=== design 1 ===
Design 1, sizing map:
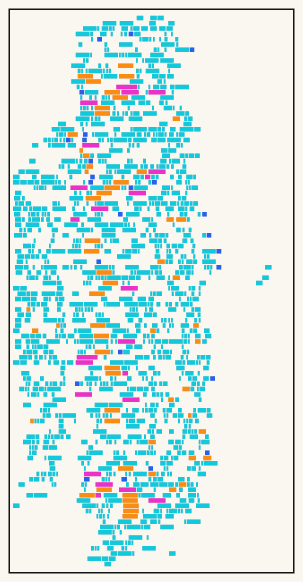

**config.mk**
```make
export PLATFORM = sky130hd
export DESIGN_NAME = data_path_p
export DESIGN_NICKNAME = d
export VERILOG_FILES = /design/src/rtl/data_path_p.sv
export SDC_FILE = /design/constraint.sdc
export NUM_CORES = 1
export LEC_CHECK = 0
export CAP_MARGIN = 20
export CORE_ASPECT_RATIO = 2
export CORE_UTILIZATION = 25
export CTS_CLUSTER_DIAMETER = 50
export DETAILED_ROUTE_END_ITERATION = 7
export HOLD_SLACK_MARGIN = 0.12
export PLACE_DENSITY_LB_ADDON = 0.3
export SLEW_MARGIN = 25
export SYNTH_ARGS = -nofsm -noshare
export SYNTH_HDL_FRONTEND = slang
export SYNTH_SLANG_ARGS = --single-unit
```
**constraint.sdc**
```tcl
create_clock -name clk -period 8.25 [get_ports clk]
set_input_delay 2.0625 -clock clk [delete_from_list [all_inputs] [get_ports clk]]
set_output_delay 2.0625 -clock clk [all_outputs]
set_load 0.05 [all_outputs]
```
**src/rtl/data_path_p.sv**
```systemverilog
// Parametrised data path: program counter, NREG x DW register file, ALU with Z/C
// flags, and an IDLE -> READ -> EXEC -> WB sequencer launched by en_in.
module data_path_p_alu #(
  parameter int DW = 16
) (
  input  logic [DW-1:0] a,
  input  logic [DW-1:0] b,
  input  logic [2:0]    func,
  output logic [DW-1:0] res,
  output logic          c
);
  logic [DW:0] wide;

  always_comb begin
    wide = '0;
    res  = '0;
    c    = 1'b0;
    case (func)
      3'b000: begin
        wide = {1'b0, a} + {1'b0, b};
        res  = wide[DW-1:0];
        c    = wide[DW];
      end
      // borrow shows up as bit DW of the widened difference
      3'b001: begin
        wide = {1'b0, a} - {1'b0, b};
        res  = wide[DW-1:0];
        c    = wide[DW];
      end
      3'b010: res = a & b;
      3'b011: res = a | b;
      3'b100: res = a ^ b;
      3'b101: begin
        res = {a[DW-2:0], 1'b0};
        c   = a[DW-1];
      end
      3'b110: begin
        res = {1'b0, a[DW-1:1]};
        c   = a[0];
      end
      default: res = b;
    endcase
  end
endmodule

module data_path_p #(
  parameter int DW   = 16,
  parameter int NREG = 4,
  parameter int RAW  = 2,
  parameter int PCW  = 16,
  parameter int OFFW = 8
) (
  input  logic            clk,
  input  logic            rst,
  input  logic            en_pc_pulse,
  input  logic [1:0]      pc_ctrl,
  input  logic [OFFW-1:0] offset_addr,
  input  logic            en_in,
  input  logic [RAW-1:0]  rd,
  input  logic [RAW-1:0]  rs,
  input  logic            reg_wr,
  input  logic            alu_in_sel,
  input  logic [OFFW-1:0] offset,
  input  logic [2:0]      alu_func,
  output logic [PCW-1:0]  pc_out,
  output logic [DW-1:0]   alu_out,
  output logic            flag_z,
  output logic            flag_c,
  output logic            busy,
  output logic            en_out
);
  typedef enum logic [1:0] {IDLE, READ, EXEC, WB} state_t;

  typedef struct packed {
    logic [RAW-1:0]  rd;
    logic [RAW-1:0]  rs;
    logic            reg_wr;
    logic            alu_in_sel;
    logic [OFFW-1:0] offset;
    logic [2:0]      alu_func;
  } req_t;

  state_t                  state, state_nxt;
  req_t                    req;
  logic [NREG-1:0][DW-1:0] regs;
  logic [DW-1:0]           op_a, op_b, alu_res;
  logic                    alu_c;

  data_path_p_alu #(.DW(DW)) u_alu (
    .a    (op_a),
    .b    (op_b),
    .func (req.alu_func),
    .res  (alu_res),
    .c    (alu_c)
  );

  assign busy = (state != IDLE);

  always_comb begin
    state_nxt = state;
    case (state)
      IDLE:    if (en_in) state_nxt = READ;
      READ:    state_nxt = EXEC;
      EXEC:    state_nxt = WB;
      default: state_nxt = IDLE;
    endcase
  end

  always_ff @(posedge clk) begin
    if (rst) begin
      state   <= IDLE;
      req     <= '0;
      regs    <= '0;
      op_a    <= '0;
      op_b    <= '0;
      alu_out <= '0;
      flag_z  <= 1'b0;
      flag_c  <= 1'b0;
      en_out  <= 1'b0;
    end else begin
      state  <= state_nxt;
      // registered so the pulse lands in the cycle the sequencer is back in IDLE
      en_out <= (state == WB);
      if (state == IDLE && en_in)
        req <= '{rd: rd, rs: rs, reg_wr: reg_wr, alu_in_sel: alu_in_sel,
                 offset: offset, alu_func: alu_func};
      if (state == READ) begin
        op_a <= regs[req.rd];
        op_b <= req.alu_in_sel ? DW'(req.offset) : regs[req.rs];
      end
      if (state == EXEC) begin
        alu_out <= alu_res;
        flag_z  <= (alu_res == '0);
        flag_c  <= alu_c;
      end
      if (state == WB && req.reg_wr)
        regs[req.rd] <= alu_out;
    end
  end

  // Branch reads flag_z as registered, so an EXEC on the same edge is not seen.
  always_ff @(posedge clk) begin
    if (rst)
      pc_out <= '0;
    else if (en_pc_pulse) begin
      case (pc_ctrl)
        2'b01:   pc_out <= pc_out + PCW'(1);
        2'b10:   pc_out <= PCW'(offset_addr);
        2'b11:   pc_out <= flag_z ? pc_out + PCW'($signed(offset_addr)) : pc_out + PCW'(1);
        default: pc_out <= pc_out;
      endcase
    end
  end
endmodule

```
=== design 2 ===
### src/rtl/mem_arb_pkg.sv
// Shared types for the unified memory arbiter: FSM state encoding, grant
// identifiers and memory width codes.
package mem_arb_pkg;

  localparam int ADDR_W = 32;
  localparam int DATA_W = 32;

  typedef enum logic [1:0] {
    ST_IDLE     = 2'd0,
    ST_ISSUE_IF = 2'd1,
    ST_ISSUE_LS = 2'd2,
    ST_RESP     = 2'd3
  } arb_state_e;

  // Width codes carried on ls_mask / mem_mask.
  typedef enum logic [1:0] {
    MASK_BYTE = 2'b00,
    MASK_HALF = 2'b01,
    MASK_WORD = 2'b10
  } mem_mask_e;

  localparam logic GNT_IF = 1'b0;
  localparam logic GNT_LS = 1'b1;

endpackage

### src/rtl/mem_arb_grant.sv
// Grant selection for the unified memory arbiter.
// MEM_ARB_RR_EN defined: simultaneous requests alternate based on last grant.
// MEM_ARB_RR_EN undefined: fixed LS-over-IF priority, last grant ignored.
module mem_arb_grant
  import mem_arb_pkg::*;
(
  input  logic i_if_req,
  input  logic i_ls_req,
  input  logic i_last_grant,
  output logic o_grant_vld,
  output logic o_grant
);

`ifdef MEM_ARB_RR_EN
  // Contention goes to whichever requester was not served last
  always_comb begin
    o_grant_vld = i_if_req | i_ls_req;
    if (i_if_req && i_ls_req) begin
      o_grant = (i_last_grant == GNT_IF) ? GNT_LS : GNT_IF;
    end else begin
      o_grant = i_ls_req ? GNT_LS : GNT_IF;
    end
  end
`else
  logic w_unused_last_grant;
  assign w_unused_last_grant = i_last_grant;

  // Load/store always wins over fetch
  always_comb begin
    o_grant_vld = i_if_req | i_ls_req;
    o_grant     = i_ls_req ? GNT_LS : GNT_IF;
  end
`endif

endmodule

### src/rtl/unified_mem_arb.sv
// Unified memory arbiter: shares one memory port between the fetch (IF) and
// load/store (LS) requesters with a single transaction in flight.
// Each transaction takes three cycles: grant (IDLE), issue, response.
// Build option MEM_ARB_RR_EN: round-robin on contention instead of LS priority.
module unified_mem_arb
  import mem_arb_pkg::*;
(
  input  logic              clk,
  input  logic              rst_n,
  input  logic              i_if_req,
  input  logic [ADDR_W-1:0] i_if_addr,
  output logic [DATA_W-1:0] o_if_rdata,
  output logic              o_if_ack,
  input  logic              i_ls_req,
  input  logic              i_ls_wen,
  input  logic [ADDR_W-1:0] i_ls_addr,
  input  logic [DATA_W-1:0] i_ls_wdata,
  input  logic [1:0]        i_ls_mask,
  output logic [DATA_W-1:0] o_ls_rdata,
  output logic              o_ls_ack,
  output logic              o_mem_en,
  output logic              o_mem_wen,
  output logic [ADDR_W-1:0] o_mem_addr,
  output logic [DATA_W-1:0] o_mem_wdata,
  output logic [1:0]        o_mem_mask,
  input  logic [DATA_W-1:0] i_mem_rdata,
  output logic              o_core_stall
);

  arb_state_e        r_state;
  arb_state_e        w_state_nxt;
  logic              r_grant;
  logic              w_grant_nxt;
  logic              r_ls_store;
  logic [DATA_W-1:0] r_if_rdata;
  logic [DATA_W-1:0] r_ls_rdata;
  logic              w_gnt_vld;
  logic              w_gnt;
  logic              w_last_grant;
  logic              w_if_resp;
  logic              w_ls_resp;
  logic              w_ls_load_resp;

`ifdef MEM_ARB_RR_EN
  logic r_last_grant;

  // Remember who was served last; reset says LS so IF wins the first tie
  always_ff @(posedge clk) begin
    if (!rst_n) begin
      r_last_grant <= GNT_LS;
    end else if (w_if_resp || w_ls_resp) begin
      r_last_grant <= r_grant;
    end
  end

  assign w_last_grant = r_last_grant;
`else
  assign w_last_grant = GNT_IF;
`endif

  mem_arb_grant u_grant (
    .i_if_req     (i_if_req),
    .i_ls_req     (i_ls_req),
    .i_last_grant (w_last_grant),
    .o_grant_vld  (w_gnt_vld),
    .o_grant      (w_gnt)
  );

  // State, grant, store flag and read-data holding registers
  always_ff @(posedge clk) begin
    if (!rst_n) begin
      r_state    <= ST_IDLE;
      r_grant    <= GNT_IF;
      r_ls_store <= 1'b0;
      r_if_rdata <= '0;
      r_ls_rdata <= '0;
    end else begin
      r_state <= w_state_nxt;
      r_grant <= w_grant_nxt;
      if (r_state == ST_ISSUE_LS) begin
        r_ls_store <= i_ls_wen;
      end
      if (w_if_resp) begin
        r_if_rdata <= i_mem_rdata;
      end
      if (w_ls_load_resp) begin
        r_ls_rdata <= i_mem_rdata;
      end
    end
  end

  // Next-state decode and memory port drive; port is idle outside ISSUE
  always_comb begin
    w_state_nxt = r_state;
    w_grant_nxt = r_grant;
    o_mem_en    = 1'b0;
    o_mem_wen   = 1'b0;
    o_mem_addr  = '0;
    o_mem_wdata = '0;
    o_mem_mask  = '0;
    w_if_resp   = 1'b0;
    w_ls_resp   = 1'b0;
    case (r_state)
      ST_IDLE: begin
        if (w_gnt_vld) begin
          w_grant_nxt = w_gnt;
          w_state_nxt = (w_gnt == GNT_LS) ? ST_ISSUE_LS : ST_ISSUE_IF;
        end
      end
      ST_ISSUE_IF: begin
        o_mem_en    = 1'b1;
        o_mem_addr  = i_if_addr;
        w_state_nxt = ST_RESP;
      end
      ST_ISSUE_LS: begin
        o_mem_en    = 1'b1;
        o_mem_wen   = i_ls_wen;
        o_mem_addr  = i_ls_addr;
        o_mem_wdata = i_ls_wdata;
        o_mem_mask  = i_ls_mask;
        w_state_nxt = ST_RESP;
      end
      ST_RESP: begin
        w_if_resp   = (r_grant == GNT_IF);
        w_ls_resp   = (r_grant == GNT_LS);
        w_state_nxt = ST_IDLE;
      end
      default: begin
        w_state_nxt = ST_IDLE;
      end
    endcase
    // Reset masks the port and the acks in the same cycle it is asserted
    if (!rst_n) begin
      o_mem_en    = 1'b0;
      o_mem_wen   = 1'b0;
      o_mem_addr  = '0;
      o_mem_wdata = '0;
      o_mem_mask  = '0;
      w_if_resp   = 1'b0;
      w_ls_resp   = 1'b0;
    end
  end

  assign w_ls_load_resp = w_ls_resp & ~r_ls_store;

  // Read data is presented straight from memory in the ack cycle, then held
  assign o_if_rdata   = w_if_resp ? i_mem_rdata : r_if_rdata;
  assign o_ls_rdata   = w_ls_load_resp ? i_mem_rdata : r_ls_rdata;
  assign o_if_ack     = w_if_resp;
  assign o_ls_ack     = w_ls_resp;
  assign o_core_stall = (i_if_req & ~o_if_ack) | (i_ls_req & ~o_ls_ack);

endmodule
### config.mk
export PLATFORM = sky130hd
export DESIGN_NAME = unified_mem_arb
export DESIGN_NICKNAME = d
export VERILOG_FILES = /design/src/rtl/mem_arb_pkg.sv /design/src/rtl/mem_arb_grant.sv /design/src/rtl/unified_mem_arb.sv
export SDC_FILE = /design/constraint.sdc
export NUM_CORES = 1
export LEC_CHECK = 0
export CORE_MARGIN = 2
export CORE_UTILIZATION = 36
export DETAILED_ROUTE_END_ITERATION = 10
export PLACE_DENSITY_LB_ADDON = 0.2
export SYNTH_ARGS = -nofsm -noshare
export SYNTH_HDL_FRONTEND = slang
export SYNTH_SLANG_ARGS = --single-unit
### constraint.sdc
create_clock -name clk -period 1.5 [get_ports clk]
set_input_delay 0.15 -clock clk [delete_from_list [all_inputs] [get_ports clk]]
set_output_delay 0.15 -clock clk [all_outputs]
set_load 0.01 [all_outputs]
=== design 3 ===
[src/rtl/display_if.sv]
// Bus between the datapath result register and the seven-segment driver.
// The display itself is the slave; whoever supplies data and watches the pins is the master.
`timescale 1ns/1ps
interface display_if;
    logic [32:1] data;
    logic [2:0]  which;
    logic [7:0]  seg;
    logic [10:0] count;
    logic [3:0]  digit;

    modport master (output data, input which, seg, count, digit);
    modport slave  (input data, output which, seg, count, digit);
endinterface

[src/rtl/display.sv]
// Eight-digit multiplexed seven-segment driver: a free-running 11-bit prescaler
// steps the active digit every 2048 clocks; digit select and decode are combinational.
`timescale 1ns/1ps
module display (
    input  logic        clk,
    input  logic        rst,
    display_if.slave    bus
);

    logic [10:0] r_count;
    logic [2:0]  r_which;
    logic [3:0]  w_digit;
    logic [7:0]  w_seg;
    logic        w_wrap;

    assign w_wrap = (r_count == 11'd2047);

    // The digit index advances only on the edge where the prescaler rolls over.
    always_ff @(posedge clk) begin
        if (rst) begin
            r_count <= 11'd0;
            r_which <= 3'd0;
        end else begin
            r_count <= r_count + 11'd1;
            if (w_wrap) begin
                r_which <= r_which + 3'd1;
            end
        end
    end

    always_comb begin
        w_digit = bus.data[4:1];
        case (r_which)
            3'd0: w_digit = bus.data[4:1];
            3'd1: w_digit = bus.data[8:5];
            3'd2: w_digit = bus.data[12:9];
            3'd3: w_digit = bus.data[16:13];
            3'd4: w_digit = bus.data[20:17];
            3'd5: w_digit = bus.data[24:21];
            3'd6: w_digit = bus.data[28:25];
            3'd7: w_digit = bus.data[32:29];
            default: w_digit = bus.data[4:1];
        endcase
    end

    // Active-low {dp,g,f,e,d,c,b,a}; dp stays dark for every code.
    always_comb begin
        w_seg = 8'hFF;
        case (w_digit)
            4'h0: w_seg = 8'hC0;
            4'h1: w_seg = 8'hF9;
            4'h2: w_seg = 8'hA4;
            4'h3: w_seg = 8'hB0;
            4'h4: w_seg = 8'h99;
            4'h5: w_seg = 8'h92;
            4'h6: w_seg = 8'h82;
            4'h7: w_seg = 8'hF8;
            4'h8: w_seg = 8'h80;
            4'h9: w_seg = 8'h90;
            4'hA: w_seg = 8'h88;
            4'hB: w_seg = 8'h83;
            4'hC: w_seg = 8'hC6;
            4'hD: w_seg = 8'hA1;
            4'hE: w_seg = 8'h86;
            4'hF: w_seg = 8'h8E;
            default: w_seg = 8'hFF;
        endcase
    end

    assign bus.count = r_count;
    assign bus.which = r_which;
    assign bus.digit = w_digit;
    assign bus.seg   = w_seg;

endmodule

[src/flat_wrapper.sv]
// flat-port wrapper written by rule: the top's interface ports become plain ports
module display_flat 
  (clk, rst, bus_data, bus_which, bus_seg, bus_count, bus_digit);
  display_if bus_i ();
  input  logic clk;
  input  logic rst;
  input wire logic [$bits(bus_i.data)-1:0] bus_data;
  output wire logic [$bits(bus_i.which)-1:0] bus_which;
  output wire logic [$bits(bus_i.seg)-1:0] bus_seg;
  output wire logic [$bits(bus_i.count)-1:0] bus_count;
  output wire logic [$bits(bus_i.digit)-1:0] bus_digit;
  assign bus_i.data = bus_data;
  assign bus_which = bus_i.which;
  assign bus_seg = bus_i.seg;
  assign bus_count = bus_i.count;
  assign bus_digit = bus_i.digit;
  display u_core (.clk(clk), .rst(rst), .bus(bus_i));
endmodule
[config.mk]
export PLATFORM = sky130hd
export DESIGN_NAME = display_flat
export DESIGN_NICKNAME = d
export VERILOG_FILES = /design/src/rtl/display_if.sv /design/src/rtl/display.sv /design/src/flat_wrapper.sv
export SDC_FILE = /design/constraint.sdc
export NUM_CORES = 1
export LEC_CHECK = 0
export ABC_AREA = 0
export CAP_MARGIN = 40
export CELL_PAD_IN_SITES_DETAIL_PLACEMENT = 1
export CELL_PAD_IN_SITES_GLOBAL_PLACEMENT = 1
export CORE_MARGIN = 4
export CORE_UTILIZATION = 30
export DETAILED_ROUTE_END_ITERATION = 6
export PLACE_DENSITY = 0.94
export SLEW_MARGIN = 30
export SYNTH_ARGS = -nofsm -noshare
export SYNTH_HDL_FRONTEND = slang
export SYNTH_SLANG_ARGS = --single-unit
[constraint.sdc]
create_clock -name clk -period 5.7 [get_ports clk]
set_input_delay 1.425 -clock clk [delete_from_list [all_inputs] [get_ports clk]]
set_output_delay 1.425 -clock clk [all_outputs]
set_load 0.05 [all_outputs]
=== design 4 ===
===== src/rtl/fpu_mult_issuer.sv =====
//------------------------------------------------------------------------------
// fpu_mult_issuer
//
// Sequences one single-precision multiply at a time through an external
// multiplier. It accepts an operand pair and classifies each operand as
// inf/nan/zero for the multiplier. It then pulses tick_exec and waits for
// instr_finished. Finally it holds the captured product until the
// downstream side takes it.
//
// Optional feature macro: FPU_ISSUE_TIMEOUT_EN
//   When this macro is defined, a watchdog counts WAIT cycles. After
//   TIMEOUT_CYCLES cycles with no instr_finished, the block answers with a
//   quiet NaN (0x7FC00000) and flags 4'b1100 (timeout | invalid).
//   When the macro is undefined, no counter exists and WAIT lasts until
//   instr_finished.
//
// Ports
//   clk, rst_n                      clock (rising edge), async active-low reset
//   req_valid/req_ready, op_a/op_b  upstream operand handshake
//   tick_exec                       one-cycle multiplier start pulse
//   reg1, reg2                      operands presented to the multiplier
//   reg_params                      {is_inf[1:0], is_nan[1:0], is_zero[1:0]},
//                                   where bit0 is reg1 and bit1 is reg2
//   instr_finished, reg_lo          multiplier done strobe and product
//   mult_overflow/underflow/invalid multiplier status flags
//   rsp_valid/rsp_ready, rsp_data   downstream result handshake
//   rsp_flags                       {timeout, invalid, underflow, overflow}
//
// state  | meaning
// -------+----------------------------------------------------------
// IDLE   | ready for a new operand pair
// LAUNCH | operands registered; tick_exec high for this one cycle
// WAIT   | multiplier running; waiting for instr_finished (or watchdog)
// RESP   | result valid; holding until rsp_ready
//------------------------------------------------------------------------------
`timescale 1ns/1ps

module fpu_mult_issuer #(
  parameter int BIT_WIDTH      = 32,
  parameter int TIMEOUT_CYCLES = 16
) (
  input  logic                 clk,
  input  logic                 rst_n,
  input  logic                 req_valid,
  output logic                 req_ready,
  input  logic [BIT_WIDTH-1:0] op_a,
  input  logic [BIT_WIDTH-1:0] op_b,
  output logic                 tick_exec,
  output logic [BIT_WIDTH-1:0] reg1,
  output logic [BIT_WIDTH-1:0] reg2,
  output logic [5:0]           reg_params,
  input  logic                 instr_finished,
  input  logic [BIT_WIDTH-1:0] reg_lo,
  input  logic                 mult_overflow,
  input  logic                 mult_underflow,
  input  logic                 mult_invalid,
  output logic                 rsp_valid,
  input  logic                 rsp_ready,
  output logic [BIT_WIDTH-1:0] rsp_data,
  output logic [3:0]           rsp_flags
);

  localparam int EXP_W  = 8;
  localparam int FRAC_W = 23;

  typedef enum logic [1:0] {
    S_IDLE   = 2'd0,
    S_LAUNCH = 2'd1,
    S_WAIT   = 2'd2,
    S_RESP   = 2'd3
  } state_t;

  state_t state, state_nxt;

  logic [2:0] cls_a, cls_b;
  logic       wait_done;

  // Returns {is_inf, is_nan, is_zero}. The sign bit is not used. A zero
  // exponent counts as zero whatever the fraction is, so denormals are
  // treated as zero.
  function automatic logic [2:0] classify(input logic [EXP_W+FRAC_W-1:0] v);
    logic exp_ones, exp_zero, frac_zero;
    exp_ones  = &v[FRAC_W +: EXP_W];
    exp_zero  = ~|v[FRAC_W +: EXP_W];
    frac_zero = ~|v[FRAC_W-1:0];
    classify  = {exp_ones & frac_zero, exp_ones & ~frac_zero, exp_zero};
  endfunction

  assign cls_a = classify(op_a[EXP_W+FRAC_W-1:0]);
  assign cls_b = classify(op_b[EXP_W+FRAC_W-1:0]);

`ifdef FPU_ISSUE_TIMEOUT_EN
  localparam int CNT_W = $clog2(TIMEOUT_CYCLES + 1);
  localparam logic [BIT_WIDTH-1:0] QNAN = BIT_WIDTH'(32'h7FC0_0000);

  logic [CNT_W-1:0] wdog_cnt;
  logic             timeout_hit;

  // The counter is loaded during LAUNCH, so WAIT lasts exactly
  // TIMEOUT_CYCLES cycles. The count reaches zero in the last of those
  // cycles.
  always_ff @(posedge clk or negedge rst_n) begin
    if (!rst_n) begin
      wdog_cnt <= '0;
    end else if (state == S_LAUNCH) begin
      wdog_cnt <= CNT_W'(TIMEOUT_CYCLES - 1);
    end else if (state == S_WAIT) begin
      if (wdog_cnt != '0) wdog_cnt <= wdog_cnt - 1'b1;
    end else begin
      wdog_cnt <= '0;
    end
  end

  // A real completion takes priority over a watchdog expiry in the same cycle.
  assign timeout_hit = (state == S_WAIT) && (wdog_cnt == '0) && !instr_finished;
  assign wait_done   = instr_finished | timeout_hit;
`else
  localparam int unused_timeout_cycles = TIMEOUT_CYCLES;
  assign wait_done = instr_finished;
`endif

  // State register
  always_ff @(posedge clk or negedge rst_n) begin
    if (!rst_n) state <= S_IDLE;
    else        state <= state_nxt;
  end

  // Next-state logic
  always_comb begin
    state_nxt = state;
    unique case (state)
      S_IDLE:   if (req_valid) state_nxt = S_LAUNCH;
      S_LAUNCH: state_nxt = S_WAIT;
      S_WAIT:   if (wait_done) state_nxt = S_RESP;
      S_RESP:   if (rsp_ready) state_nxt = S_IDLE;
      default:  state_nxt = S_IDLE;
    endcase
  end

  // Output logic
  always_comb begin
    req_ready = 1'b0;
    tick_exec = 1'b0;
    rsp_valid = 1'b0;
    unique case (state)
      S_IDLE:   req_ready = 1'b1;
      S_LAUNCH: tick_exec = 1'b1;
      S_WAIT:   ;
      S_RESP:   rsp_valid = 1'b1;
      default:  ;
    endcase
  end

  // Operand registers change only on accept, so they stay stable through
  // LAUNCH and WAIT.
  always_ff @(posedge clk or negedge rst_n) begin
    if (!rst_n) begin
      reg1       <= '0;
      reg2       <= '0;
      reg_params <= '0;
    end else if (state == S_IDLE && req_valid) begin
      reg1       <= op_a;
      reg2       <= op_b;
      reg_params <= {cls_b[2], cls_a[2], cls_b[1], cls_a[1], cls_b[0], cls_a[0]};
    end
  end

  // Result capture happens only in WAIT. An instr_finished in any other
  // state has no effect.
  always_ff @(posedge clk or negedge rst_n) begin
    if (!rst_n) begin
      rsp_data  <= '0;
      rsp_flags <= '0;
    end else if (state == S_WAIT) begin
      if (instr_finished) begin
        rsp_data  <= reg_lo;
        rsp_flags <= {1'b0, mult_invalid, mult_underflow, mult_overflow};
      end
`ifdef FPU_ISSUE_TIMEOUT_EN
      else if (timeout_hit) begin
        rsp_data  <= QNAN;
        rsp_flags <= 4'b1100;
      end
`endif
    end
  end

endmodule


===== config.mk =====
export PLATFORM = sky130hd
export DESIGN_NAME = fpu_mult_issuer
export DESIGN_NICKNAME = d
export VERILOG_FILES = /design/src/rtl/fpu_mult_issuer.sv
export SDC_FILE = /design/constraint.sdc
export NUM_CORES = 1
export LEC_CHECK = 0
export CORE_MARGIN = 2
export CORE_UTILIZATION = 37
export CTS_CLUSTER_SIZE = 24
export DETAILED_ROUTE_END_ITERATION = 16
export PLACE_DENSITY = 0.72
export SYNTH_ARGS = -nofsm -noshare
export SYNTH_HDL_FRONTEND = slang
export SYNTH_SLANG_ARGS = --single-unit

===== constraint.sdc =====
create_clock -name clk -period 1.75 [get_ports clk]
set_clock_uncertainty 0.15 [all_clocks]
set_input_delay 0.2625 -clock clk [delete_from_list [all_inputs] [get_ports clk]]
set_output_delay 0.2625 -clock clk [all_outputs]
set_load 0.05 [all_outputs]

Design 2, placement density heat map:
11 x 11 tiles, from white (low) to dark blue (high), 0 to 100% covered.
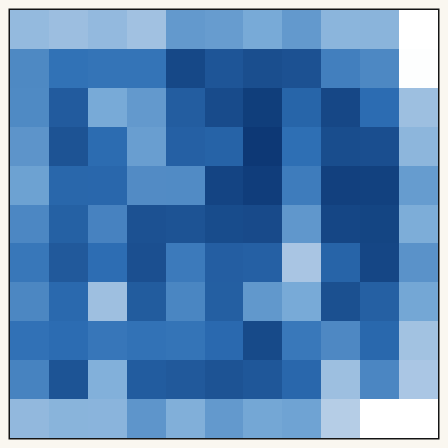
The fullest tile reaches 97%. The emptiest ninth of the die: lower right. 3.3% of the tiles are nearly empty.
FP Core Util: 36.9%
core box area: 10800 µm²
Finished Core Util: 75.3%

==> changes_impl.md, design 2 <==
## Flow update

- Vias in the first global route: roughly 5000
- Final hold slack: 0.295 ns
- Max Cap Violations: 0
- Met2 routed WL: 9330 µm
- R2r worst-path depth: 8
- Data buffer area share: around 43%
- Initial antenna violation count: 3
- Post-Syn Area: ~4000 µm²
- P_int: 4510 µW
- Detailed Route WL: 17500 µm
- # setup viols final: 134
- Clock power frac: 19.9%
- Die Y: 109 µm
- Top power group: combinational cells
- Origin of the worst setup path: r_state[1]
- Lkg Pwr: 0.00384 µW
- Logic inverters: 5
- Register area: approximately 1400 µm²
- Hpwl dp: 11300 µm
- Crit path capture: o_mem_addr[7]
- Synth-to-layout area growth: 104%
- Final worst setup slack: -0.416 ns
- Die Area: between 10000 and 15000 µm²
- Largest cell class by area: non-clock buffers
- Residual DRC count: 0
- First-pass GRT wire length: 24800 µm
- Drt pass-1 iters: 4
- Failing checks: negative setup slack
- Cells after Synth: 533
- Clock transition at the registers of the reported paths: 0.07 ns
- Hold_sp: rst_n
- DRT iter0 DRCs: 242
- GR Layer Usage met2: between 40% and 50%
- Yosys synthesis chip area: ~4000 µm²
- Top cells, area: dfxtp_1, nand2_1, mux2_4
- FP Rows: 38
- Total Power: about 6700 µW
- Ant diodes: 1
- Worst-case clock buffer depth: 2
- Layout cells sized above 1: 44.0%
- Switch share: about 33%
- Post-CTS Hold Buffers: 0
- Status: finished with violations
- Clk pwr: 1340 µW
- Worst-margin pin slew: between 0.3 and 0.4 ns
[design 2: cell families after synthesis]
group	after synthesis	synth area share (%)
AOI/OAI and AO/OA	103	17.1
and+or+nand+nor	274	29.0
buffers and inverters	51	6.78
DFF	68	34.0
adders and majority gates	4	1.25
muxes	33	11.9
[design 2: cell usage in the layout (no fill, tap or decap), types with 2 or more instances in the layout]
master,instances
clkbuf_8,11
inv_2,2
nand2_2,36
mux2_4,30
clkdlybuf4s50_1,133
buf_6,72
buf_12,20
nand2_1,138
clkbuf_1,2
a21boi_1,30
clkbuf_16,5
a22oi_2,32
inv_1,3
ha_4,4
a21boi_0,3
and3_1,31
dfxtp_1,66
nor2b_1,3
clkbuf_2,31
nor2_2,2
buf_2,51
dfxtp_4,2
nor2_1,30
a21oi_1,2
clkinv_2,2
buf_4,30
o21ai_2,2
buf_16,7
o21ai_0,32
and3_4,5
nand2_4,21
mux2_2,2
[design 2: metrics by stage]
step                      setup TNS [ns]  area, µm²
final                             -42.60       8160
after detailed placement          -44.90       6990
after floorplan                        0       4010
after global routing              -51.39       8160
after CTS                         -47.81       7780
after global placement            -40.46       6990
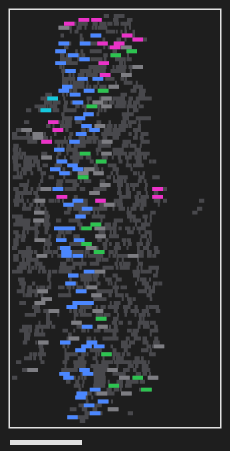
Design 1: sequential cells coloured by netlist name
The bar under the picture is 50 µm long.
Key: op_a = green [flops 16]; regs = blue [flops 64]; req = magenta [flops 17]; state = cyan [flops 2]
Another 51 sequential cells are not coloured.
fraction of area in registers: 25.1%
Finished Core Util: 29.6%
P_seq: 859 µW
register area: 3000 µm²

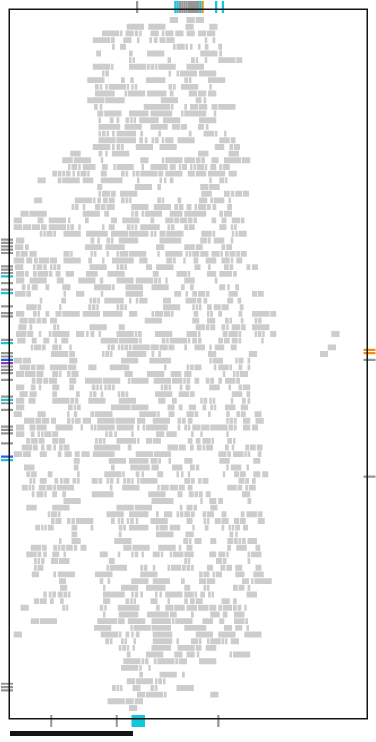
Design 1: I/O pins on the die edge
The bar under the picture is 50 µm long. Pins as bars across the die edge, other pins in grey.
Key: en_in = purple [pins 1, direction input, edge left]; alu_out = cyan [pins 16, direction output, edge 6 bottom, 5 top, 5 left]; alu_func = orange [pins 3, direction input, edge 2 right, 1 top]; pc_ctrl = blue [pins 2, direction input, edge left]
Die Y: 288 µm
PortBufs: 66
DIE WIDTH: 145 µm

## Picture notes: 'sizing map' of design 1
Key: _3 and _4 cells = blue [cells 25, most used buf_4]; _0 and _1 cells = cyan [cells 1203, most used nand2_1]; _2 cells = orange [cells 60, most used mux4_2]; _6 and larger = magenta [cells 23, most used clkbuf_16]
fin area: 12000 µm²
synth-to-layout area growth: 16.6%
final worst setup slack: 3.22 ns
Signal buffers: 82

==> changes_impl.md, design 1 <==
## Flow update

- Sequential Power Share: 31.6%
- CTS tree: yes
- Max Fclk: 0.199 GHz
- Most instantiated logic cell after routing: nand2_1
- Total placed cells including tap cells: 1809
- Syn nets: 1384
- Clock transition at the registers of the reported paths: 0.07 ns
- Ys cells: 1282
- CP startpoint kind: input port
- Top routing layer used: met4
- R2r endpoint: flag_z
- Ant diodes: 0
- Vias in the first global route: 9608
- Status: finished clean
- R2r worst-path depth: 11
- # setup viols final: 0
- Clock sink total: 150
- Worst Hold Class: reg2reg
- Top power group: combinational cells
- Placement Cell Area: around 11000 µm²
- Fin crit period: 5.03 ns
- Yosys synthesis chip area: slightly above 10000 µm²
- Dpl ws: 2.72 ns
- End of the worst hold path: req[5]
- DRT met1 WL: 12500 µm
- Combinational fraction of design power: slightly below 40%
- Adder Area Share: 8.89%
- Pins over their slew limit: 0
- WP data required: 8.59 ns
- Lkg Pwr: 0.00426 µW
- Number of OpenROAD warnings: 61
- Crit path max-delay cell type: a2111oi_0
- Origin of the worst setup path: offset_addr[0]
- Seq share, synth: 29.3%
- Drt pass-1 iters: 5
- Worst-Skew Late Latency: 0.44 ns
- Buf/Inv on CP: 1
- TNS Setup: 0 ns
- Via count: 9614
- CTS resizes: 0
-- design 1: final cells by class --
cell class / instances / area (µm²)
tap: 530 / 663
clock buffer: 19 / 443
clock inverter: 13 / 149
timing repair buffer: 82 / 778
sequential: 150 / 3000
fill: 4351 / 28400
inverter: 66 / 248
multi-input combinational: 981 / 6670
-- design 1: cells in the mapped netlist, drive strengths merged (4+ instances only) --
master     n  area [µm²]
a211o      5        43.8
a211oi    27         203
a21o      11        82.6
a21oi    125         626
a221oi    10         100
a22oi     10        75.1
a2bb2oi   10        87.6
a31o       4        35.0
a31oi     16         100
a32o       4        40.0
and2       6        37.5
and3       9        56.3
buf       20         110
clkbuf    65         244
dfxtp    150        3000
ha        68         851
inv       66         248
mux2       9         101
mux2i     46         460
mux4      32         721
nand2    218         818
nand2b    17         106
nand3     21         105
nor2     113         424
nor2b     11        68.8
nor3      16        80.1
o211ai    11        82.6
o21ai     58         290
o21bai     7        52.6
o22ai     11        68.8
o311ai     4        35.0
o31a       5        43.8
o31ai      8        60.1
or3        8        50.1
xnor2     15         131
xor2       6        52.6
-- design 1: state kept, by name (all words and copies together), names as in the netlist, 2 cells and up --
signal,cells
op_b,16
op_a,16
alu_out,16
regs,64
req,17
pc_out,16
state,2
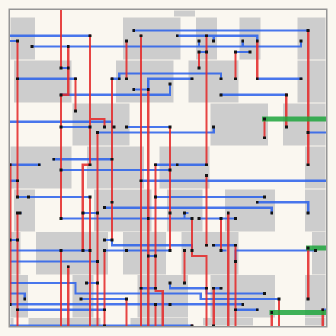
Design 3: zoomed window
Window x 43 to 63, y 43 to 63 µm. Cells in grey, sequential cells in the stronger grey; small squares are vias.
Key: metal 3 = green; metal 1 = blue; metal 2 = red
Most frequent: mux2i_1 (3), clkdlybuf4s50_1 (3). 22 logic cells have their middle in the window. Sequential cells in the window: 0.

==> changes_impl.md, design 3 <==
## Flow update

- Status: finished clean
- Yosys simple share: around 17%
- Slew margin rel.: between 60% and 70%
- CP Class: in2out
- WP depth: 9
- Syn nets: 183
- CTS resizes: 0
- Yosys cell types: ~40
- Largest net degree at the start of global routing: 16
- Reg2Reg Setup Slack: about 3.8 ns
- Share of the synthesized area in the top cell type: 23.9%
- GP Congestion: 0.805
- First-pass GRT wire length: just under 6000 µm
- Origin of the worst setup path: bus_data[24]
- Register area: 280 µm²
- CLK BUF: 4
- Crit path capture: bus_seg[6]
- Comb power: 94.8 µW
- Comb area: 811 µm²
- Data buffer area share: roughly a third
- Fin nets: 242
- Fraction of area in registers: between 10% and 20%
- Area fraction in xor and xnor cells: under 10%
- Fin area: 1840 µm²
- Adder Area Share: 13.8%
- Residual DRC count: 0
- Fin crit period: 5.50 ns
- Vias in the first global route: 1241
- Detailed Route WL: 3550 µm
- Clock power frac: 33.1%
- Core box area: 3720 µm²
- Die Y: a little over 70 µm
- Switch share: 30.0%
design 3: state kept, by name (all words and copies together) (netlist names):
register	flops
u_core.bus.count	11
u_core.bus.which	3
design 3: layer usage:
metal	track usage, %	vias up	routed length, µm	share of wire, %
li1	-	605	-	-
met2	23.7	45	1570	44
met5	0	-	0	0
met3	3.98	4	260	7.3
met4	6.26	0	63	1.8
met1	17.8	562	1650	47
design 3: Yosys cell counts (all sizes together):
| cell type | instances |
|---|---|
| xnor2 | 6 |
| nand4 | 2 |
| nand3 | 3 |
| or4 | 1 |
| a31oi | 5 |
| a31o | 1 |
| inv | 10 |
| and3b | 1 |
| nor4 | 1 |
| conb | 1 |
| a221o | 3 |
| nor3 | 4 |
| dfxtp | 14 |
| a221oi | 2 |
| nor2 | 12 |
| ha | 13 |
| and2 | 1 |
| mux2 | 5 |
| clkbuf | 3 |
| o2bb2ai | 3 |
| a21o | 1 |
| and3 | 1 |
| mux2i | 5 |
| a32o | 1 |
| nor2b | 2 |
| xor2 | 3 |
| a21oi | 3 |
| o22ai | 1 |
| or3 | 2 |
| nand2b | 1 |
| nand2 | 8 |
| a22oi | 2 |
| o21ai | 5 |
| buf | 4 |
| a22o | 5 |
| or2 | 1 |
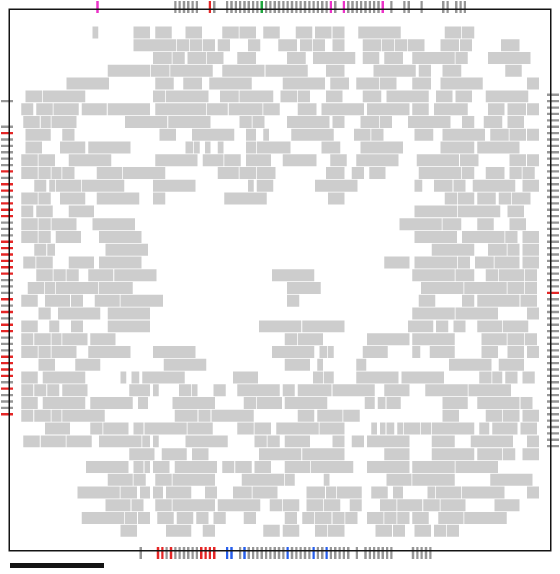
Design 4: I/O pins on the die edge
The bar under the picture is 20 µm long. Pins as bars across the die edge, other pins in grey.
Key: reg_params = blue [pins 6, direction output, edge bottom]; reg2 = red [pins 32, direction output, edge 23 left, 7 bottom, 1 right, 1 top]; tick_exec = green [pins 1, direction output, edge top]; rsp_flags = magenta [pins 4, direction output, edge top]
All pins by edge: 56 bottom, 56 right, 54 top, 47 left.
Die Y: 115 µm
DIE WIDTH: 115 µm

==> changes_impl.md, design 4 <==
## Flow update

- Syn. warnings: 0
- Logic share of the area: between 20% and 30%
- Status: finished clean
- Data buffer area share: 29.4%
- Register area: 2680 µm²
- Largest regs: reg1 (32), reg2 (32), rsp_data (32)
- GP Congestion: 0.784
- WP data required: approximately 1.9 ns
- Yosys cell types: 22
- Post-synth EDFFs: 0
- Vias in the first global route: 3213
- P_seq: approximately 4400 µW
- Seq share, synth: 58.8%
- Routing usage on met1: 20.4%
- Core box area: 12000 µm²
- Fin area: 6930 µm²
- Synth flops: 107
- FP Rows: 40
- Total Power: 16000 µW
- Comb area: 1700 µm²
- Multi-input gates: 153
- Post-DRT Antenna Nets: 0
- CP Class: reg2reg
- FP Core Util: 37.9%
- Arrival time worst endpoint: 1.77 ns
- Root buffer cell: clkbuf_16
- GR peak layer: met2
- Hpwl dp: 8140 µm
- Filler Cells Inserted: 960
- Clock transition at the registers of the reported paths: 0.07 ns
- Largest cell class by area: registers
- # setup viols final: 0
- Crit path capture type: flip-flop
- Pwr dens: roughly 2300 nW/µm²
- Met2 routed WL: 5200 µm
- Post-Syn Area: 4550 µm²
- Layout cells sized above 1: 48.0%
- Grt ovf: 0
- Cells after Synth: around 280
- Top power group: combinational cells
- Mean Syn Cell Area: around 17 µm²
- Top cells excl fill/tap: buf_4, dfrtp_1, clkdlybuf4s50_1
- Most instantiated logic cell after routing: buf_4
- DRT iter0 DRCs: 99
- Fraction of area in registers: 38.6%
- Seq cells: 107
design 4: what timing repair did:
| action | CTS | global route |
|---|---|---|
| hold buffers | 1 | 0 |
| endpoints found under the setup margin | 0 | 12 |
| gates resized | 0 | 3 |
| hold endpoints to repair | 107 | 0 |
design 4: worst max-delay path: stages, from the launching register on:
cell	delay (ns)
dfrtp_1	0.42
inv_2	0.10
ha_4	0.18
nand2_4	0.12
or3_1	0.42
o31ai_2	0.19
design 4: worst paths after layout:
check / slack (ns) / start / end
max: 0.08 / state[0] / reg_params[5]
min reg2reg: 0.35 / reg_params[3] / reg_params[3]
min in group clk: 0.35 / reg_params[3] / reg_params[3]
max reg2reg: 0.08 / state[0] / reg_params[5]
max in group asynchronous: 0.84 / rst_n / reg1[10]
min: 0.11 / rst_n / rsp_data[4]
design 4: stage by stage:
| step | std cells | utilization, % | setup slack (ns) |
|---|---|---|---|
| final | 649 | 57.7 | 0.0823 |
| after global routing | 649 | 57.7 | 0.000709 |
| after CTS | 649 | 57.7 | 0.0289 |
| after detailed placement | 632 | 55.0 | -0.0442 |
| after global placement | 632 | 55.0 | -0.0123 |
| after floorplan | 276 | - | 0.0195 |

=== design 5 ===
Design 5, zoomed window:
Window x 28 to 48, y 28 to 48 µm. Cells in grey, sequential cells in the stronger grey; small squares are vias.
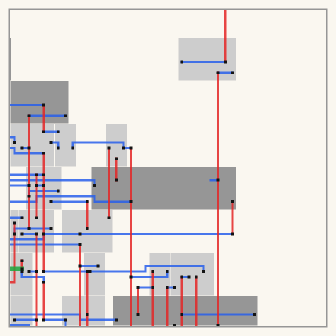

[src/rtl/usb_rx_pkg.sv]
// Shared constants and sizing helpers for the USB receive bit-timing path.
package usb_rx_pkg;

  localparam int unsigned BITS_PER_BYTE    = 8;
  localparam int unsigned DEF_CLKS_PER_BIT = 8;
  localparam int unsigned DEF_SAMPLE_POINT = 3;
  localparam int unsigned DEF_IDLE_BITS    = 8;

  // One spare bit lets the idle counter park one past its firing value.
  function automatic int unsigned idle_cnt_width(int unsigned idle_bits,
                                                 int unsigned clks_per_bit);
    return $clog2(idle_bits * clks_per_bit) + 1;
  endfunction

endpackage

[src/rtl/rx_rollover_counter.sv]
// Up-counter that wraps to zero after reaching a run-time rollover value.
module rx_rollover_counter #(
  parameter int unsigned Width = 4
) (
  input  logic             clk,
  input  logic             n_rst,
  input  logic             clear_i,
  input  logic             count_enable_i,
  input  logic [Width-1:0] rollover_val_i,
  output logic [Width-1:0] count_o,
  output logic             rollover_flag_o
);

  logic [Width-1:0] count_q, count_d;

  always_comb begin
    count_d = count_q;
    if (clear_i) begin
      count_d = '0;
    end else if (count_enable_i) begin
      count_d = (count_q == rollover_val_i) ? '0 : count_q + 1'b1;
    end
  end

  always_ff @(posedge clk or negedge n_rst) begin
    if (!n_rst) begin
      count_q <= '0;
    end else begin
      count_q <= count_d;
    end
  end

  assign count_o         = count_q;
  assign rollover_flag_o = (count_q == rollover_val_i);

endmodule

[src/rtl/usb_rx_timer.sv]
// USB receive bit timer: edge-resynchronised phase, mid-bit sample strobe,
// de-stuffed bit/byte counting and line-idle timeout.
module usb_rx_timer
  import usb_rx_pkg::*;
#(
  parameter int unsigned CLKS_PER_BIT = DEF_CLKS_PER_BIT,
  parameter int unsigned SAMPLE_POINT = DEF_SAMPLE_POINT,
  parameter int unsigned IDLE_BITS    = DEF_IDLE_BITS
) (
  input  logic       clk,
  input  logic       n_rst,
  input  logic       rx_en,
  input  logic       rx_rst,
  input  logic       d_edge,
  input  logic       stuffed,
  output logic       shift_enable,
  output logic       byte_received,
  output logic [3:0] bit_count,
  output logic       timeout
);

  localparam int unsigned PhaseW    = $clog2(CLKS_PER_BIT);
  localparam int unsigned IdleW     = idle_cnt_width(IDLE_BITS, CLKS_PER_BIT);
  localparam int unsigned IdleLimit = IDLE_BITS * CLKS_PER_BIT;

  localparam logic [PhaseW-1:0] PhaseMax    = PhaseW'(CLKS_PER_BIT - 1);
  localparam logic [PhaseW-1:0] SamplePhase = PhaseW'(SAMPLE_POINT);
  localparam logic [3:0]        BitMax      = 4'(BITS_PER_BYTE - 1);
  localparam logic [IdleW-1:0]  IdleSat     = IdleW'(IdleLimit);
  localparam logic [IdleW-1:0]  IdleFire    = IdleW'(IdleLimit - 1);

  logic [PhaseW-1:0] phase;
  logic [3:0]        bit_cnt;
  logic [IdleW-1:0]  idle_cnt;
  logic              unused_phase_wrap;
  logic              bit_wrap;
  logic              idle_sat;
  logic              sample;
  logic              bit_inc;
  logic              byte_q, byte_d;

  rx_rollover_counter #(
    .Width (PhaseW)
  ) u_phase_cnt (
    .clk             (clk),
    .n_rst           (n_rst),
    .clear_i         (d_edge | rx_rst),
    .count_enable_i  (rx_en),
    .rollover_val_i  (PhaseMax),
    .count_o         (phase),
    .rollover_flag_o (unused_phase_wrap)
  );

  rx_rollover_counter #(
    .Width (4)
  ) u_bit_cnt (
    .clk             (clk),
    .n_rst           (n_rst),
    .clear_i         (rx_rst),
    .count_enable_i  (bit_inc),
    .rollover_val_i  (BitMax),
    .count_o         (bit_cnt),
    .rollover_flag_o (bit_wrap)
  );

  // Rolls over one past the firing value, so gating the enable on the flag saturates it.
  rx_rollover_counter #(
    .Width (IdleW)
  ) u_idle_cnt (
    .clk             (clk),
    .n_rst           (n_rst),
    .clear_i         (d_edge | rx_rst),
    .count_enable_i  (rx_en & ~idle_sat),
    .rollover_val_i  (IdleSat),
    .count_o         (idle_cnt),
    .rollover_flag_o (idle_sat)
  );

  always_comb begin
    sample  = rx_en & ~rx_rst & (phase == SamplePhase);
    bit_inc = sample & ~stuffed;
    byte_d  = bit_inc & bit_wrap;
  end

  always_ff @(posedge clk or negedge n_rst) begin
    if (!n_rst) begin
      byte_q <= 1'b0;
    end else begin
      byte_q <= byte_d;
    end
  end

  assign shift_enable  = sample;
  assign byte_received = byte_q & ~rx_rst;
  assign bit_count     = bit_cnt;
  assign timeout       = rx_en & ~rx_rst & (idle_cnt == IdleFire);

endmodule

[config.mk]
export PLATFORM = sky130hd
export DESIGN_NAME = usb_rx_timer
export DESIGN_NICKNAME = d
export VERILOG_FILES = /design/src/rtl/usb_rx_pkg.sv /design/src/rtl/rx_rollover_counter.sv /design/src/rtl/usb_rx_timer.sv
export SDC_FILE = /design/constraint.sdc
export NUM_CORES = 1
export LEC_CHECK = 0
export ABC_AREA = 0
export CORE_MARGIN = 4
export CORE_UTILIZATION = 45
export CTS_CLUSTER_SIZE = 16
export DETAILED_ROUTE_END_ITERATION = 16
export HOLD_SLACK_MARGIN = 0.03
export PLACE_DENSITY_LB_ADDON = 0.2
export SYNTH_ARGS = -nofsm -noshare
export SYNTH_HDL_FRONTEND = slang
export SYNTH_SLANG_ARGS = --single-unit
[constraint.sdc]
create_clock -name clk -period 3.5 [get_ports clk]
set_input_delay 0.7 -clock clk [delete_from_list [all_inputs] [get_ports clk]]
set_output_delay 0.7 -clock clk [all_outputs]
set_load 0.01 [all_outputs]
=== design 6 ===
File: src/rtl/lstm_fx_pkg.sv
// Shared Q6.11 fixed-point constants, the sweep FSM state type and the
// piecewise-linear sigmoid core used by the activation units.
package lstm_fx_pkg;

   localparam int unsigned WIDTH  = 18;       // Q6.11 signed word width
   localparam int unsigned FRAC   = 11;       // fractional bits, scale 2048
   localparam int          Q_MAX  = 131071;
   localparam int          Q_MIN  = -131072;
   localparam int          ONE_Q  = 2048;
   localparam int          HALF_Q = 1024;

   // Offsets of the middle and outer sigmoid segments (0.625, 0.84375)
   localparam int          SEG2_OFS = 1280;
   localparam int          SEG3_OFS = 1728;

   typedef enum logic [1:0] {StIdle, StRun, StDrain, StDone} sweep_state_e;

   // Sigmoid of a non-negative magnitude in Q6.11. The curve is concave for
   // x >= 0, so taking the minimum of the segments keeps it continuous and
   // monotonic (no step at the segment boundaries).
   function automatic int plan_sig(input logic [WIDTH+1:0] ax);
      int a;
      int m;
      a = int'(ax);
      m = ONE_Q;
      if ((a >>> 2) + HALF_Q < m) m = (a >>> 2) + HALF_Q;
      if ((a >>> 3) + SEG2_OFS < m) m = (a >>> 3) + SEG2_OFS;
      if ((a >>> 5) + SEG3_OFS < m) m = (a >>> 5) + SEG3_OFS;
      return m;
   endfunction

endpackage

File: src/rtl/act_sweep_gen_if.sv
// Valid/ready stream carrying (x, tanh, sigmoid) triples.
//   master: drives out_valid, out_x, out_tanh, out_sig, out_last; reads out_ready
//   slave : the consumer side
interface act_sweep_gen_if;
   import lstm_fx_pkg::*;

   logic                    out_valid;
   logic                    out_ready;
   logic                    out_last;
   logic signed [WIDTH-1:0] out_x;
   logic signed [WIDTH-1:0] out_tanh;
   logic signed [WIDTH-1:0] out_sig;

   modport master (output out_valid, out_x, out_tanh, out_sig, out_last, input out_ready);
   modport slave  (input out_valid, out_x, out_tanh, out_sig, out_last, output out_ready);

endinterface

File: src/rtl/sat_add_q6_11.sv
// Combinational signed saturating add for Q6.11 words.
//   a, b : signed addends
//   y    : a + b clamped to [Q_MIN, Q_MAX]
module sat_add_q6_11
   import lstm_fx_pkg::*;
(
   input  logic signed [WIDTH-1:0] a,
   input  logic signed [WIDTH-1:0] b,
   output logic signed [WIDTH-1:0] y
);

   logic signed [WIDTH:0] sum;

   always_comb begin
      sum = {a[WIDTH-1], a} + {b[WIDTH-1], b};
      if (sum > Q_MAX)      y = WIDTH'(Q_MAX);
      else if (sum < Q_MIN) y = WIDTH'(Q_MIN);
      else                  y = sum[WIDTH-1:0];
   end

endmodule

File: src/rtl/sigmoid_q6_11.sv
// Piecewise-linear sigmoid, Q6.11 in and out.
//   x : signed argument
//   y : sigmoid(x) in [0, 2048]
module sigmoid_q6_11
   import lstm_fx_pkg::*;
(
   input  logic signed [WIDTH-1:0] x,
   output logic signed [WIDTH-1:0] y
);

   logic [WIDTH+1:0] ax;
   int               p;

   always_comb begin
      ax = x[WIDTH-1] ? (~{2'b11, x} + 1'b1) : {2'b00, x};
      p  = plan_sig(ax);
      // sigmoid(-x) = 1 - sigmoid(x)
      y  = x[WIDTH-1] ? WIDTH'(ONE_Q - p) : WIDTH'(p);
   end

endmodule

File: src/rtl/tanh_q6_11.sv
// Piecewise-linear tanh, Q6.11 in and out, via tanh(x) = 2*sigmoid(2x) - 1.
//   x : signed argument
//   y : tanh(x) in [-2048, 2048]
module tanh_q6_11
   import lstm_fx_pkg::*;
(
   input  logic signed [WIDTH-1:0] x,
   output logic signed [WIDTH-1:0] y
);

   logic [WIDTH+1:0] ax2;
   int               p;

   always_comb begin
      ax2 = x[WIDTH-1] ? ((~{2'b11, x} + 1'b1) << 1) : ({2'b00, x} << 1);
      p   = plan_sig(ax2);
      y   = x[WIDTH-1] ? WIDTH'(ONE_Q - 2 * p) : WIDTH'(2 * p - ONE_Q);
   end

endmodule

File: src/rtl/act_sweep_gen.sv
// Activation sweep generator: steps x from x_start by x_step (saturating) for
// x_count samples and streams (x, tanh(x), sigmoid(x)) triples.
//   clk, rst_n            : clock, async active-low reset
//   start                 : begin a sweep (sampled in idle only)
//   x_start/x_step/x_count: sweep configuration, latched on accepted start
//   busy, done            : sweep in progress / one-cycle end pulse
//   os                    : triple stream (master side)
//   mono_err              : only with MONO_CHECK_EN; sticky flag set when a
//                           loaded tanh/sigmoid moves against the sweep direction
module act_sweep_gen
   import lstm_fx_pkg::*;
#(
   parameter int unsigned CNT_W = 16
) (
   input  logic                    clk,
   input  logic                    rst_n,
   input  logic                    start,
   input  logic signed [WIDTH-1:0] x_start,
   input  logic signed [WIDTH-1:0] x_step,
   input  logic [CNT_W-1:0]        x_count,
   output logic                    busy,
   output logic                    done,
`ifdef MONO_CHECK_EN
   output logic                    mono_err,
`endif
   act_sweep_gen_if.master         os
);

   sweep_state_e            state_q;
   logic signed [WIDTH-1:0] x_q;
   logic signed [WIDTH-1:0] step_q;
   logic [CNT_W-1:0]        rem_q;
   logic signed [WIDTH-1:0] x_nxt;
   logic signed [WIDTH-1:0] tanh_x;
   logic signed [WIDTH-1:0] sig_x;
   logic                    load;

   sat_add_q6_11 u_sat_add (.a(x_q), .b(step_q), .y(x_nxt));
   tanh_q6_11    u_tanh    (.x(x_q), .y(tanh_x));
   sigmoid_q6_11 u_sig     (.x(x_q), .y(sig_x));

   // Output slot is free when empty or being drained this cycle
   assign load = (state_q == StRun) && (!os.out_valid || os.out_ready);

`ifdef MONO_CHECK_EN
   logic mono_bad;
   always_comb begin
      if (step_q[WIDTH-1]) mono_bad = (tanh_x > os.out_tanh) || (sig_x > os.out_sig);
      else                 mono_bad = (tanh_x < os.out_tanh) || (sig_x < os.out_sig);
   end
`endif

   always_ff @(posedge clk or negedge rst_n) begin
      if (!rst_n) begin
         state_q      <= StIdle;
         x_q          <= '0;
         step_q       <= '0;
         rem_q        <= '0;
         busy         <= 1'b0;
         done         <= 1'b0;
         os.out_valid <= 1'b0;
         os.out_last  <= 1'b0;
         os.out_x     <= '0;
         os.out_tanh  <= '0;
         os.out_sig   <= '0;
`ifdef MONO_CHECK_EN
         mono_err     <= 1'b0;
`endif
      end else begin
         done <= 1'b0;
         unique case (state_q)
            StIdle: begin
               if (start) begin
`ifdef MONO_CHECK_EN
                  mono_err <= 1'b0;
`endif
                  if (x_count != '0) begin
                     x_q     <= x_start;
                     step_q  <= x_step;
                     rem_q   <= x_count;
                     busy    <= 1'b1;
                     state_q <= StRun;
                  end else begin
                     done    <= 1'b1;
                     state_q <= StDone;
                  end
               end
            end
            StRun: begin
               if (load) begin
`ifdef MONO_CHECK_EN
                  // out_valid here means a previous triple of this sweep exists
                  if (os.out_valid && mono_bad) mono_err <= 1'b1;
`endif
                  os.out_x     <= x_q;
                  os.out_tanh  <= tanh_x;
                  os.out_sig   <= sig_x;
                  os.out_valid <= 1'b1;
                  os.out_last  <= (rem_q == CNT_W'(1));
                  x_q          <= x_nxt;
                  rem_q        <= rem_q - CNT_W'(1);
                  if (rem_q == CNT_W'(1)) state_q <= StDrain;
               end
            end
            StDrain: begin
               if (os.out_ready) begin
                  os.out_valid <= 1'b0;
                  os.out_last  <= 1'b0;
                  busy         <= 1'b0;
                  done         <= 1'b1;
                  state_q      <= StDone;
               end
            end
            StDone: begin
               state_q <= StIdle;
            end
            default: state_q <= StIdle;
         endcase
      end
   end

endmodule

File: src/flat_wrapper.sv
// flat-port wrapper written by rule: the top's interface ports become plain ports
module act_sweep_gen_flat import lstm_fx_pkg::*;
#(
   parameter int unsigned CNT_W = 16
)
  (clk, rst_n, start, x_start, x_step, x_count, busy, done, os_out_valid, os_out_x, os_out_tanh, os_out_sig, os_out_last, os_out_ready);
  act_sweep_gen_if os_i ();
  input  logic clk;
  input  logic rst_n;
  input  logic start;
  input  logic signed [WIDTH-1:0] x_start;
  input  logic signed [WIDTH-1:0] x_step;
  input  logic [CNT_W-1:0] x_count;
  output logic busy;
  output logic done;
  output wire logic [$bits(os_i.out_valid)-1:0] os_out_valid;
  output wire logic [$bits(os_i.out_x)-1:0] os_out_x;
  output wire logic [$bits(os_i.out_tanh)-1:0] os_out_tanh;
  output wire logic [$bits(os_i.out_sig)-1:0] os_out_sig;
  output wire logic [$bits(os_i.out_last)-1:0] os_out_last;
  input wire logic [$bits(os_i.out_ready)-1:0] os_out_ready;
  assign os_out_valid = os_i.out_valid;
  assign os_out_x = os_i.out_x;
  assign os_out_tanh = os_i.out_tanh;
  assign os_out_sig = os_i.out_sig;
  assign os_out_last = os_i.out_last;
  assign os_i.out_ready = os_out_ready;
  act_sweep_gen #(.CNT_W(CNT_W)) u_core (.clk(clk), .rst_n(rst_n), .start(start), .x_start(x_start), .x_step(x_step), .x_count(x_count), .busy(busy), .done(done), .os(os_i));
endmodule
File: config.mk
export PLATFORM = sky130hd
export DESIGN_NAME = act_sweep_gen_flat
export DESIGN_NICKNAME = d
export VERILOG_FILES = /design/src/rtl/lstm_fx_pkg.sv /design/src/rtl/act_sweep_gen_if.sv /design/src/rtl/sat_add_q6_11.sv /design/src/rtl/sigmoid_q6_11.sv /design/src/rtl/tanh_q6_11.sv /design/src/rtl/act_sweep_gen.sv /design/src/flat_wrapper.sv
export SDC_FILE = /design/constraint.sdc
export NUM_CORES = 1
export LEC_CHECK = 0
export ABC_AREA = 1
export CAP_MARGIN = 20
export CORE_MARGIN = 3
export CORE_UTILIZATION = 40
export DETAILED_ROUTE_END_ITERATION = 10
export SLEW_MARGIN = 0
export SYNTH_ARGS = -nofsm -noshare
export SYNTH_HDL_FRONTEND = slang
export SYNTH_SLANG_ARGS = --single-unit
File: constraint.sdc
create_clock -name clk -period 7.05 [get_ports clk]
set_input_delay 1.41 -clock clk [delete_from_list [all_inputs] [get_ports clk]]
set_output_delay 1.41 -clock clk [all_outputs]
set_load 0.02 [all_outputs]
=== design 7 ===
===== src/rtl/bru_pkg.sv =====
// Shared types and default parameters for the branch resolve unit.
// Optional statistics counters are enabled with the BRU_STATS_EN macro.
package bru_pkg;

    localparam int BRU_DEPTH = 4;
    localparam int BRU_PC_W  = 8;
    localparam int BRU_CNT_W = 16;

    typedef enum logic {
        RUN   = 1'b0,
        FLUSH = 1'b1
    } bru_state_e;

    // Entry layout at the default PC width; the FIFO stores the same
    // {pc, taken} packing for any PC_W.
    typedef struct packed {
        logic [BRU_PC_W-1:0] pc;
        logic                taken;
    } bru_entry_t;

endpackage


===== src/rtl/bru_fifo.sv =====
// In-order storage of outstanding predictions: {pc, taken} per entry,
// with push, pop and clear; clear wins over a push in the same cycle.
module bru_fifo
    import bru_pkg::*;
#(
    parameter int DEPTH = BRU_DEPTH,
    parameter int PC_W  = BRU_PC_W
) (
    input  logic            clk,
    input  logic            rst,
    input  logic            push,
    input  logic [PC_W-1:0] wr_pc,
    input  logic            wr_taken,
    input  logic            pop,
    input  logic            clear,
    output logic            full,
    output logic            empty,
    output logic [PC_W-1:0] head_pc,
    output logic            head_taken
);

    localparam int AW = $clog2(DEPTH);

    logic [PC_W:0]   mem_q [DEPTH];
    logic [AW-1:0]   wr_ptr_q;
    logic [AW-1:0]   rd_ptr_q;
    logic [AW:0]     count_q;
    logic            push_ok;
    logic            pop_ok;
    logic [PC_W:0]   head_word;

    assign full    = (count_q == (AW+1)'(DEPTH));
    assign empty   = (count_q == '0);
    assign push_ok = push && !full && !clear;
    assign pop_ok  = pop && !empty;

    // Head is read asynchronously: the compare happens in the same cycle
    // the resolution arrives.
    assign head_word  = mem_q[rd_ptr_q];
    assign head_pc    = head_word[PC_W:1];
    assign head_taken = head_word[0];

    always_ff @(posedge clk) begin
        if (push_ok) begin
            mem_q[wr_ptr_q] <= {wr_pc, wr_taken};
        end
    end

    always_ff @(posedge clk or posedge rst) begin
        if (rst) begin
            wr_ptr_q <= '0;
            rd_ptr_q <= '0;
            count_q  <= '0;
        end else if (clear) begin
            wr_ptr_q <= '0;
            rd_ptr_q <= '0;
            count_q  <= '0;
        end else begin
            if (push_ok) begin
                wr_ptr_q <= wr_ptr_q + AW'(1);
            end
            if (pop_ok) begin
                rd_ptr_q <= rd_ptr_q + AW'(1);
            end
            case ({push_ok, pop_ok})
                2'b10:   count_q <= count_q + (AW+1)'(1);
                2'b01:   count_q <= count_q - (AW+1)'(1);
                default: count_q <= count_q;
            endcase
        end
    end

endmodule


===== src/rtl/branch_resolve_unit.sv =====
// Compares in-flight branch predictions with execute-stage outcomes, trains
// the predictor and flushes on a miss. Statistics need BRU_STATS_EN.
module branch_resolve_unit
    import bru_pkg::*;
#(
    parameter int DEPTH = BRU_DEPTH,
    parameter int PC_W  = BRU_PC_W,
    parameter int CNT_W = BRU_CNT_W
) (
    input  logic             clk,
    input  logic             rst,
    input  logic             pred_valid,
    input  logic             pred_taken,
    input  logic [PC_W-1:0]  pred_pc,
    output logic             pred_ready,
    input  logic             res_valid,
    input  logic             res_taken,
    output logic             upd_request,
    output logic             upd_taken,
    output logic             mispredict,
    output logic [PC_W-1:0]  mis_pc,
    output logic             res_err,
    output logic [CNT_W-1:0] stat_total,
    output logic [CNT_W-1:0] stat_miss
);

    bru_state_e      state_q, state_d;
    logic            fifo_full;
    logic            fifo_empty;
    logic [PC_W-1:0] head_pc;
    logic            head_taken;
    logic            in_run;
    logic            push;
    logic            res_ok;
    logic            miss;

    logic            upd_request_q, upd_request_d;
    logic            upd_taken_q, upd_taken_d;
    logic            mispredict_q, mispredict_d;
    logic [PC_W-1:0] mis_pc_q, mis_pc_d;
    logic            res_err_q, res_err_d;

    bru_fifo #(
        .DEPTH (DEPTH),
        .PC_W  (PC_W)
    ) u_fifo (
        .clk        (clk),
        .rst        (rst),
        .push       (push),
        .wr_pc      (pred_pc),
        .wr_taken   (pred_taken),
        .pop        (res_ok),
        .clear      (miss),
        .full       (fifo_full),
        .empty      (fifo_empty),
        .head_pc    (head_pc),
        .head_taken (head_taken)
    );

    always_ff @(posedge clk or posedge rst) begin
        if (rst) begin
            state_q <= RUN;
        end else begin
            state_q <= state_d;
        end
    end

    // A resolution during FLUSH finds nothing to pop: the FIFO was just
    // cleared, so it is reported as an orphan like an empty-FIFO one.
    always_comb begin
        state_d = state_q;
        in_run  = 1'b0;
        case (state_q)
            RUN: begin
                in_run = 1'b1;
                if (miss) begin
                    state_d = FLUSH;
                end
            end
            FLUSH: begin
                state_d = RUN;
            end
            default: begin
                state_d = RUN;
            end
        endcase
    end

    assign pred_ready = in_run && !fifo_full;
    assign push       = pred_valid && pred_ready;
    assign res_ok     = res_valid && in_run && !fifo_empty;
    assign miss       = res_ok && (head_taken != res_taken);

    always_comb begin
        upd_request_d = res_ok;
        upd_taken_d   = res_ok && res_taken;
        mispredict_d  = miss;
        mis_pc_d      = miss ? head_pc : '0;
        res_err_d     = res_err_q || (res_valid && !res_ok);
    end

    always_ff @(posedge clk or posedge rst) begin
        if (rst) begin
            upd_request_q <= 1'b0;
            upd_taken_q   <= 1'b0;
            mispredict_q  <= 1'b0;
            mis_pc_q      <= '0;
            res_err_q     <= 1'b0;
        end else begin
            upd_request_q <= upd_request_d;
            upd_taken_q   <= upd_taken_d;
            mispredict_q  <= mispredict_d;
            mis_pc_q      <= mis_pc_d;
            res_err_q     <= res_err_d;
        end
    end

    assign upd_request = upd_request_q;
    assign upd_taken   = upd_taken_q;
    assign mispredict  = mispredict_q;
    assign mis_pc      = mis_pc_q;
    assign res_err     = res_err_q;

`ifdef BRU_STATS_EN
    logic [CNT_W-1:0] stat_total_q;
    logic [CNT_W-1:0] stat_miss_q;

    // Saturating: once all-ones the counter is simply never written again.
    always_ff @(posedge clk or posedge rst) begin
        if (rst) begin
            stat_total_q <= '0;
            stat_miss_q  <= '0;
        end else begin
            if (res_ok && (stat_total_q != '1)) begin
                stat_total_q <= stat_total_q + CNT_W'(1);
            end
            if (miss && (stat_miss_q != '1)) begin
                stat_miss_q <= stat_miss_q + CNT_W'(1);
            end
        end
    end

    assign stat_total = stat_total_q;
    assign stat_miss  = stat_miss_q;
`else
    assign stat_total = '0;
    assign stat_miss  = '0;
`endif

endmodule


===== config.mk =====
export PLATFORM = sky130hd
export DESIGN_NAME = branch_resolve_unit
export DESIGN_NICKNAME = d
export VERILOG_FILES = /design/src/rtl/bru_pkg.sv /design/src/rtl/bru_fifo.sv /design/src/rtl/branch_resolve_unit.sv
export SDC_FILE = /design/constraint.sdc
export NUM_CORES = 1
export LEC_CHECK = 0
export CAP_MARGIN = 20
export CORE_MARGIN = 2
export CORE_UTILIZATION = 45
export CTS_CLUSTER_SIZE = 12
export DETAILED_ROUTE_END_ITERATION = 10
export GPL_ROUTABILITY_DRIVEN = 0
export PLACE_DENSITY = 0.81
export SLEW_MARGIN = 10
export SYNTH_ARGS = -nofsm -noshare
export SYNTH_HDL_FRONTEND = slang
export SYNTH_SLANG_ARGS = --single-unit

===== constraint.sdc =====
create_clock -name clk -period 2.1 [get_ports clk]
set_input_delay 0.525 -clock clk [delete_from_list [all_inputs] [get_ports clk]]
set_output_delay 0.525 -clock clk [all_outputs]
set_load 0.02 [all_outputs]

=== design 8 ===
$ cat src/rtl/lr_shift_pipe_pkg.sv
// lr_shift_defs: shift mode encoding and a constant clog2 helper shared by the shifter pipeline.
package lr_shift_defs;
    typedef enum logic [2:0] {
        LSL = 3'd0,
        LSR = 3'd1,
        ASR = 3'd2,
        ROL = 3'd3,
        ROR = 3'd4
    } shift_mode_e;

    function automatic int clog2(input int v);
        int r;
        r = 0;
        for (int i = 0; i < 31; i++) if ((1 << i) < v) r = i + 1;
        return r;
    endfunction
endpackage

$ cat src/rtl/shift_level_group.sv
// shift_level_group: combinational mux levels first..first+count-1, level k shifting by 2^k.
module shift_level_group
    import lr_shift_defs::*;
#(
    parameter int width = 8,
    parameter int first = 0,
    parameter int count = 1
) (
    input  logic [width-1:0]        i_bits,
    input  logic [clog2(width)-1:0] i_shift,
    input  logic [2:0]              i_mode,
    input  logic                    i_sign,
    output logic [width-1:0]        o_bits
);
    localparam int lvls = clog2(width);

    // ASR fills from the sign captured at input, not the current MSB of the partial result.
    function automatic logic [width-1:0] lvl_shift(input logic [width-1:0] d, input int n,
                                                   input logic [2:0] m, input logic s);
        logic [width-1:0] fill;
        fill = s ? ~({width{1'b1}} >> n) : '0;
        return m == LSR ? d >> n :
               m == ASR ? (d >> n) | fill :
               m == ROL ? (d << n) | (d >> (width - n)) :
               m == ROR ? (d >> n) | (d << (width - n)) : d << n;
    endfunction

    always_comb begin
        o_bits = i_bits;
        for (int k = 0; k < lvls; k++)
            if (k >= first && k < first + count && i_shift[k])
                o_bits = lvl_shift(o_bits, 1 << k, i_mode, i_sign);
    end
endmodule

$ cat src/rtl/lr_shift_pipe.sv
// lr_shift_pipe: pipelined LSL/LSR/ASR/ROL/ROR shifter with valid/ready and bubble-collapsing stages.
module lr_shift_pipe
    import lr_shift_defs::*;
#(
    parameter int width  = 8,
    parameter int stages = 1
) (
    input  logic                    clk,
    input  logic                    rst,
    input  logic                    i_valid,
    output logic                    i_ready,
    input  logic [width-1:0]        i_bits,
    input  logic [clog2(width)-1:0] i_shift,
    input  logic [2:0]              i_mode,
    output logic                    o_valid,
    input  logic                    o_ready,
    output logic [width-1:0]        o_bits
);
    localparam int lvls = clog2(width);
    localparam int per  = (lvls + stages - 1) / stages;

    logic [stages-1:0] r_valid, r_sign;
    logic [width-1:0]  r_bits  [stages];
    logic [lvls-1:0]   r_shift [stages];
    logic [2:0]        r_mode  [stages];

    logic [stages-1:0] w_en, w_v, w_sg;
    logic [width-1:0]  w_d  [stages];
    logic [width-1:0]  w_y  [stages];
    logic [lvls-1:0]   w_sh [stages];
    logic [2:0]        w_m  [stages];

    // A stage may load whenever it is empty or its successor is moving.
    always_comb begin
        logic e;
        e = o_ready;
        for (int k = stages - 1; k >= 0; k--) begin
            e = !r_valid[k] || e;
            w_en[k] = e;
        end
        w_v[0]  = i_valid;
        w_d[0]  = i_bits;
        w_sh[0] = i_shift;
        w_m[0]  = i_mode;
        w_sg[0] = i_bits[width-1];
        for (int k = 1; k < stages; k++) begin
            w_v[k]  = r_valid[k-1];
            w_d[k]  = r_bits[k-1];
            w_sh[k] = r_shift[k-1];
            w_m[k]  = r_mode[k-1];
            w_sg[k] = r_sign[k-1];
        end
    end

    for (genvar s = 0; s < stages; s++) begin : g_grp
        localparam int first = s * per;
        localparam int count = first >= lvls ? 0 : (lvls - first < per ? lvls - first : per);
        shift_level_group #(.width(width), .first(first), .count(count)) u_grp (
            .i_bits (w_d[s]),
            .i_shift(w_sh[s]),
            .i_mode (w_m[s]),
            .i_sign (w_sg[s]),
            .o_bits (w_y[s])
        );
    end

    always_ff @(posedge clk or negedge rst) begin
        if (!rst) begin
            r_valid <= '0;
            r_sign  <= '0;
            for (int k = 0; k < stages; k++) begin
                r_bits[k]  <= '0;
                r_shift[k] <= '0;
                r_mode[k]  <= '0;
            end
        end else begin
            for (int k = 0; k < stages; k++) begin
                if (w_en[k]) r_valid[k] <= w_v[k];
                if (w_en[k] && w_v[k]) begin
                    r_bits[k]  <= w_y[k];
                    r_shift[k] <= w_sh[k];
                    r_mode[k]  <= w_m[k];
                    r_sign[k]  <= w_sg[k];
                end
            end
        end
    end

    assign i_ready = w_en[0];
    assign o_valid = r_valid[stages-1];
    assign o_bits  = r_bits[stages-1];
endmodule

$ cat config.mk
export PLATFORM = sky130hd
export DESIGN_NAME = lr_shift_pipe
export DESIGN_NICKNAME = d
export VERILOG_FILES = /design/src/rtl/lr_shift_pipe_pkg.sv /design/src/rtl/shift_level_group.sv /design/src/rtl/lr_shift_pipe.sv
export SDC_FILE = /design/constraint.sdc
export NUM_CORES = 1
export LEC_CHECK = 0
export ABC_AREA = 1
export CAP_MARGIN = 0
export CORE_MARGIN = 2
export CORE_UTILIZATION = 44
export DETAILED_ROUTE_END_ITERATION = 12
export PLACE_DENSITY = 0.77
export RECOVER_POWER = 25
export SLEW_MARGIN = 20
export SYNTH_ARGS = -nofsm -noshare
export SYNTH_HDL_FRONTEND = slang
export SYNTH_HIERARCHICAL = 1
export SYNTH_SLANG_ARGS = --single-unit
export TNS_END_PERCENT = 5
$ cat constraint.sdc
create_clock -name clk -period 0.8 [get_ports clk]
set_input_delay 0.08 -clock clk [delete_from_list [all_inputs] [get_ports clk]]
set_output_delay 0.08 -clock clk [all_outputs]
set_load 0.02 [all_outputs]
Design 5, placement view:
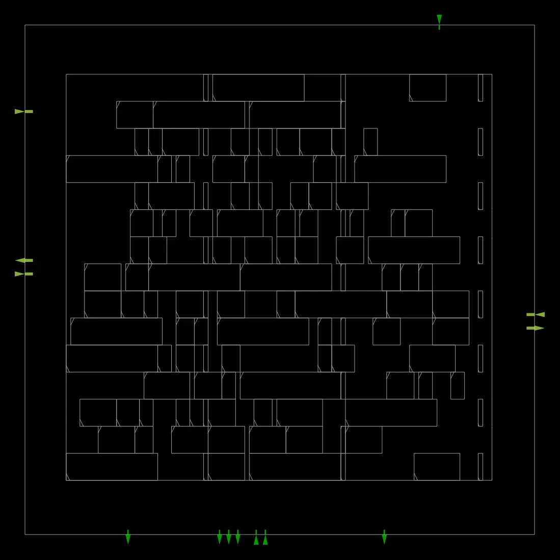
FP Rows: 15
fraction of area in registers: 37.3%
Finished Core Util: 57.7%

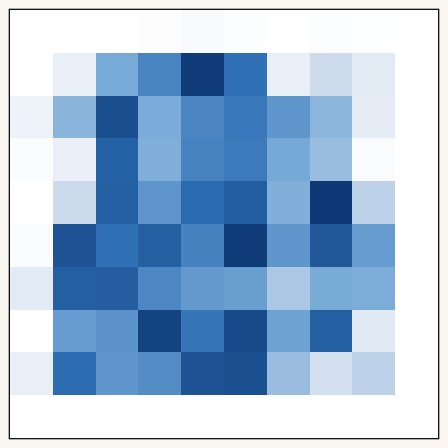
Design 5: placement density heat map
10 x 10 tiles, from white (low) to dark blue (high), 0 to 100% covered.
The emptiest ninth of the die: upper right. 31% of the tiles are nearly empty. The mean over all tiles is 37%. The fullest tile reaches 97%. The densest ninth of the die: centre.
core box area: 1750 µm²
FP Core Util: 48.1%

## Picture notes: 'zoomed window' of design 5
Key: metal 2 = red; metal 1 = blue; metal 3 = green
15 logic cells have their middle in the window. Most frequent: nor2_1 (3), xor2_1 (2), dfrtp_1 (2). Netlist names of flops here include u_idle_cnt.count_o (1), u_phase_cnt.count_o (1). Sequential cells in the window: 2.

==> changes_impl.md, design 5 <==
## Flow update

- Status: finished clean
- Hold_sp: u_bit_cnt.count_o[3]
- Fin crit period: 2.91 ns
- Origin of the worst setup path: rx_rst
- PortBufs: 12
- CTS resizes: 0
- # H-tree levels: 1
- Multiplexer share: 3.58%
- Pins over their slew limit: 0
- Vias in the first global route: roughly 660
- Grt ovf: 0
- Cells after Synth: 88
- R2r endpoint: u_bit_cnt.count_o[3]
- Synth-to-layout area growth: 20.0%
- Avg WL per Cell: 13.0 µm
- WP data required: 2.80 ns
- Die Area: 2620 µm²
-- design 5: cell usage in the layout (no fill, tap or decap), drive strengths merged, types with 2 or more instances in the layout --
master	n
nand2	13
o21ai	3
mux2i	3
inv	5
dfrtp	15
nand3	4
ha	6
or3	2
xor2	2
a21oi	9
nand4	2
nor2	6
clkdlybuf4s50	12
clkbuf	4
nor4	2
-- design 5: synthesized netlist by cell type (all sizes together), types with 2 or more instances --
cell and n:
a21oi 9, buf 3, dfrtp 15, ha 6, inv 5, mux2i 3, nand2 13, nand3 4
nand4 2, nor2 6, nor4 2, o21ai 3, or3 2, xor2 2
-- design 5: cell type report --
| class | instances | area, µm² |
|---|---|---|
| clock buffer | 4 | 26.3 |
| fill | 170 | 738 |
| inverter | 5 | 18.8 |
| multi-input combinational | 65 | 428 |
| sequential | 15 | 375 |
| tap | 25 | 31.3 |
| timing repair buffer | 13 | 128 |
-- design 5: worst max-delay path, stage by stage --
cell and delay (ns):
clkdlybuf4s50_1 0.58, nor4_1 0.34, clkdlybuf4s50_1 0.59
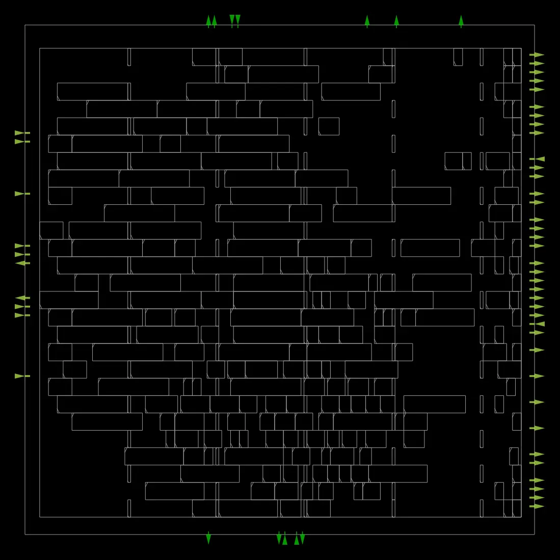
Design 7: placement view
Seq cells: 56
fraction of area in registers: 52.6%
FP Rows: 27
Post-Layout Cell Count: 290

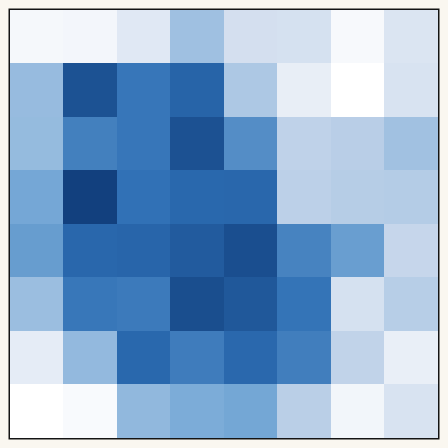
Design 7: placement density heat map
8 x 8 tiles, from white (low) to dark blue (high), 0 to 100% covered.
3.1% of the tiles are nearly empty. The emptiest ninth of the die: upper right. The fullest tile reaches 94%. The mean over all tiles is 46%.
FP Core Util: 46.7%
core box area: 5540 µm²
Finished Core Util: 54.3%

==> changes_impl.md, design 7 <==
## Flow update

- Status: finished clean
- Max Cap Violations: 0
- Wire length on met3: 287 µm
- Hold depth: 1
- Origin of the worst setup path: u_fifo.rd_ptr_q[0]
- CP max stage delay: 0.58 ns
- Ys cells: 176
- RSZ-0062 raised after global routing: yes
- Reg2Reg Setup Slack: 0.02 ns
- Die Area: 6370 µm²
- Worst-Skew Late Latency: 0.32 ns
- Routed vias/inst: 4.76
- Worst Skew: 0.00992 ns
- Synth flops: 56
- Seq share, synth: 61.2%
- WP depth: 6
- Initial antenna violation count: 0
- Grt ovf: 0
- Top cells excl fill/tap: edfxtp_1, conb_1, clkdlybuf4s50_1
- Synth-to-layout area growth: 16.3%
- Mean Syn Cell Area: 14.7 µm²
- Final Hold Vio Count: 0
- Vias in the first global route: 1350
- Via count: between 1000 and 1500
- Clock transition at the registers of the reported paths: 0.10 ns
- Area fraction in xor and xnor cells: under 10%
- Routing usage on met1: 17.6%
- Fin crit period: about 2.1 ns
- Most instantiated logic cell after routing: edfxtp_1
- Die Y: 79.8 µm
- TritonCTS Buffers: 5
- Launch instance of the worst register-to-register path: u_fifo.rd_ptr_q[0]
- Yosys cell types: 37
- Worst-path maximum fanout: 3
- R2r worst-path depth: 6
-- design 7: timing repair --
action,in CTS,in global routing
pin swaps,3,2
buffers inserted,0,0
hold buffers,0,0
gates resized,7,0
endpoints found under the setup margin,38,2
-- design 7: cell usage after synthesis (all sizes together) (2+ instances only) --
library cell | n | share of area, %
mux4 | 9 | 8.3
clkbuf | 4 | 0.58
ha | 4 | 1.9
xnor2 | 3 | 1.7
nand2b | 4 | 0.97
nor3 | 3 | 0.58
nor2 | 3 | 0.44
buf | 35 | 10
a21oi | 3 | 0.58
o21ai | 2 | 0.39
nand3 | 2 | 0.39
and3 | 4 | 0.97
dfrtp | 20 | 19
nand4b | 2 | 0.68
and2 | 9 | 2.9
nand2 | 8 | 1.2
or2 | 3 | 0.82
edfxtp | 36 | 42
nand4 | 4 | 0.97
a21o | 2 | 0.58
inv | 5 | 0.73
mux2i | 3 | 1.2
-- design 7: final cells by class --
type / instances / area [µm²]
Clock buffer: 5 / 68.8
Clock inverter: 3 / 28.8
Fill cell: 465 / 2530
Inverter: 6 / 22.5
Multi-Input combinational cell: 106 / 836
Sequential cell: 56 / 1580
Tap cell: 72 / 90.1
Timing Repair Buffer: 42 / 379
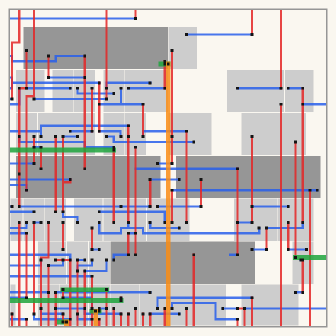
Design 8: zoomed window
Window x 30 to 50, y 30 to 50 µm. Cells in grey, sequential cells in the stronger grey; small squares are vias.
Key: metal 2 = red; metal 4 = orange; metal 1 = blue; metal 3 = green
38 logic cells have their middle in the window. Netlist names of flops here include o_bits (3), o_valid (1). Most frequent: nand2_1 (14), nand3_1 (5), dfrtp_1 (4). Sequential cells in the window: 4.

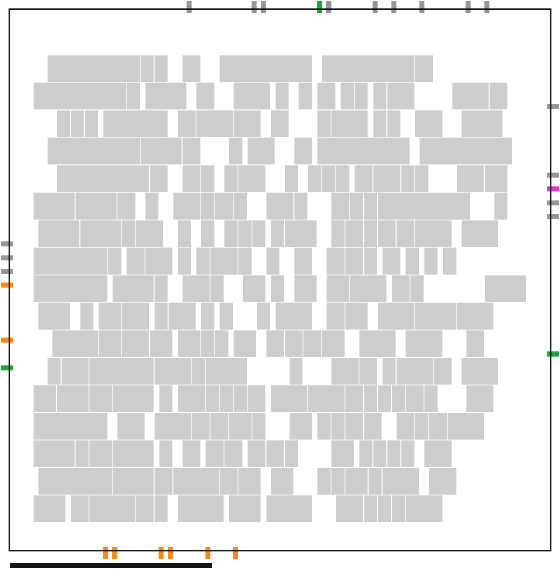
Design 8: I/O pins on the die edge
The bar under the picture is 20 µm long. Pins as bars across the die edge, other pins in grey.
Key: i_shift = green [pins 3, direction input, edge 1 left, 1 right, 1 top]; i_bits = orange [pins 8, direction input, edge 6 bottom, 2 left]; o_valid = magenta [pins 1, direction output, edge right]
PortBufs: 27
DIE WIDTH: 53.4 µm

==> changes_impl.md, design 8 <==
## Flow update

- Worst-Skew Late Latency: 0.28 ns
- Ant diodes: 0
- Post-synth EDFFs: 0
- Dpl ws: -1.17 ns
- # setup viols final: 19
- Post-CTS Hold Buffers: 0
- Syn. warnings: 6
- Clock sink total: 9
- Final worst setup slack: -0.394 ns
- Top-count cell post-synth: nand2_1
- Residual DRC count: 0
- Max Fclk: 0.838 GHz
- Status: finished with violations
- GP Congestion: 0.922
- Placement Cell Area: 1570 µm²
- Crit path max-delay cell type: nor2_4
- Post-Layout Cell Count: about 270
- Root buffer cell: clkbuf_4
- Pins over their slew limit: 0
- Yosys simple share: 64.8%
- Clock transition at the registers of the reported paths: ~0.07 ns
- RSZ-0062 raised after global routing: yes
- Routed vias/inst: 5.69
- Worst Skew: 0.00802 ns
- Most common reg cell: dfrtp_1
- Origin of the worst setup path: i_mode[2]
- Final Hold Vio Count: 0
- Signal buffers: 57
- Syn nets: 206
- Adder Area Share: 0%
- Top cells, area: nand2_1, nand3_1, dfrtp_1
- Data buffer area share: 30.6%
- Crit path cell chain: buf_12 -> nor2_4 -> nand2_8 -> buf_12 -> nand4_1 -> nand3_2 -> nand3_2 -> nand2_2 -> nand2_2 -> nand2_1 -> nand2_1 -> nand2_1 -> nand3_2 -> nand2_1
- Failing checks: negative setup slack
- # H-tree levels: 1
- Yosys synthesis chip area: between 1000 and 1500 µm²
- Postcts setup bufs: 2
- Fin crit share: 149%
- Crit path capture: o_bits[0]
- Post-synthesis compound-gate area fraction: 1.40%
- Post-DRT Antenna Nets: 0
- Slew margin rel.: 67.3%
==> design 8: routing by layer <==
layer | vias to the layer above | share of wire, % | track usage (%)
li1 | 737 | - | -
met5 | - | 0 | 0
met4 | 0 | 2.2 | 9.83
met2 | 96 | 48 | 50.6
met1 | 697 | 41 | 40.2
met3 | 12 | 8.5 | 7.06
==> design 8: layout by cell type, fill, tap and decap left out, drive strengths merged <==
| cell | netlist | final |
|---|---|---|
| nand2 | 82 | 82 |
| nand3 | 57 | 58 |
| buf | 4 | 42 |
| inv | 14 | 14 |
| dfrtp | 9 | 9 |
| nand4 | 8 | 8 |
| dlymetal6s2s | 0 | 5 |
| clkbuf | 2 | 5 |
| nor2 | 5 | 5 |
| dlygate4sd2 | 0 | 4 |
| clkdlybuf4s50 | 0 | 4 |
| clkinv | 2 | 2 |
| o21ai | 2 | 2 |
| or2 | 1 | 1 |
| a21oi | 1 | 1 |
| dlygate4sd3 | 0 | 1 |
==> design 8: worst register-to-register path: stages, from the launching register on <==
cell	delay, ns
dfrtp_1	0.39
nand2_2	0.08
buf_4	0.17
nand2_2	0.15
nand2_1	0.11
nand2_1	0.06
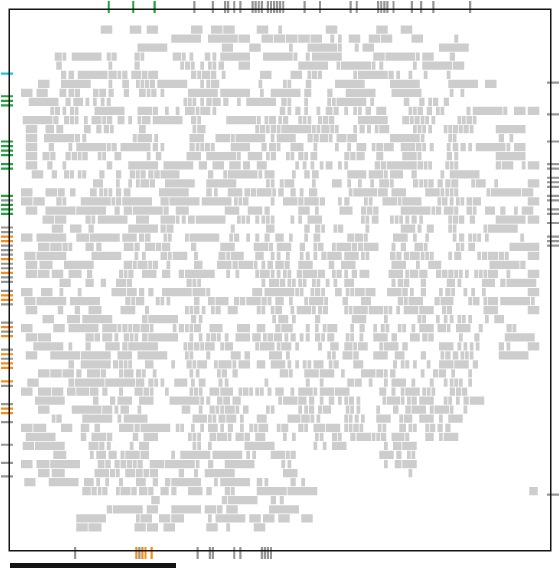
Design 6: I/O pins on the die edge
The bar under the picture is 50 µm long. Pins as bars across the die edge, other pins in grey.
Key: x_count = green [pins 16, direction input, edge 13 left, 3 top]; clk = cyan [pins 1, direction input, edge left]; x_start = orange [pins 18, direction input, edge 14 left, 4 bottom]
All pins by edge: 50 left, 32 top, 17 right, 15 bottom.
DIE WIDTH: 162 µm
PortBufs: 112

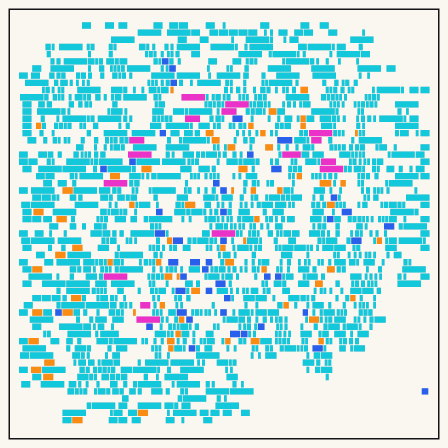
Design 6: sizing map
Key: _2 cells = orange [cells 66, most used mux2_2]; _6 and larger = magenta [cells 16, most used clkbuf_16]; _3 and _4 cells = blue [cells 45, most used buf_4]; _0 and _1 cells = cyan [cells 1390, most used nand2_1]
final worst setup slack: 0.612 ns
synth-to-layout area growth: 20.3%
Signal buffers: 139
fin area: 11800 µm²

==> changes_impl.md, design 6 <==
## Flow update

- Max Cap Violations: 0
- Multiplexer share: 1.96%
- TritonCTS Buffers: 9
- Layout cells sized above 1: 8.37%
- Grt ovf: 0
- Initial antenna violation count: 0
- Residual DRC count: 0
- Multi-input gates: 1107
- Status: finished clean
- Avg WL per Cell: 15.2 µm
- Final Hold Vio Count: 0
- Crit path max-delay cell type: dfrtp_1
- CP max stage delay: 0.41 ns
- Post-DRT Antenna Nets: 0
- Number of OpenROAD warnings: 37
- Syn. warnings: 0
- Register area: between 2000 and 3000 µm²
- Io pins: 114
- # H-tree levels: 3
- Worst-Skew Late Latency: between 0.3 and 0.4 ns
- CTS tree: yes
- Most instantiated logic cell after routing: nand2_1
- Dpl ws: -0.0351 ns
- Fraction of area in registers: between 20% and 30%
- GP Congestion: 0.957
- Top-count cell post-synth: nand2_1
- CTS resizes: 5
- Post-synth EDFFs: 0
- DRT iter0 DRCs: 444
- Drt pass-1 iters: 5
- Hold_sp: u_core.os.out_tanh[1]
- Root buffer cell: clkbuf_16
- Yosys simple share: 28.1%
- First-pass GRT wire length: 46600 µm
- End of the worst hold path: u_core.os.out_tanh[1]
- Cells after Synth: between 1000 and 1500
- Post-CTS Hold Buffers: 0
- Post-synthesis compound-gate area fraction: 16.0%
- Hold depth: 2
- Data buffer area share: 11.2%
[design 6: sequential cells by signal (all words and copies together), names as in the netlist]
name,flops
u_core.busy,1
u_core.done,1
u_core.os.out_last,1
u_core.os.out_sig,18
u_core.os.out_tanh,17
u_core.os.out_valid,1
u_core.os.out_x,18
u_core.rem_q,16
u_core.state_q,2
u_core.step_q,18
u_core.x_q,18
[design 6: layer usage]
layer	vias up	wire length, µm	GRT usage (%)	share of wire, %
li1	4845	-	-	-
met1	4422	12700	28.5	45
met2	215	13700	38.1	49
met3	24	1200	2.78	4.3
met4	0	384	4.61	1.4
met5	-	0	0	0
[design 6: worst max path at each step]
stage	slack, ns	startpoint	cells past startpoint	endpoint
2_1_floorplan	0.80	u_core.x_q[1]	46	u_core.os.out_tanh[13]
3_3_place_gp	0.15	u_core.x_q[0]	43	u_core.os.out_tanh[17]
3_5_place_dp	-0.04	u_core.x_q[0]	45	u_core.os.out_tanh[13]
4_1_cts	0.1	u_core.x_q[0]	45	u_core.os.out_tanh[13]
5_1_grt	0.01	u_core.x_q[0]	47	u_core.os.out_tanh[13]
6_report	0.61	u_core.x_q[0]	45	u_core.os.out_tanh[13]

=== design 9 ===
===== src/rtl/pipe_hazard_ctrl.sv =====
// ----------------------------------------------------------------------------
// pipe_hazard_ctrl
// Central stall / flush / forward controller for the 5-stage core
// (IF/ID/EX/MEM/WB). It produces the stage-register load enables and bubble
// inserts, and the operand-forwarding mux selects for the R1/R2/R3 inputs of
// ID/EX. It also sequences the data-memory req/ack handshake, freezing the
// pipe on wait states and forcing a release with a sticky error flag if a
// memory access never completes.
// ----------------------------------------------------------------------------
module pipe_hazard_ctrl #(
  parameter int RAW     = 4,   // register-address width
  parameter int MEM_TMO = 15,  // max MWAIT cycles before forced release, 1..255
  parameter int CNT_W   = 16   // width of the stall_cycles counter
) (
  input  logic             clk,
  input  logic             rst,

  // Instruction in ID: source registers and which operands it really reads
  input  logic [RAW-1:0]   i_id_rs1,
  input  logic [RAW-1:0]   i_id_rs2,
  input  logic [RAW-1:0]   i_id_rs3,
  input  logic             i_id_use1,
  input  logic             i_id_use2,
  input  logic             i_id_use3,

  // Destination info of the instructions further down the pipe
  input  logic [RAW-1:0]   i_ex_dest,
  input  logic             i_ex_wreg,
  input  logic             i_ex_rmem,
  input  logic [RAW-1:0]   i_mem_dest,
  input  logic             i_mem_wreg,
  input  logic             i_mem_rmem,
  input  logic             i_mem_wmem,
  input  logic [RAW-1:0]   i_wb_dest,
  input  logic             i_wb_wreg,

  input  logic             i_br_taken,
  input  logic             i_dmem_ack,
  output logic             o_dmem_req,

  // Stage-register control
  output logic             o_pc_en,
  output logic             o_if_id_en,
  output logic             o_id_ex_en,
  output logic             o_ex_mem_en,
  output logic             o_mem_wb_en,
  output logic             o_if_id_flush,
  output logic             o_id_ex_flush,
  output logic             o_mem_wb_flush,

  // Forwarding selects: 00 regfile, 01 EX result, 10 MEM result, 11 WB result
  output logic [1:0]       o_fwd1,
  output logic [1:0]       o_fwd2,
  output logic [1:0]       o_fwd3,

  output logic [CNT_W-1:0] o_stall_cycles,
  output logic             o_mem_err
);

  typedef enum logic [0:0] {
    RUN   = 1'b0,
    MWAIT = 1'b1
  } state_t;

  localparam logic [1:0] FWD_RF  = 2'b00;
  localparam logic [1:0] FWD_EX  = 2'b01;
  localparam logic [1:0] FWD_MEM = 2'b10;
  localparam logic [1:0] FWD_WB  = 2'b11;

  // Last MWAIT count value before the access is released by force.
  localparam logic [7:0] TMO_LAST = 8'(MEM_TMO - 1);

  state_t           r_state;
  logic [7:0]       r_tmo_cnt;
  logic [CNT_W-1:0] r_stall_cycles;
  logic             r_mem_err;

  logic w_mem_acc;
  logic w_tmo_hit;
  logic w_wait;
  logic w_load_use;

  // Forwarding source for one operand: youngest producer wins. A load in EX
  // has no result yet, so it is skipped here and handled by the load-use stall.
  function automatic logic [1:0] fwd_sel(
    input logic [RAW-1:0] rs,
    input logic           use_n,
    input logic           ex_wreg,
    input logic           ex_rmem,
    input logic [RAW-1:0] ex_dest,
    input logic           mem_wreg,
    input logic [RAW-1:0] mem_dest,
    input logic           wb_wreg,
    input logic [RAW-1:0] wb_dest
  );
    logic [1:0] sel;
    sel = FWD_RF;
    if (use_n) begin
      if (ex_wreg && !ex_rmem && ex_dest == rs)
        sel = FWD_EX;
      else if (mem_wreg && mem_dest == rs)
        sel = FWD_MEM;
      else if (wb_wreg && wb_dest == rs)
        sel = FWD_WB;
    end
    return sel;
  endfunction

  assign w_mem_acc = i_mem_rmem | i_mem_wmem;
  assign w_tmo_hit = (r_tmo_cnt == TMO_LAST);

  // A wait cycle freezes everything upstream of WB. The first wait cycle is
  // the RUN cycle in which the access starts without an ack.
  assign w_wait = ((r_state == RUN)   && w_mem_acc && !i_dmem_ack) ||
                  ((r_state == MWAIT) && !i_dmem_ack && !w_tmo_hit);

  // Load in EX whose destination feeds an operand the ID instruction reads.
  assign w_load_use = i_ex_rmem && i_ex_wreg &&
                      ((i_id_use1 && i_ex_dest == i_id_rs1) ||
                       (i_id_use2 && i_ex_dest == i_id_rs2) ||
                       (i_id_use3 && i_ex_dest == i_id_rs3));

  // Stage enables, bubbles and memory request; everything held inactive in reset.
  always_comb begin
    // NOTE: every output gets a default before any branch so no path leaves it
    // unassigned; otherwise synthesis infers a latch to hold the old value.
    o_pc_en        = 1'b0;
    o_if_id_en     = 1'b0;
    o_id_ex_en     = 1'b0;
    o_ex_mem_en    = 1'b0;
    o_mem_wb_en    = 1'b0;
    o_if_id_flush  = 1'b0;
    o_id_ex_flush  = 1'b0;
    o_mem_wb_flush = 1'b0;
    o_dmem_req     = 1'b0;

    if (!rst) begin
      o_dmem_req = ((r_state == RUN) && w_mem_acc) || (r_state == MWAIT);

      if (w_wait) begin
        // Only WB advances, and it takes a bubble; a branch in EX stays frozen
        // and is acted on once the memory access releases.
        o_mem_wb_en    = 1'b1;
        o_mem_wb_flush = 1'b1;
      end else if (i_br_taken) begin
        // Squash IF/ID and ID/EX; the squashed ID instruction needs no stall.
        o_pc_en       = 1'b1;
        o_if_id_en    = 1'b1;
        o_id_ex_en    = 1'b1;
        o_ex_mem_en   = 1'b1;
        o_mem_wb_en   = 1'b1;
        o_if_id_flush = 1'b1;
        o_id_ex_flush = 1'b1;
      end else if (w_load_use) begin
        // Hold IF and ID for one cycle and send a bubble into EX.
        o_id_ex_en    = 1'b1;
        o_id_ex_flush = 1'b1;
        o_ex_mem_en   = 1'b1;
        o_mem_wb_en   = 1'b1;
      end else begin
        o_pc_en     = 1'b1;
        o_if_id_en  = 1'b1;
        o_id_ex_en  = 1'b1;
        o_ex_mem_en = 1'b1;
        o_mem_wb_en = 1'b1;
      end
    end
  end

  // Forwarding selects track the current stage contents, including during stalls.
  always_comb begin
    o_fwd1 = FWD_RF;
    o_fwd2 = FWD_RF;
    o_fwd3 = FWD_RF;
    if (!rst) begin
      o_fwd1 = fwd_sel(i_id_rs1, i_id_use1, i_ex_wreg, i_ex_rmem, i_ex_dest,
                       i_mem_wreg, i_mem_dest, i_wb_wreg, i_wb_dest);
      o_fwd2 = fwd_sel(i_id_rs2, i_id_use2, i_ex_wreg, i_ex_rmem, i_ex_dest,
                       i_mem_wreg, i_mem_dest, i_wb_wreg, i_wb_dest);
      o_fwd3 = fwd_sel(i_id_rs3, i_id_use3, i_ex_wreg, i_ex_rmem, i_ex_dest,
                       i_mem_wreg, i_mem_dest, i_wb_wreg, i_wb_dest);
    end
  end

  // Memory-handshake FSM with its timeout counter, error flag and stall counter.
  always_ff @(posedge clk or posedge rst) begin
    if (rst) begin
      r_state        <= RUN;
      r_tmo_cnt      <= 8'd0;
      r_stall_cycles <= '0;
      r_mem_err      <= 1'b0;
    end else begin
      // NOTE: non-blocking assignments here so every register samples the
      // pre-edge values, independent of statement order in this block.
      if (!o_pc_en && r_stall_cycles != '1)
        r_stall_cycles <= r_stall_cycles + 1'b1;

      case (r_state)
        RUN: begin
          r_tmo_cnt <= 8'd0;
          if (w_mem_acc && !i_dmem_ack)
            r_state <= MWAIT;
        end
        MWAIT: begin
          if (i_dmem_ack || w_tmo_hit) begin
            r_state   <= RUN;
            r_tmo_cnt <= 8'd0;
            // Only a release without an ack is an error.
            if (!i_dmem_ack)
              r_mem_err <= 1'b1;
          end else begin
            r_tmo_cnt <= r_tmo_cnt + 8'd1;
          end
        end
        default: begin
          r_state   <= RUN;
          r_tmo_cnt <= 8'd0;
        end
      endcase
    end
  end

  assign o_stall_cycles = r_stall_cycles;
  assign o_mem_err      = r_mem_err;

endmodule


===== config.mk =====
export PLATFORM = sky130hd
export DESIGN_NAME = pipe_hazard_ctrl
export DESIGN_NICKNAME = d
export VERILOG_FILES = /design/src/rtl/pipe_hazard_ctrl.sv
export SDC_FILE = /design/constraint.sdc
export NUM_CORES = 1
export LEC_CHECK = 0
export ABC_AREA = 1
export CAP_MARGIN = 25
export CORE_MARGIN = 8
export CORE_UTILIZATION = 32
export CTS_CLUSTER_SIZE = 28
export DETAILED_ROUTE_END_ITERATION = 10
export PLACE_DENSITY = 0.61
export SKIP_LAST_GASP = 1
export SLEW_MARGIN = 20
export SYNTH_ARGS = -nofsm -noshare
export SYNTH_HDL_FRONTEND = slang
export SYNTH_SLANG_ARGS = --single-unit

===== constraint.sdc =====
create_clock -name clk -period 1.8 [get_ports clk]
set_input_delay 0.36 -clock clk [delete_from_list [all_inputs] [get_ports clk]]
set_output_delay 0.36 -clock clk [all_outputs]
set_load 0.05 [all_outputs]

=== design 10 ===
`config.mk`:
```
export PLATFORM = sky130hd
export DESIGN_NAME = conversor_saida_bcd
export DESIGN_NICKNAME = d
export VERILOG_FILES = /design/src/rtl/conversor_saida_bcd.sv
export SDC_FILE = /design/constraint.sdc
export NUM_CORES = 1
export LEC_CHECK = 0
export CORE_UTILIZATION = 54
export CTS_CLUSTER_SIZE = 25
export DETAILED_ROUTE_END_ITERATION = 10
export GPL_TIMING_DRIVEN = 1
export PLACE_DENSITY = 0.81
export SLEW_MARGIN = 20
export SYNTH_ARGS = -nofsm -noshare
export SYNTH_HDL_FRONTEND = slang
export SYNTH_SLANG_ARGS = --single-unit
```
`constraint.sdc`:
```
create_clock -name clock -period 3.3 [get_ports clock]
set_clock_uncertainty 0.1 [all_clocks]
set_input_delay 0.66 -clock clock [delete_from_list [all_inputs] [get_ports clock]]
set_output_delay 0.66 -clock clock [all_outputs]
set_load 0.005 [all_outputs]
```
`src/rtl/conversor_saida_bcd.sv`:
```
// Signed binary-to-BCD output converter: captures a register value on request and
// converts its magnitude to three BCD digits plus sign, saturating above 999.
module conversor_saida_bcd #(
  parameter int LARGURA = 32
) (
  input  logic               clock,
  input  logic               reset,
  input  logic               inicia,
  input  logic [LARGURA-1:0] dado,
  output logic               ocupado,
  output logic               pronto,
  output logic [3:0]         centena,
  output logic [3:0]         dezena,
  output logic [3:0]         unidade,
  output logic               indicaNegativo,
  output logic               estouro
);

  typedef enum logic [1:0] {
    OCIOSO  = 2'd0,
    DESLOCA = 2'd1,
    FIM     = 2'd2
  } estado_t;

  localparam logic [LARGURA-1:0] LIMITE = LARGURA'(32'd999);

  estado_t             estado_q, estado_d;
  logic [3:0]          contador_q, contador_d;
  logic                sinal_q, sinal_d;
  logic                ovf_q, ovf_d;
  logic [9:0]          bin_q, bin_d;
  logic [11:0]         bcd_q, bcd_d;
  logic [3:0]          centena_q, centena_d;
  logic [3:0]          dezena_q, dezena_d;
  logic [3:0]          unidade_q, unidade_d;
  logic                negativo_q, negativo_d;
  logic                estouro_q, estouro_d;
  logic                pronto_q, pronto_d;
  logic                ocupado_q, ocupado_d;
  logic [LARGURA-1:0]  magnitude_s;
  logic [11:0]         ajustado_s;

  function automatic logic [3:0] ajusta(input logic [3:0] digito);
    if (digito >= 4'd5) begin
      return digito + 4'd3;
    end else begin
      return digito;
    end
  endfunction

  // Two's-complement magnitude; the most negative value maps to 2^(LARGURA-1).
  assign magnitude_s = dado[LARGURA-1] ? (~dado + {{(LARGURA-1){1'b0}}, 1'b1}) : dado;

  // Digit correction applied before every shift of the double-dabble register.
  assign ajustado_s = {ajusta(bcd_q[11:8]), ajusta(bcd_q[7:4]), ajusta(bcd_q[3:0])};

  // Next-state and next-output logic of the conversion sequencer.
  always_comb begin
    estado_d   = estado_q;
    contador_d = contador_q;
    sinal_d    = sinal_q;
    ovf_d      = ovf_q;
    bin_d      = bin_q;
    bcd_d      = bcd_q;
    centena_d  = centena_q;
    dezena_d   = dezena_q;
    unidade_d  = unidade_q;
    negativo_d = negativo_q;
    estouro_d  = estouro_q;
    pronto_d   = 1'b0;
    ocupado_d  = ocupado_q;

    case (estado_q)
      OCIOSO: begin
        if (inicia) begin
          sinal_d    = dado[LARGURA-1];
          ovf_d      = (magnitude_s > LIMITE);
          bin_d      = magnitude_s[9:0];
          bcd_d      = 12'd0;
          contador_d = 4'd10;
          estado_d   = DESLOCA;
          ocupado_d  = 1'b1;
        end else begin
          ocupado_d  = 1'b0;
        end
      end
      DESLOCA: begin
        {bcd_d, bin_d} = {ajustado_s, bin_q} << 5'd1;
        contador_d     = contador_q - 4'd1;
        ocupado_d      = 1'b1;
        if (contador_q == 4'd1) begin
          estado_d = FIM;
        end else begin
          estado_d = DESLOCA;
        end
      end
      FIM: begin
        if (ovf_q) begin
          centena_d = 4'd9;
          dezena_d  = 4'd9;
          unidade_d = 4'd9;
        end else begin
          centena_d = bcd_q[11:8];
          dezena_d  = bcd_q[7:4];
          unidade_d = bcd_q[3:0];
        end
        negativo_d = sinal_q;
        estouro_d  = ovf_q;
        pronto_d   = 1'b1;
        ocupado_d  = 1'b0;
        estado_d   = OCIOSO;
      end
      default: begin
        estado_d  = OCIOSO;
        ocupado_d = 1'b0;
      end
    endcase
  end

  // State and output registers with synchronous reset.
  always_ff @(posedge clock) begin
    if (reset) begin
      estado_q   <= OCIOSO;
      contador_q <= 4'd0;
      sinal_q    <= 1'b0;
      ovf_q      <= 1'b0;
      bin_q      <= 10'd0;
      bcd_q      <= 12'd0;
      centena_q  <= 4'd0;
      dezena_q   <= 4'd0;
      unidade_q  <= 4'd0;
      negativo_q <= 1'b0;
      estouro_q  <= 1'b0;
      pronto_q   <= 1'b0;
      ocupado_q  <= 1'b0;
    end else begin
      estado_q   <= estado_d;
      contador_q <= contador_d;
      sinal_q    <= sinal_d;
      ovf_q      <= ovf_d;
      bin_q      <= bin_d;
      bcd_q      <= bcd_d;
      centena_q  <= centena_d;
      dezena_q   <= dezena_d;
      unidade_q  <= unidade_d;
      negativo_q <= negativo_d;
      estouro_q  <= estouro_d;
      pronto_q   <= pronto_d;
      ocupado_q  <= ocupado_d;
    end
  end

  assign ocupado        = ocupado_q;
  assign pronto         = pronto_q;
  assign centena        = centena_q;
  assign dezena         = dezena_q;
  assign unidade        = unidade_q;
  assign indicaNegativo = negativo_q;
  assign estouro        = estouro_q;

endmodule
```
=== design 11 ===
## src/rtl/cpu_pkg.sv

```systemverilog
// Shared definitions for the instruction-fetch sequencing logic.
//   ADDR_W_DEF / STEP_DEF : default program-address width and sequential step.
//   op_e                  : one-hot-free op code chosen each cycle by the
//                           command priority encoder.
//   sel_op()              : the priority encoder itself
//                           (stall > ret > call > jmp > br > inc).
package cpu_pkg;

  localparam int ADDR_W_DEF = 8;
  localparam int STEP_DEF   = 4;

  typedef enum logic [2:0] {
    OP_HOLD = 3'd0,
    OP_INC  = 3'd1,
    OP_JMP  = 3'd2,
    OP_BR   = 3'd3,
    OP_CALL = 3'd4,
    OP_RET  = 3'd5
  } op_e;

  // Stall folds into OP_HOLD so every downstream mux and the stack see
  // "no operation" without separate gating.
  function automatic op_e sel_op(input logic stall,
                                 input logic ret,
                                 input logic call,
                                 input logic jmp,
                                 input logic br,
                                 input logic inc);
    op_e op;
    if (stall)     op = OP_HOLD;
    else if (ret)  op = OP_RET;
    else if (call) op = OP_CALL;
    else if (jmp)  op = OP_JMP;
    else if (br)   op = OP_BR;
    else if (inc)  op = OP_INC;
    else           op = OP_HOLD;
    return op;
  endfunction

endpackage

```

## src/rtl/return_stack.sv

```systemverilog
// Registered LIFO used as the hardware return-address stack.
//   clk, rst       : clock, synchronous active-low reset (clears sp only).
//   push/push_data : write push_data on top; ignored when full.
//   pop            : discard top entry; ignored when empty.
//   top_data       : current top entry (don't-care when empty).
//   sp             : number of valid entries, 0..DEPTH.
//   full/empty     : sp==DEPTH / sp==0.
// Refusal and error flagging on full/empty are decided by the caller; the
// internal guards only keep the pointer in range.
module return_stack #(
  parameter int W     = 8,
  parameter int DEPTH = 4,
  parameter int SP_W  = $clog2(DEPTH + 1)
) (
  input  logic            clk,
  input  logic            rst,
  input  logic            push,
  input  logic            pop,
  input  logic [W-1:0]    push_data,
  output logic [W-1:0]    top_data,
  output logic [SP_W-1:0] sp,
  output logic            full,
  output logic            empty
);

  localparam int IDX_W = (DEPTH > 1) ? $clog2(DEPTH) : 1;

  logic [W-1:0]    mem_q [2**IDX_W];
  logic [W-1:0]    mem_d [2**IDX_W];
  logic [SP_W-1:0] sp_q, sp_d;
  logic [IDX_W-1:0] wr_idx, top_idx;

  assign full    = (sp_q == SP_W'(DEPTH));
  assign empty   = (sp_q == '0);
  assign wr_idx  = IDX_W'(sp_q);
  assign top_idx = IDX_W'(sp_q - SP_W'(1));
  assign top_data = mem_q[top_idx];
  assign sp      = sp_q;

  always_comb begin
    mem_d = mem_q;
    sp_d  = sp_q;
    if (push && !full) begin
      mem_d[wr_idx] = push_data;
      sp_d          = sp_q + SP_W'(1);
    end else if (pop && !empty) begin
      sp_d = sp_q - SP_W'(1);
    end
  end

  always_ff @(posedge clk) begin
    if (!rst) sp_q <= '0;
    else      sp_q <= sp_d;
  end

  // Contents are don't-care after reset, so storage carries no reset.
  always_ff @(posedge clk) begin
    mem_q <= mem_d;
  end

endmodule

```

## src/rtl/pc_sequencer.sv

```systemverilog
// Program counter for the fetch stage with a hardware return-address stack.
//   clk, rst                 : clock, synchronous active-low reset.
//   stall                    : freeze all state; overrides every command.
//   inc/jmp/br/call/ret      : commands, priority ret > call > jmp > br > inc.
//   tgt                      : absolute target for jmp/call.
//   off                      : two's-complement branch offset.
//   pc                       : registered fetch address.
//   sp                       : valid return-stack entries.
//   ovf/unf                  : sticky call-when-full / ret-when-empty flags.
module pc_sequencer
  import cpu_pkg::*;
#(
  parameter int                ADDR_W      = ADDR_W_DEF,
  parameter int                STEP        = STEP_DEF,
  parameter int                STACK_DEPTH = 4,
  parameter logic [ADDR_W-1:0] RESET_ADDR  = '0
) (
  input  logic                               clk,
  input  logic                               rst,
  input  logic                               stall,
  input  logic                               inc,
  input  logic                               jmp,
  input  logic                               br,
  input  logic                               call,
  input  logic                               ret,
  input  logic [ADDR_W-1:0]                  tgt,
  input  logic [ADDR_W-1:0]                  off,
  output logic [ADDR_W-1:0]                  pc,
  output logic [$clog2(STACK_DEPTH+1)-1:0]   sp,
  output logic                               ovf,
  output logic                               unf
);

  localparam int SP_W = $clog2(STACK_DEPTH + 1);

  op_e              op;
  logic [ADDR_W-1:0] pc_q, pc_d;
  logic [ADDR_W-1:0] pc_seq;
  logic             ovf_q, ovf_d;
  logic             unf_q, unf_d;
  logic             push, pop;
  logic [ADDR_W-1:0] top_data;
  logic             full, empty;

  assign op     = sel_op(stall, ret, call, jmp, br, inc);
  assign pc_seq = pc_q + ADDR_W'(STEP);

  // A refused call or ret leaves pc where it is and only raises its flag.
  always_comb begin
    pc_d  = pc_q;
    ovf_d = ovf_q;
    unf_d = unf_q;
    push  = 1'b0;
    pop   = 1'b0;
    case (op)
      OP_INC: pc_d = pc_seq;
      OP_JMP: pc_d = tgt;
      OP_BR:  pc_d = pc_q + off;
      OP_CALL: begin
        if (full) begin
          ovf_d = 1'b1;
        end else begin
          push = 1'b1;
          pc_d = tgt;
        end
      end
      OP_RET: begin
        if (empty) begin
          unf_d = 1'b1;
        end else begin
          pop  = 1'b1;
          pc_d = top_data;
        end
      end
      default: ;
    endcase
  end

  always_ff @(posedge clk) begin
    if (!rst) begin
      pc_q  <= RESET_ADDR;
      ovf_q <= 1'b0;
      unf_q <= 1'b0;
    end else begin
      pc_q  <= pc_d;
      ovf_q <= ovf_d;
      unf_q <= unf_d;
    end
  end

  return_stack #(
    .W     (ADDR_W),
    .DEPTH (STACK_DEPTH),
    .SP_W  (SP_W)
  ) u_stack (
    .clk       (clk),
    .rst       (rst),
    .push      (push),
    .pop       (pop),
    .push_data (pc_seq),
    .top_data  (top_data),
    .sp        (sp),
    .full      (full),
    .empty     (empty)
  );

  assign pc  = pc_q;
  assign ovf = ovf_q;
  assign unf = unf_q;

endmodule

```

## config.mk

```make
export PLATFORM = sky130hd
export DESIGN_NAME = pc_sequencer
export DESIGN_NICKNAME = d
export VERILOG_FILES = /design/src/rtl/cpu_pkg.sv /design/src/rtl/return_stack.sv /design/src/rtl/pc_sequencer.sv
export SDC_FILE = /design/constraint.sdc
export NUM_CORES = 1
export LEC_CHECK = 0
export ABC_AREA = 1
export CORE_AREA = 2 2 85 79
export DETAILED_ROUTE_END_ITERATION = 10
export DIE_AREA = 0 0 87 81
export GPL_TIMING_DRIVEN = 0
export PLACE_DENSITY = 0.68
export SLEW_MARGIN = 20
export SYNTH_ARGS = -nofsm -noshare
export SYNTH_HDL_FRONTEND = slang
export SYNTH_HIERARCHICAL = 1
export SYNTH_SLANG_ARGS = --single-unit
```

## constraint.sdc

```tcl
create_clock -name clk -period 2.1 [get_ports clk]
set_input_delay 0.315 -clock clk [delete_from_list [all_inputs] [get_ports clk]]
set_output_delay 0.315 -clock clk [all_outputs]
set_load 0.01 [all_outputs]
```

Design 9, placement view:
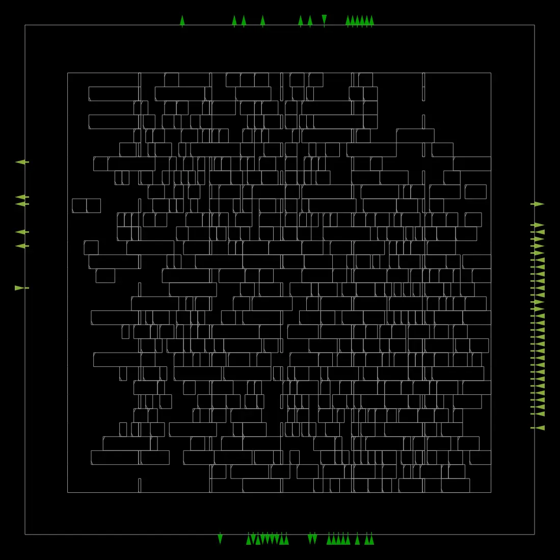
Seq cells: 26
Finished Core Util: 60.7%
fraction of area in registers: 16.3%
Filler Cells Inserted: 596

==> changes_impl.md, design 9 <==
## Flow update

- Status: finished with violations
- Failing checks: negative setup slack
- Fin crit share: 119%
- Share of the synthesized area in the top cell type: 29.5%
- Most common reg cell: dfrtp_1
- PortBufs: 68
- GR Layer Usage met2: about 28%
- Final worst setup slack: -0.344 ns
- Max Fclk: around 0.47 GHz
- DRT iter0 DRCs: 94
- CTS resizes: 206
- Worst-case clock buffer depth: 2
- CP max stage delay: about 0.38 ns
- # setup viols final: 25
- Vias in the first global route: 2691
- Final Hold Vio Count: 0
- Clock transition at the registers of the reported paths: 0.10 ns
- Top cells excl fill/tap: nand2_1, buf_4, nor2_1
- Post-DRT Antenna Nets: 0
- Avg WL per Cell: about 15 µm
==> design 9: per-layer routing <==
| metal | wire length (µm) | up-vias | part of all wire (%) |
|---|---|---|---|
| met2 | 4120 | 97 | 50 |
| met3 | 407 | 14 | 5.0 |
| met1 | 3470 | 1300 | 42 |
| met4 | 178 | 0 | 2.2 |
| met5 | 0 | - | 0 |
| li1 | - | 1354 | - |
==> design 9: flip-flops by register name, indices dropped and copies added, names as in the netlist <==
register and cells:
o_mem_err 1, r_tmo_cnt 8, o_stall_cycles 16, r_state 1
==> design 9: power breakdown <==
part	switching [µW]	internal, µW
registers	94.8	656
clock network	181	158
logic	735	546
==> design 9: cell type report <==
cell class,count,area (µm²),area share (%)
inverter,45,200,4.91
timing repair buffer,139,1310,32.2
multi-input combinational,253,1760,43.1
tap,80,100,2.45
sequential,26,663,16.3
clock buffer,4,45.0,1.10
==> design 9: logic make-up after synthesis <==
| family | Yosys count | share of synthesized area (%) |
|---|---|---|
| simple gates | 192 | 40.3 |
| xor+xnor | 23 | 9.12 |
| fa+ha+maj | 3 | 1.70 |
| compound gates | 34 | 9.41 |
| flops | 26 | 29.5 |
| buf+inv | 52 | 10.0 |
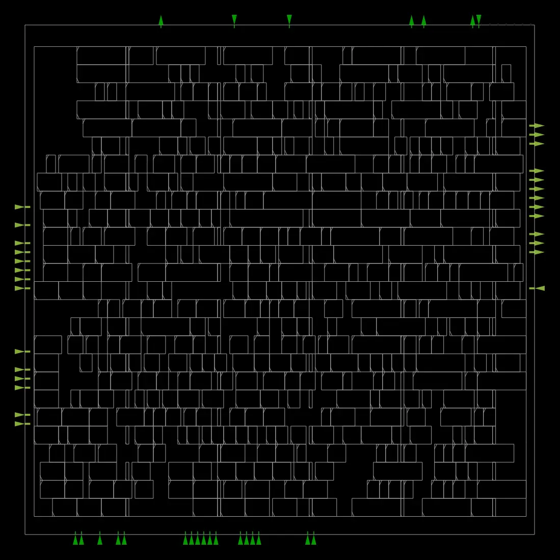
Design 10: placement view
FP Rows: 26
Filler Cells Inserted: 408
Post-Layout Cell Count: 535
core box area: 5240 µm²
fraction of area in registers: 23.8%

==> changes_impl.md, design 10 <==
## Flow update

- Worst-margin pin slew: 0.760 ns
- TritonCTS Buffers: 5
- Data buffer area share: between 10% and 20%
- Slew margin rel.: 49.2%
- WP data required: between 3 and 4 ns
- Number of OpenROAD warnings: 30
- First-pass GRT wire length: about 14000 µm
- Crit path cell chain: clkdlybuf4s50_1 -> or4_1 -> or3_1 -> or4_1 -> o21ai_1 -> a2bb2oi_1 -> nor4_1 -> a211oi_1
- Top reg by flops: bcd_q
- Synth flops: 46
- Multi-input gates: 312
- Worst-path maximum fanout: 5
- Logic share of the area: 49.8%
- Pwr dens: approximately 330 nW/µm²
- Fin nets: 508
- Routing usage on met1: 36.1%
- # setup viols final: 0
- Fin area: 3860 µm²
- Register area: 921 µm²
- Placement Cell Area: roughly 3700 µm²
- Clock transition at the registers of the reported paths: 0.10 ns
- GR peak layer: met2
- DRT met1 WL: 3580 µm
- Ys cells: 400
- Post-synth EDFFs: 0
- Status: finished clean
- FP Core Util: ~58%
- Logic inverters: 14
- Worst Hold Class: reg2reg
- Tap Cells: 70
- CTS resizes: 0
- Multiplexer share: 2.49%
- PortBufs: 50
- Crit path max-delay cell type: or4_1
- CTS tree: yes
- Ant diodes: 0
- Top cells, area: dfxtp_1, nor2_1, nor3_1
- Post-synthesis compound-gate area fraction: 20.7%
- Syn. warnings: 0
- Worst-case clock buffer depth: 2
- # H-tree levels: 2
- Die Y: 76.7 µm
design 10: final timing paths:
| check | end | cells after the start | from | slack (ns) |
|---|---|---|---|---|
| worst min register to register | unidade[2] | 2 | unidade[2] | 0.36 |
| worst min-delay path | unidade[2] | 2 | unidade[2] | 0.36 |
| worst max-delay path | ovf_q | 8 | dado[21] | 0.24 |
| worst max register to register | bcd_q[3] | 5 | estado_q[0] | 1.20 |
design 10: critical path: cells and delay by family:
| family | cells | cell delay (ns) |
|---|---|---|
| AOI/OAI and AO/OA | 3 | 0.33 |
| and+or+nand+nor | 4 | 1.69 |
| buffers and inverters | 1 | 0.47 |
design 10: cell families after synthesis:
group	count (synthesis)
AOI/OAI and AO/OA	95
adders and majority gates	9
buffers and inverters	42
xor gates and xnor gates	14
muxes	7
DFF	46
and+or+nand+nor	187
design 10: stage by stage:
step                      utilization (%)  hold WS [ns]  TNS, ns  instances
after floorplan                         -         0.331        0        400
after CTS                            73.7         0.366        0        535
after detailed placement             71.6         0.354  -0.0272        527
after global routing                 73.7         0.398        0        535
after global placement               71.6         0.338        0        527
final                                73.7         0.363        0        535
design 10: power by group:
part	internal, µW	switching [µW]	total (µW)
combinational	128	138	265
sequential	576	20.0	596
clock	227	198	425
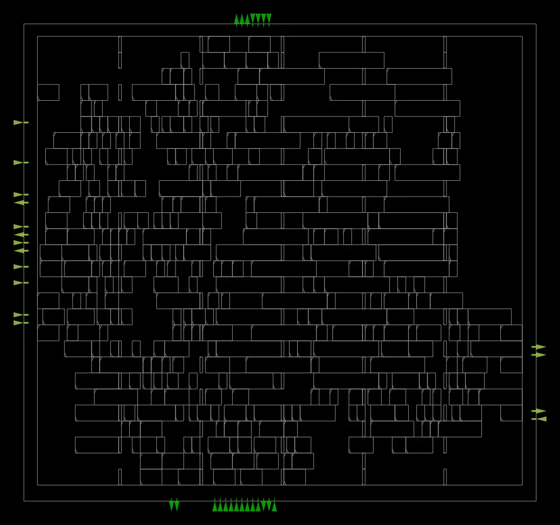
Design 11: placement view
Filler Cells Inserted: 577
Seq cells: 45

==> changes_impl.md, design 11 <==
## Flow update

- Synth flops: 45
- Largest net degree at the start of global routing: 13
- Worst-margin pin slew: 0.458 ns
- First-pass GRT wire length: 9900 µm
- GP Congestion: approximately 0.78
- CLK BUF: 8
- # setup viols final: 0
- Most instantiated logic cell after routing: nand2_1
- TritonCTS Buffers: 5
- Clock sink total: 45
- Status: finished clean
- Yosys cell types: 32
- Number of OpenROAD warnings: 30
- Post-Syn Area: ~2700 µm²
- Syn nets: 356
- Sequential Power Share: between 40% and 50%
- Clk pwr: ~510 µW
- CTS tree: yes
- Yosys simple share: 29.1%
- Fraction of area in registers: 36.8%
- Reg2Reg Setup Slack: 0.12 ns
- Syn. warnings: 6
- Residual DRC count: 0
- Worst-path maximum fanout: 12
- Placement Cell Area: roughly 3200 µm²
- Core box area: 6270 µm²
- DIE WIDTH: a little under 90 µm
- Postcts setup bufs: 2
- Top power group: sequential cells
- Combinational fraction of design power: roughly 28%
- FP Rows: 28
- Dominant comb cell: simple AND/OR/NAND/NOR gates
- Layout cells sized above 1: roughly 16%
- Initial antenna violation count: 0
- Data buffer area share: between 10% and 20%
- Crit path capture: u_stack/mem_q[7]
- Signal buffers: about 46
- CP Class: reg2reg
- Adder Area Share: 6.83%
- Mean Syn Cell Area: 8.42 µm²
- Post-Layout Cell Count: roughly 440
- P_int: 1500 µW
- R2r endpoint: u_stack/mem_q[7]
- # H-tree levels: 2
- Avg WL per Cell: 13.8 µm
- WP data required: 2.11 ns
- Clock network area share: 2.41%
## design 11: synth_stat cells (all sizes together)
| cell | n | area share [%] |
|---|---|---|
| nand4 | 5 | 1.4 |
| ha | 13 | 6.1 |
| xnor2 | 1 | 0.33 |
| a21oi | 19 | 3.7 |
| inv | 40 | 5.6 |
| o21ai | 20 | 3.7 |
| fa | 1 | 0.75 |
| nor3 | 3 | 0.56 |
| nand3b | 1 | 0.28 |
| buf | 7 | 2.1 |
| nand3 | 23 | 5.1 |
| or2 | 3 | 0.70 |
| xor2 | 3 | 0.98 |
| nand2 | 82 | 14 |
| edfxtp | 32 | 36 |
| nor2 | 43 | 7.0 |
| o22ai | 8 | 1.9 |
| clkinv | 1 | 0.14 |
| dfxtp | 13 | 9.7 |
## design 11: metal layers
layer	up-vias	wire (µm)	track usage [%]
met1	1012	2880	23.5
met3	5	298	3.86
met4	0	69	4.69
li1	1138	-	-
met5	-	0	0
met2	50	2820	32.0
## design 11: critical path, cell delays in order, from the launching register on
cell and delay, ns:
dfxtp_4 0.38, buf_6 0.14, inv_4 0.07, buf_8 0.15, ha_4 0.17, nand2_2 0.10
inv_2 0.07, nor3_4 0.23, nand2_4 0.11, nor2_4 0.14, buf_12 0.14

==> notes/layouts.md <==
Pictures saved along the way, in no particular order.

Sizing map.
picture 1
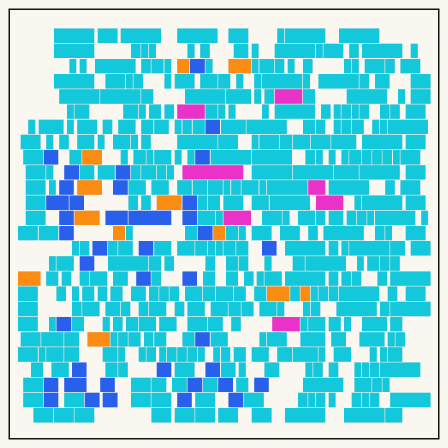
picture 2
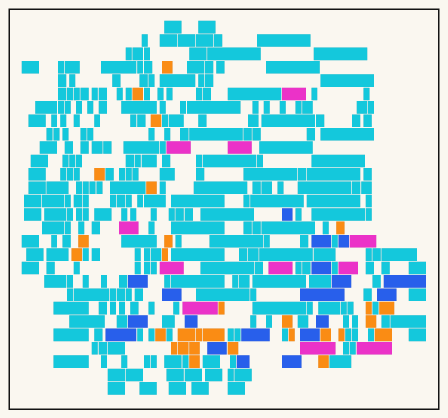
picture 3
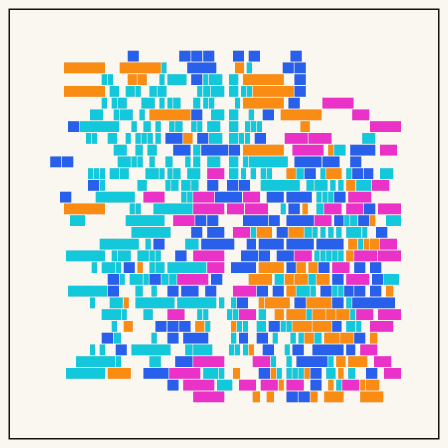
- fewest cells: picture 2
- picture 1 = design 10
- picture 2 = design 11
- picture 3 = design 9



==> screenshots <==
I/O pins on the die edge.
The bar under the picture is 20 µm long. Pins as bars across the die edge, other pins in grey.
Plate I
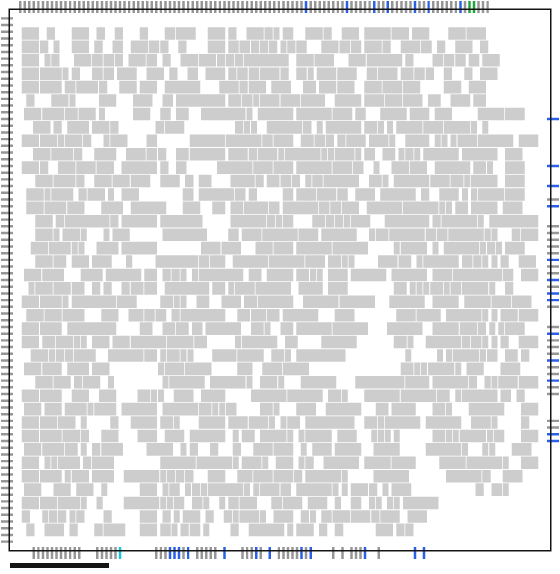
Plate II
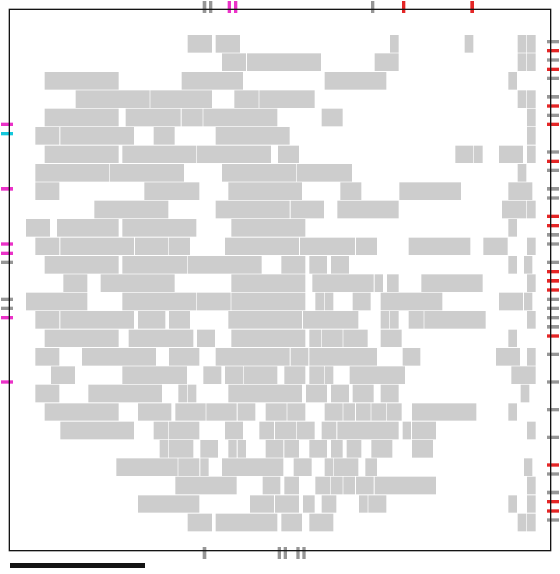
Plate III
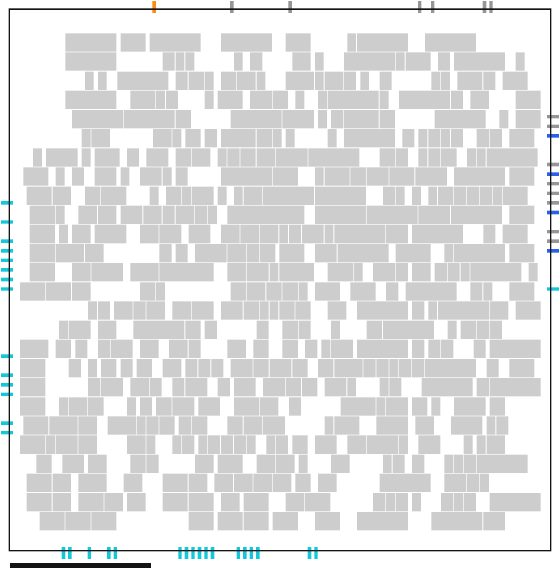
Plate IV
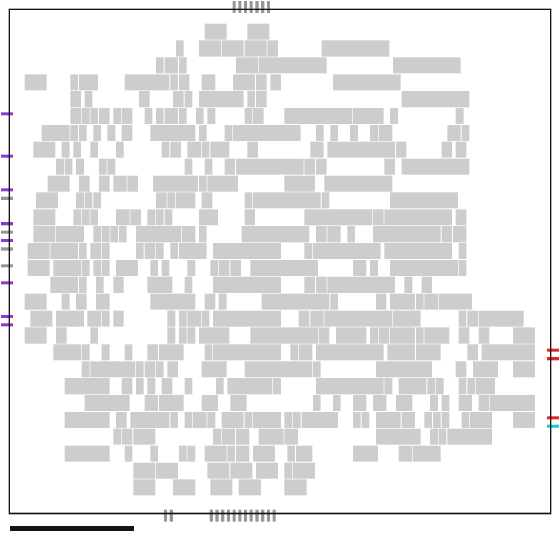
Plate V
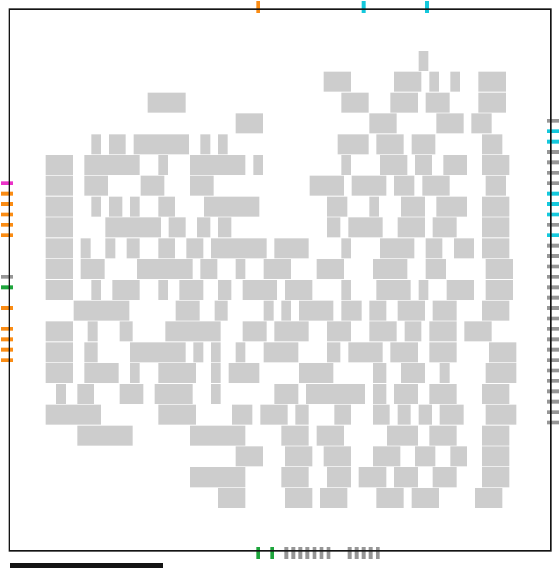
Plate VI
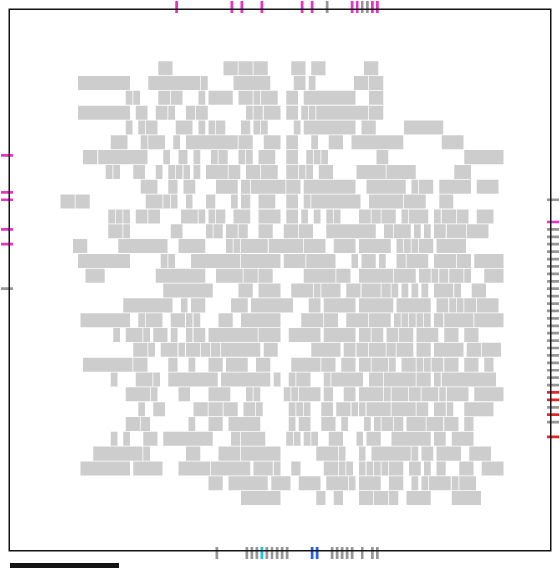
| from | picture |
|---|---|
| design 9 | Plate VI |
| design 2 | Plate I |
| design 7 | Plate II |
| design 10 | Plate III |
| design 11 | Plate IV |
| design 3 | Plate V |
The one with the fewest pins is Plate IV.
The one with the largest die is Plate I.


==> notes/layouts.md <==
Pictures saved along the way, in no particular order.

Sizing map.
panel A
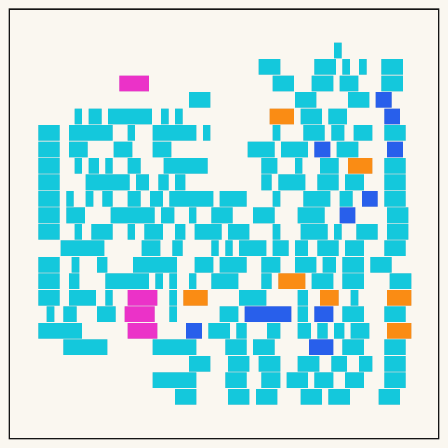
panel B
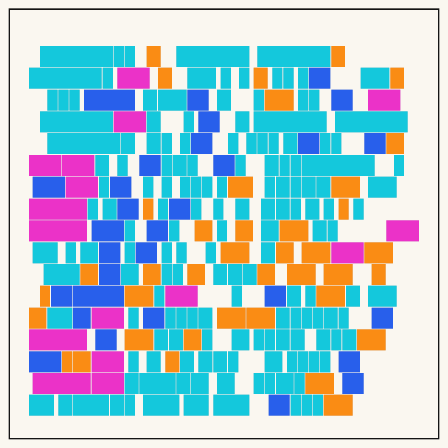
panel C
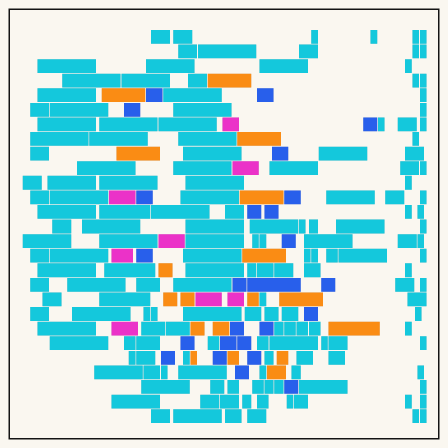
panel D
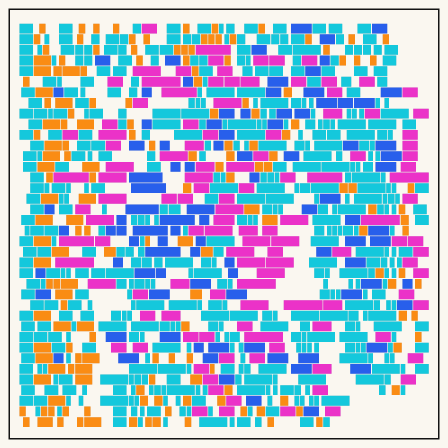
panel E
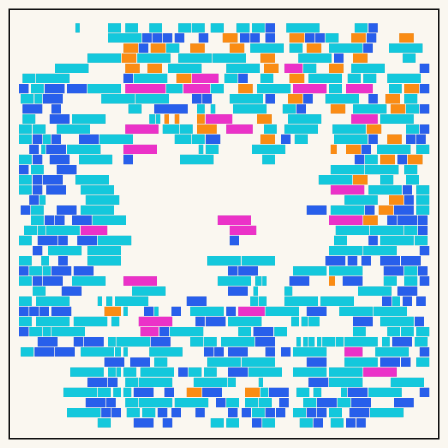
panel F
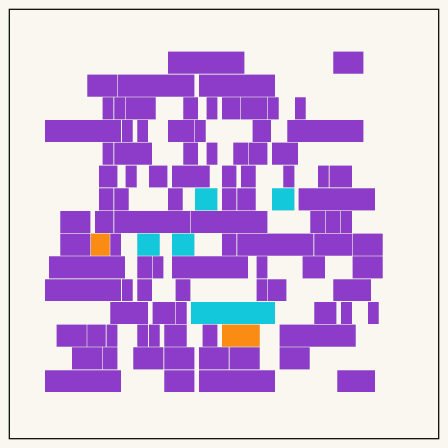
- design 8 = panel B
- design 7 = panel C
- design 3 = panel A
- design 4 = panel E
- design 5 = panel F
- design 2 = panel D
Of these, most cells: panel D

Key to panel B:
Key: _3 and _4 cells = blue [cells 30, most used buf_4]; _6 and larger = magenta [cells 16, most used buf_6]; _2 cells = orange [cells 39, most used nand3_2]; _0 and _1 cells = cyan [cells 158, most used nand2_1]

Power is estimated from default activity; no workload was simulated.
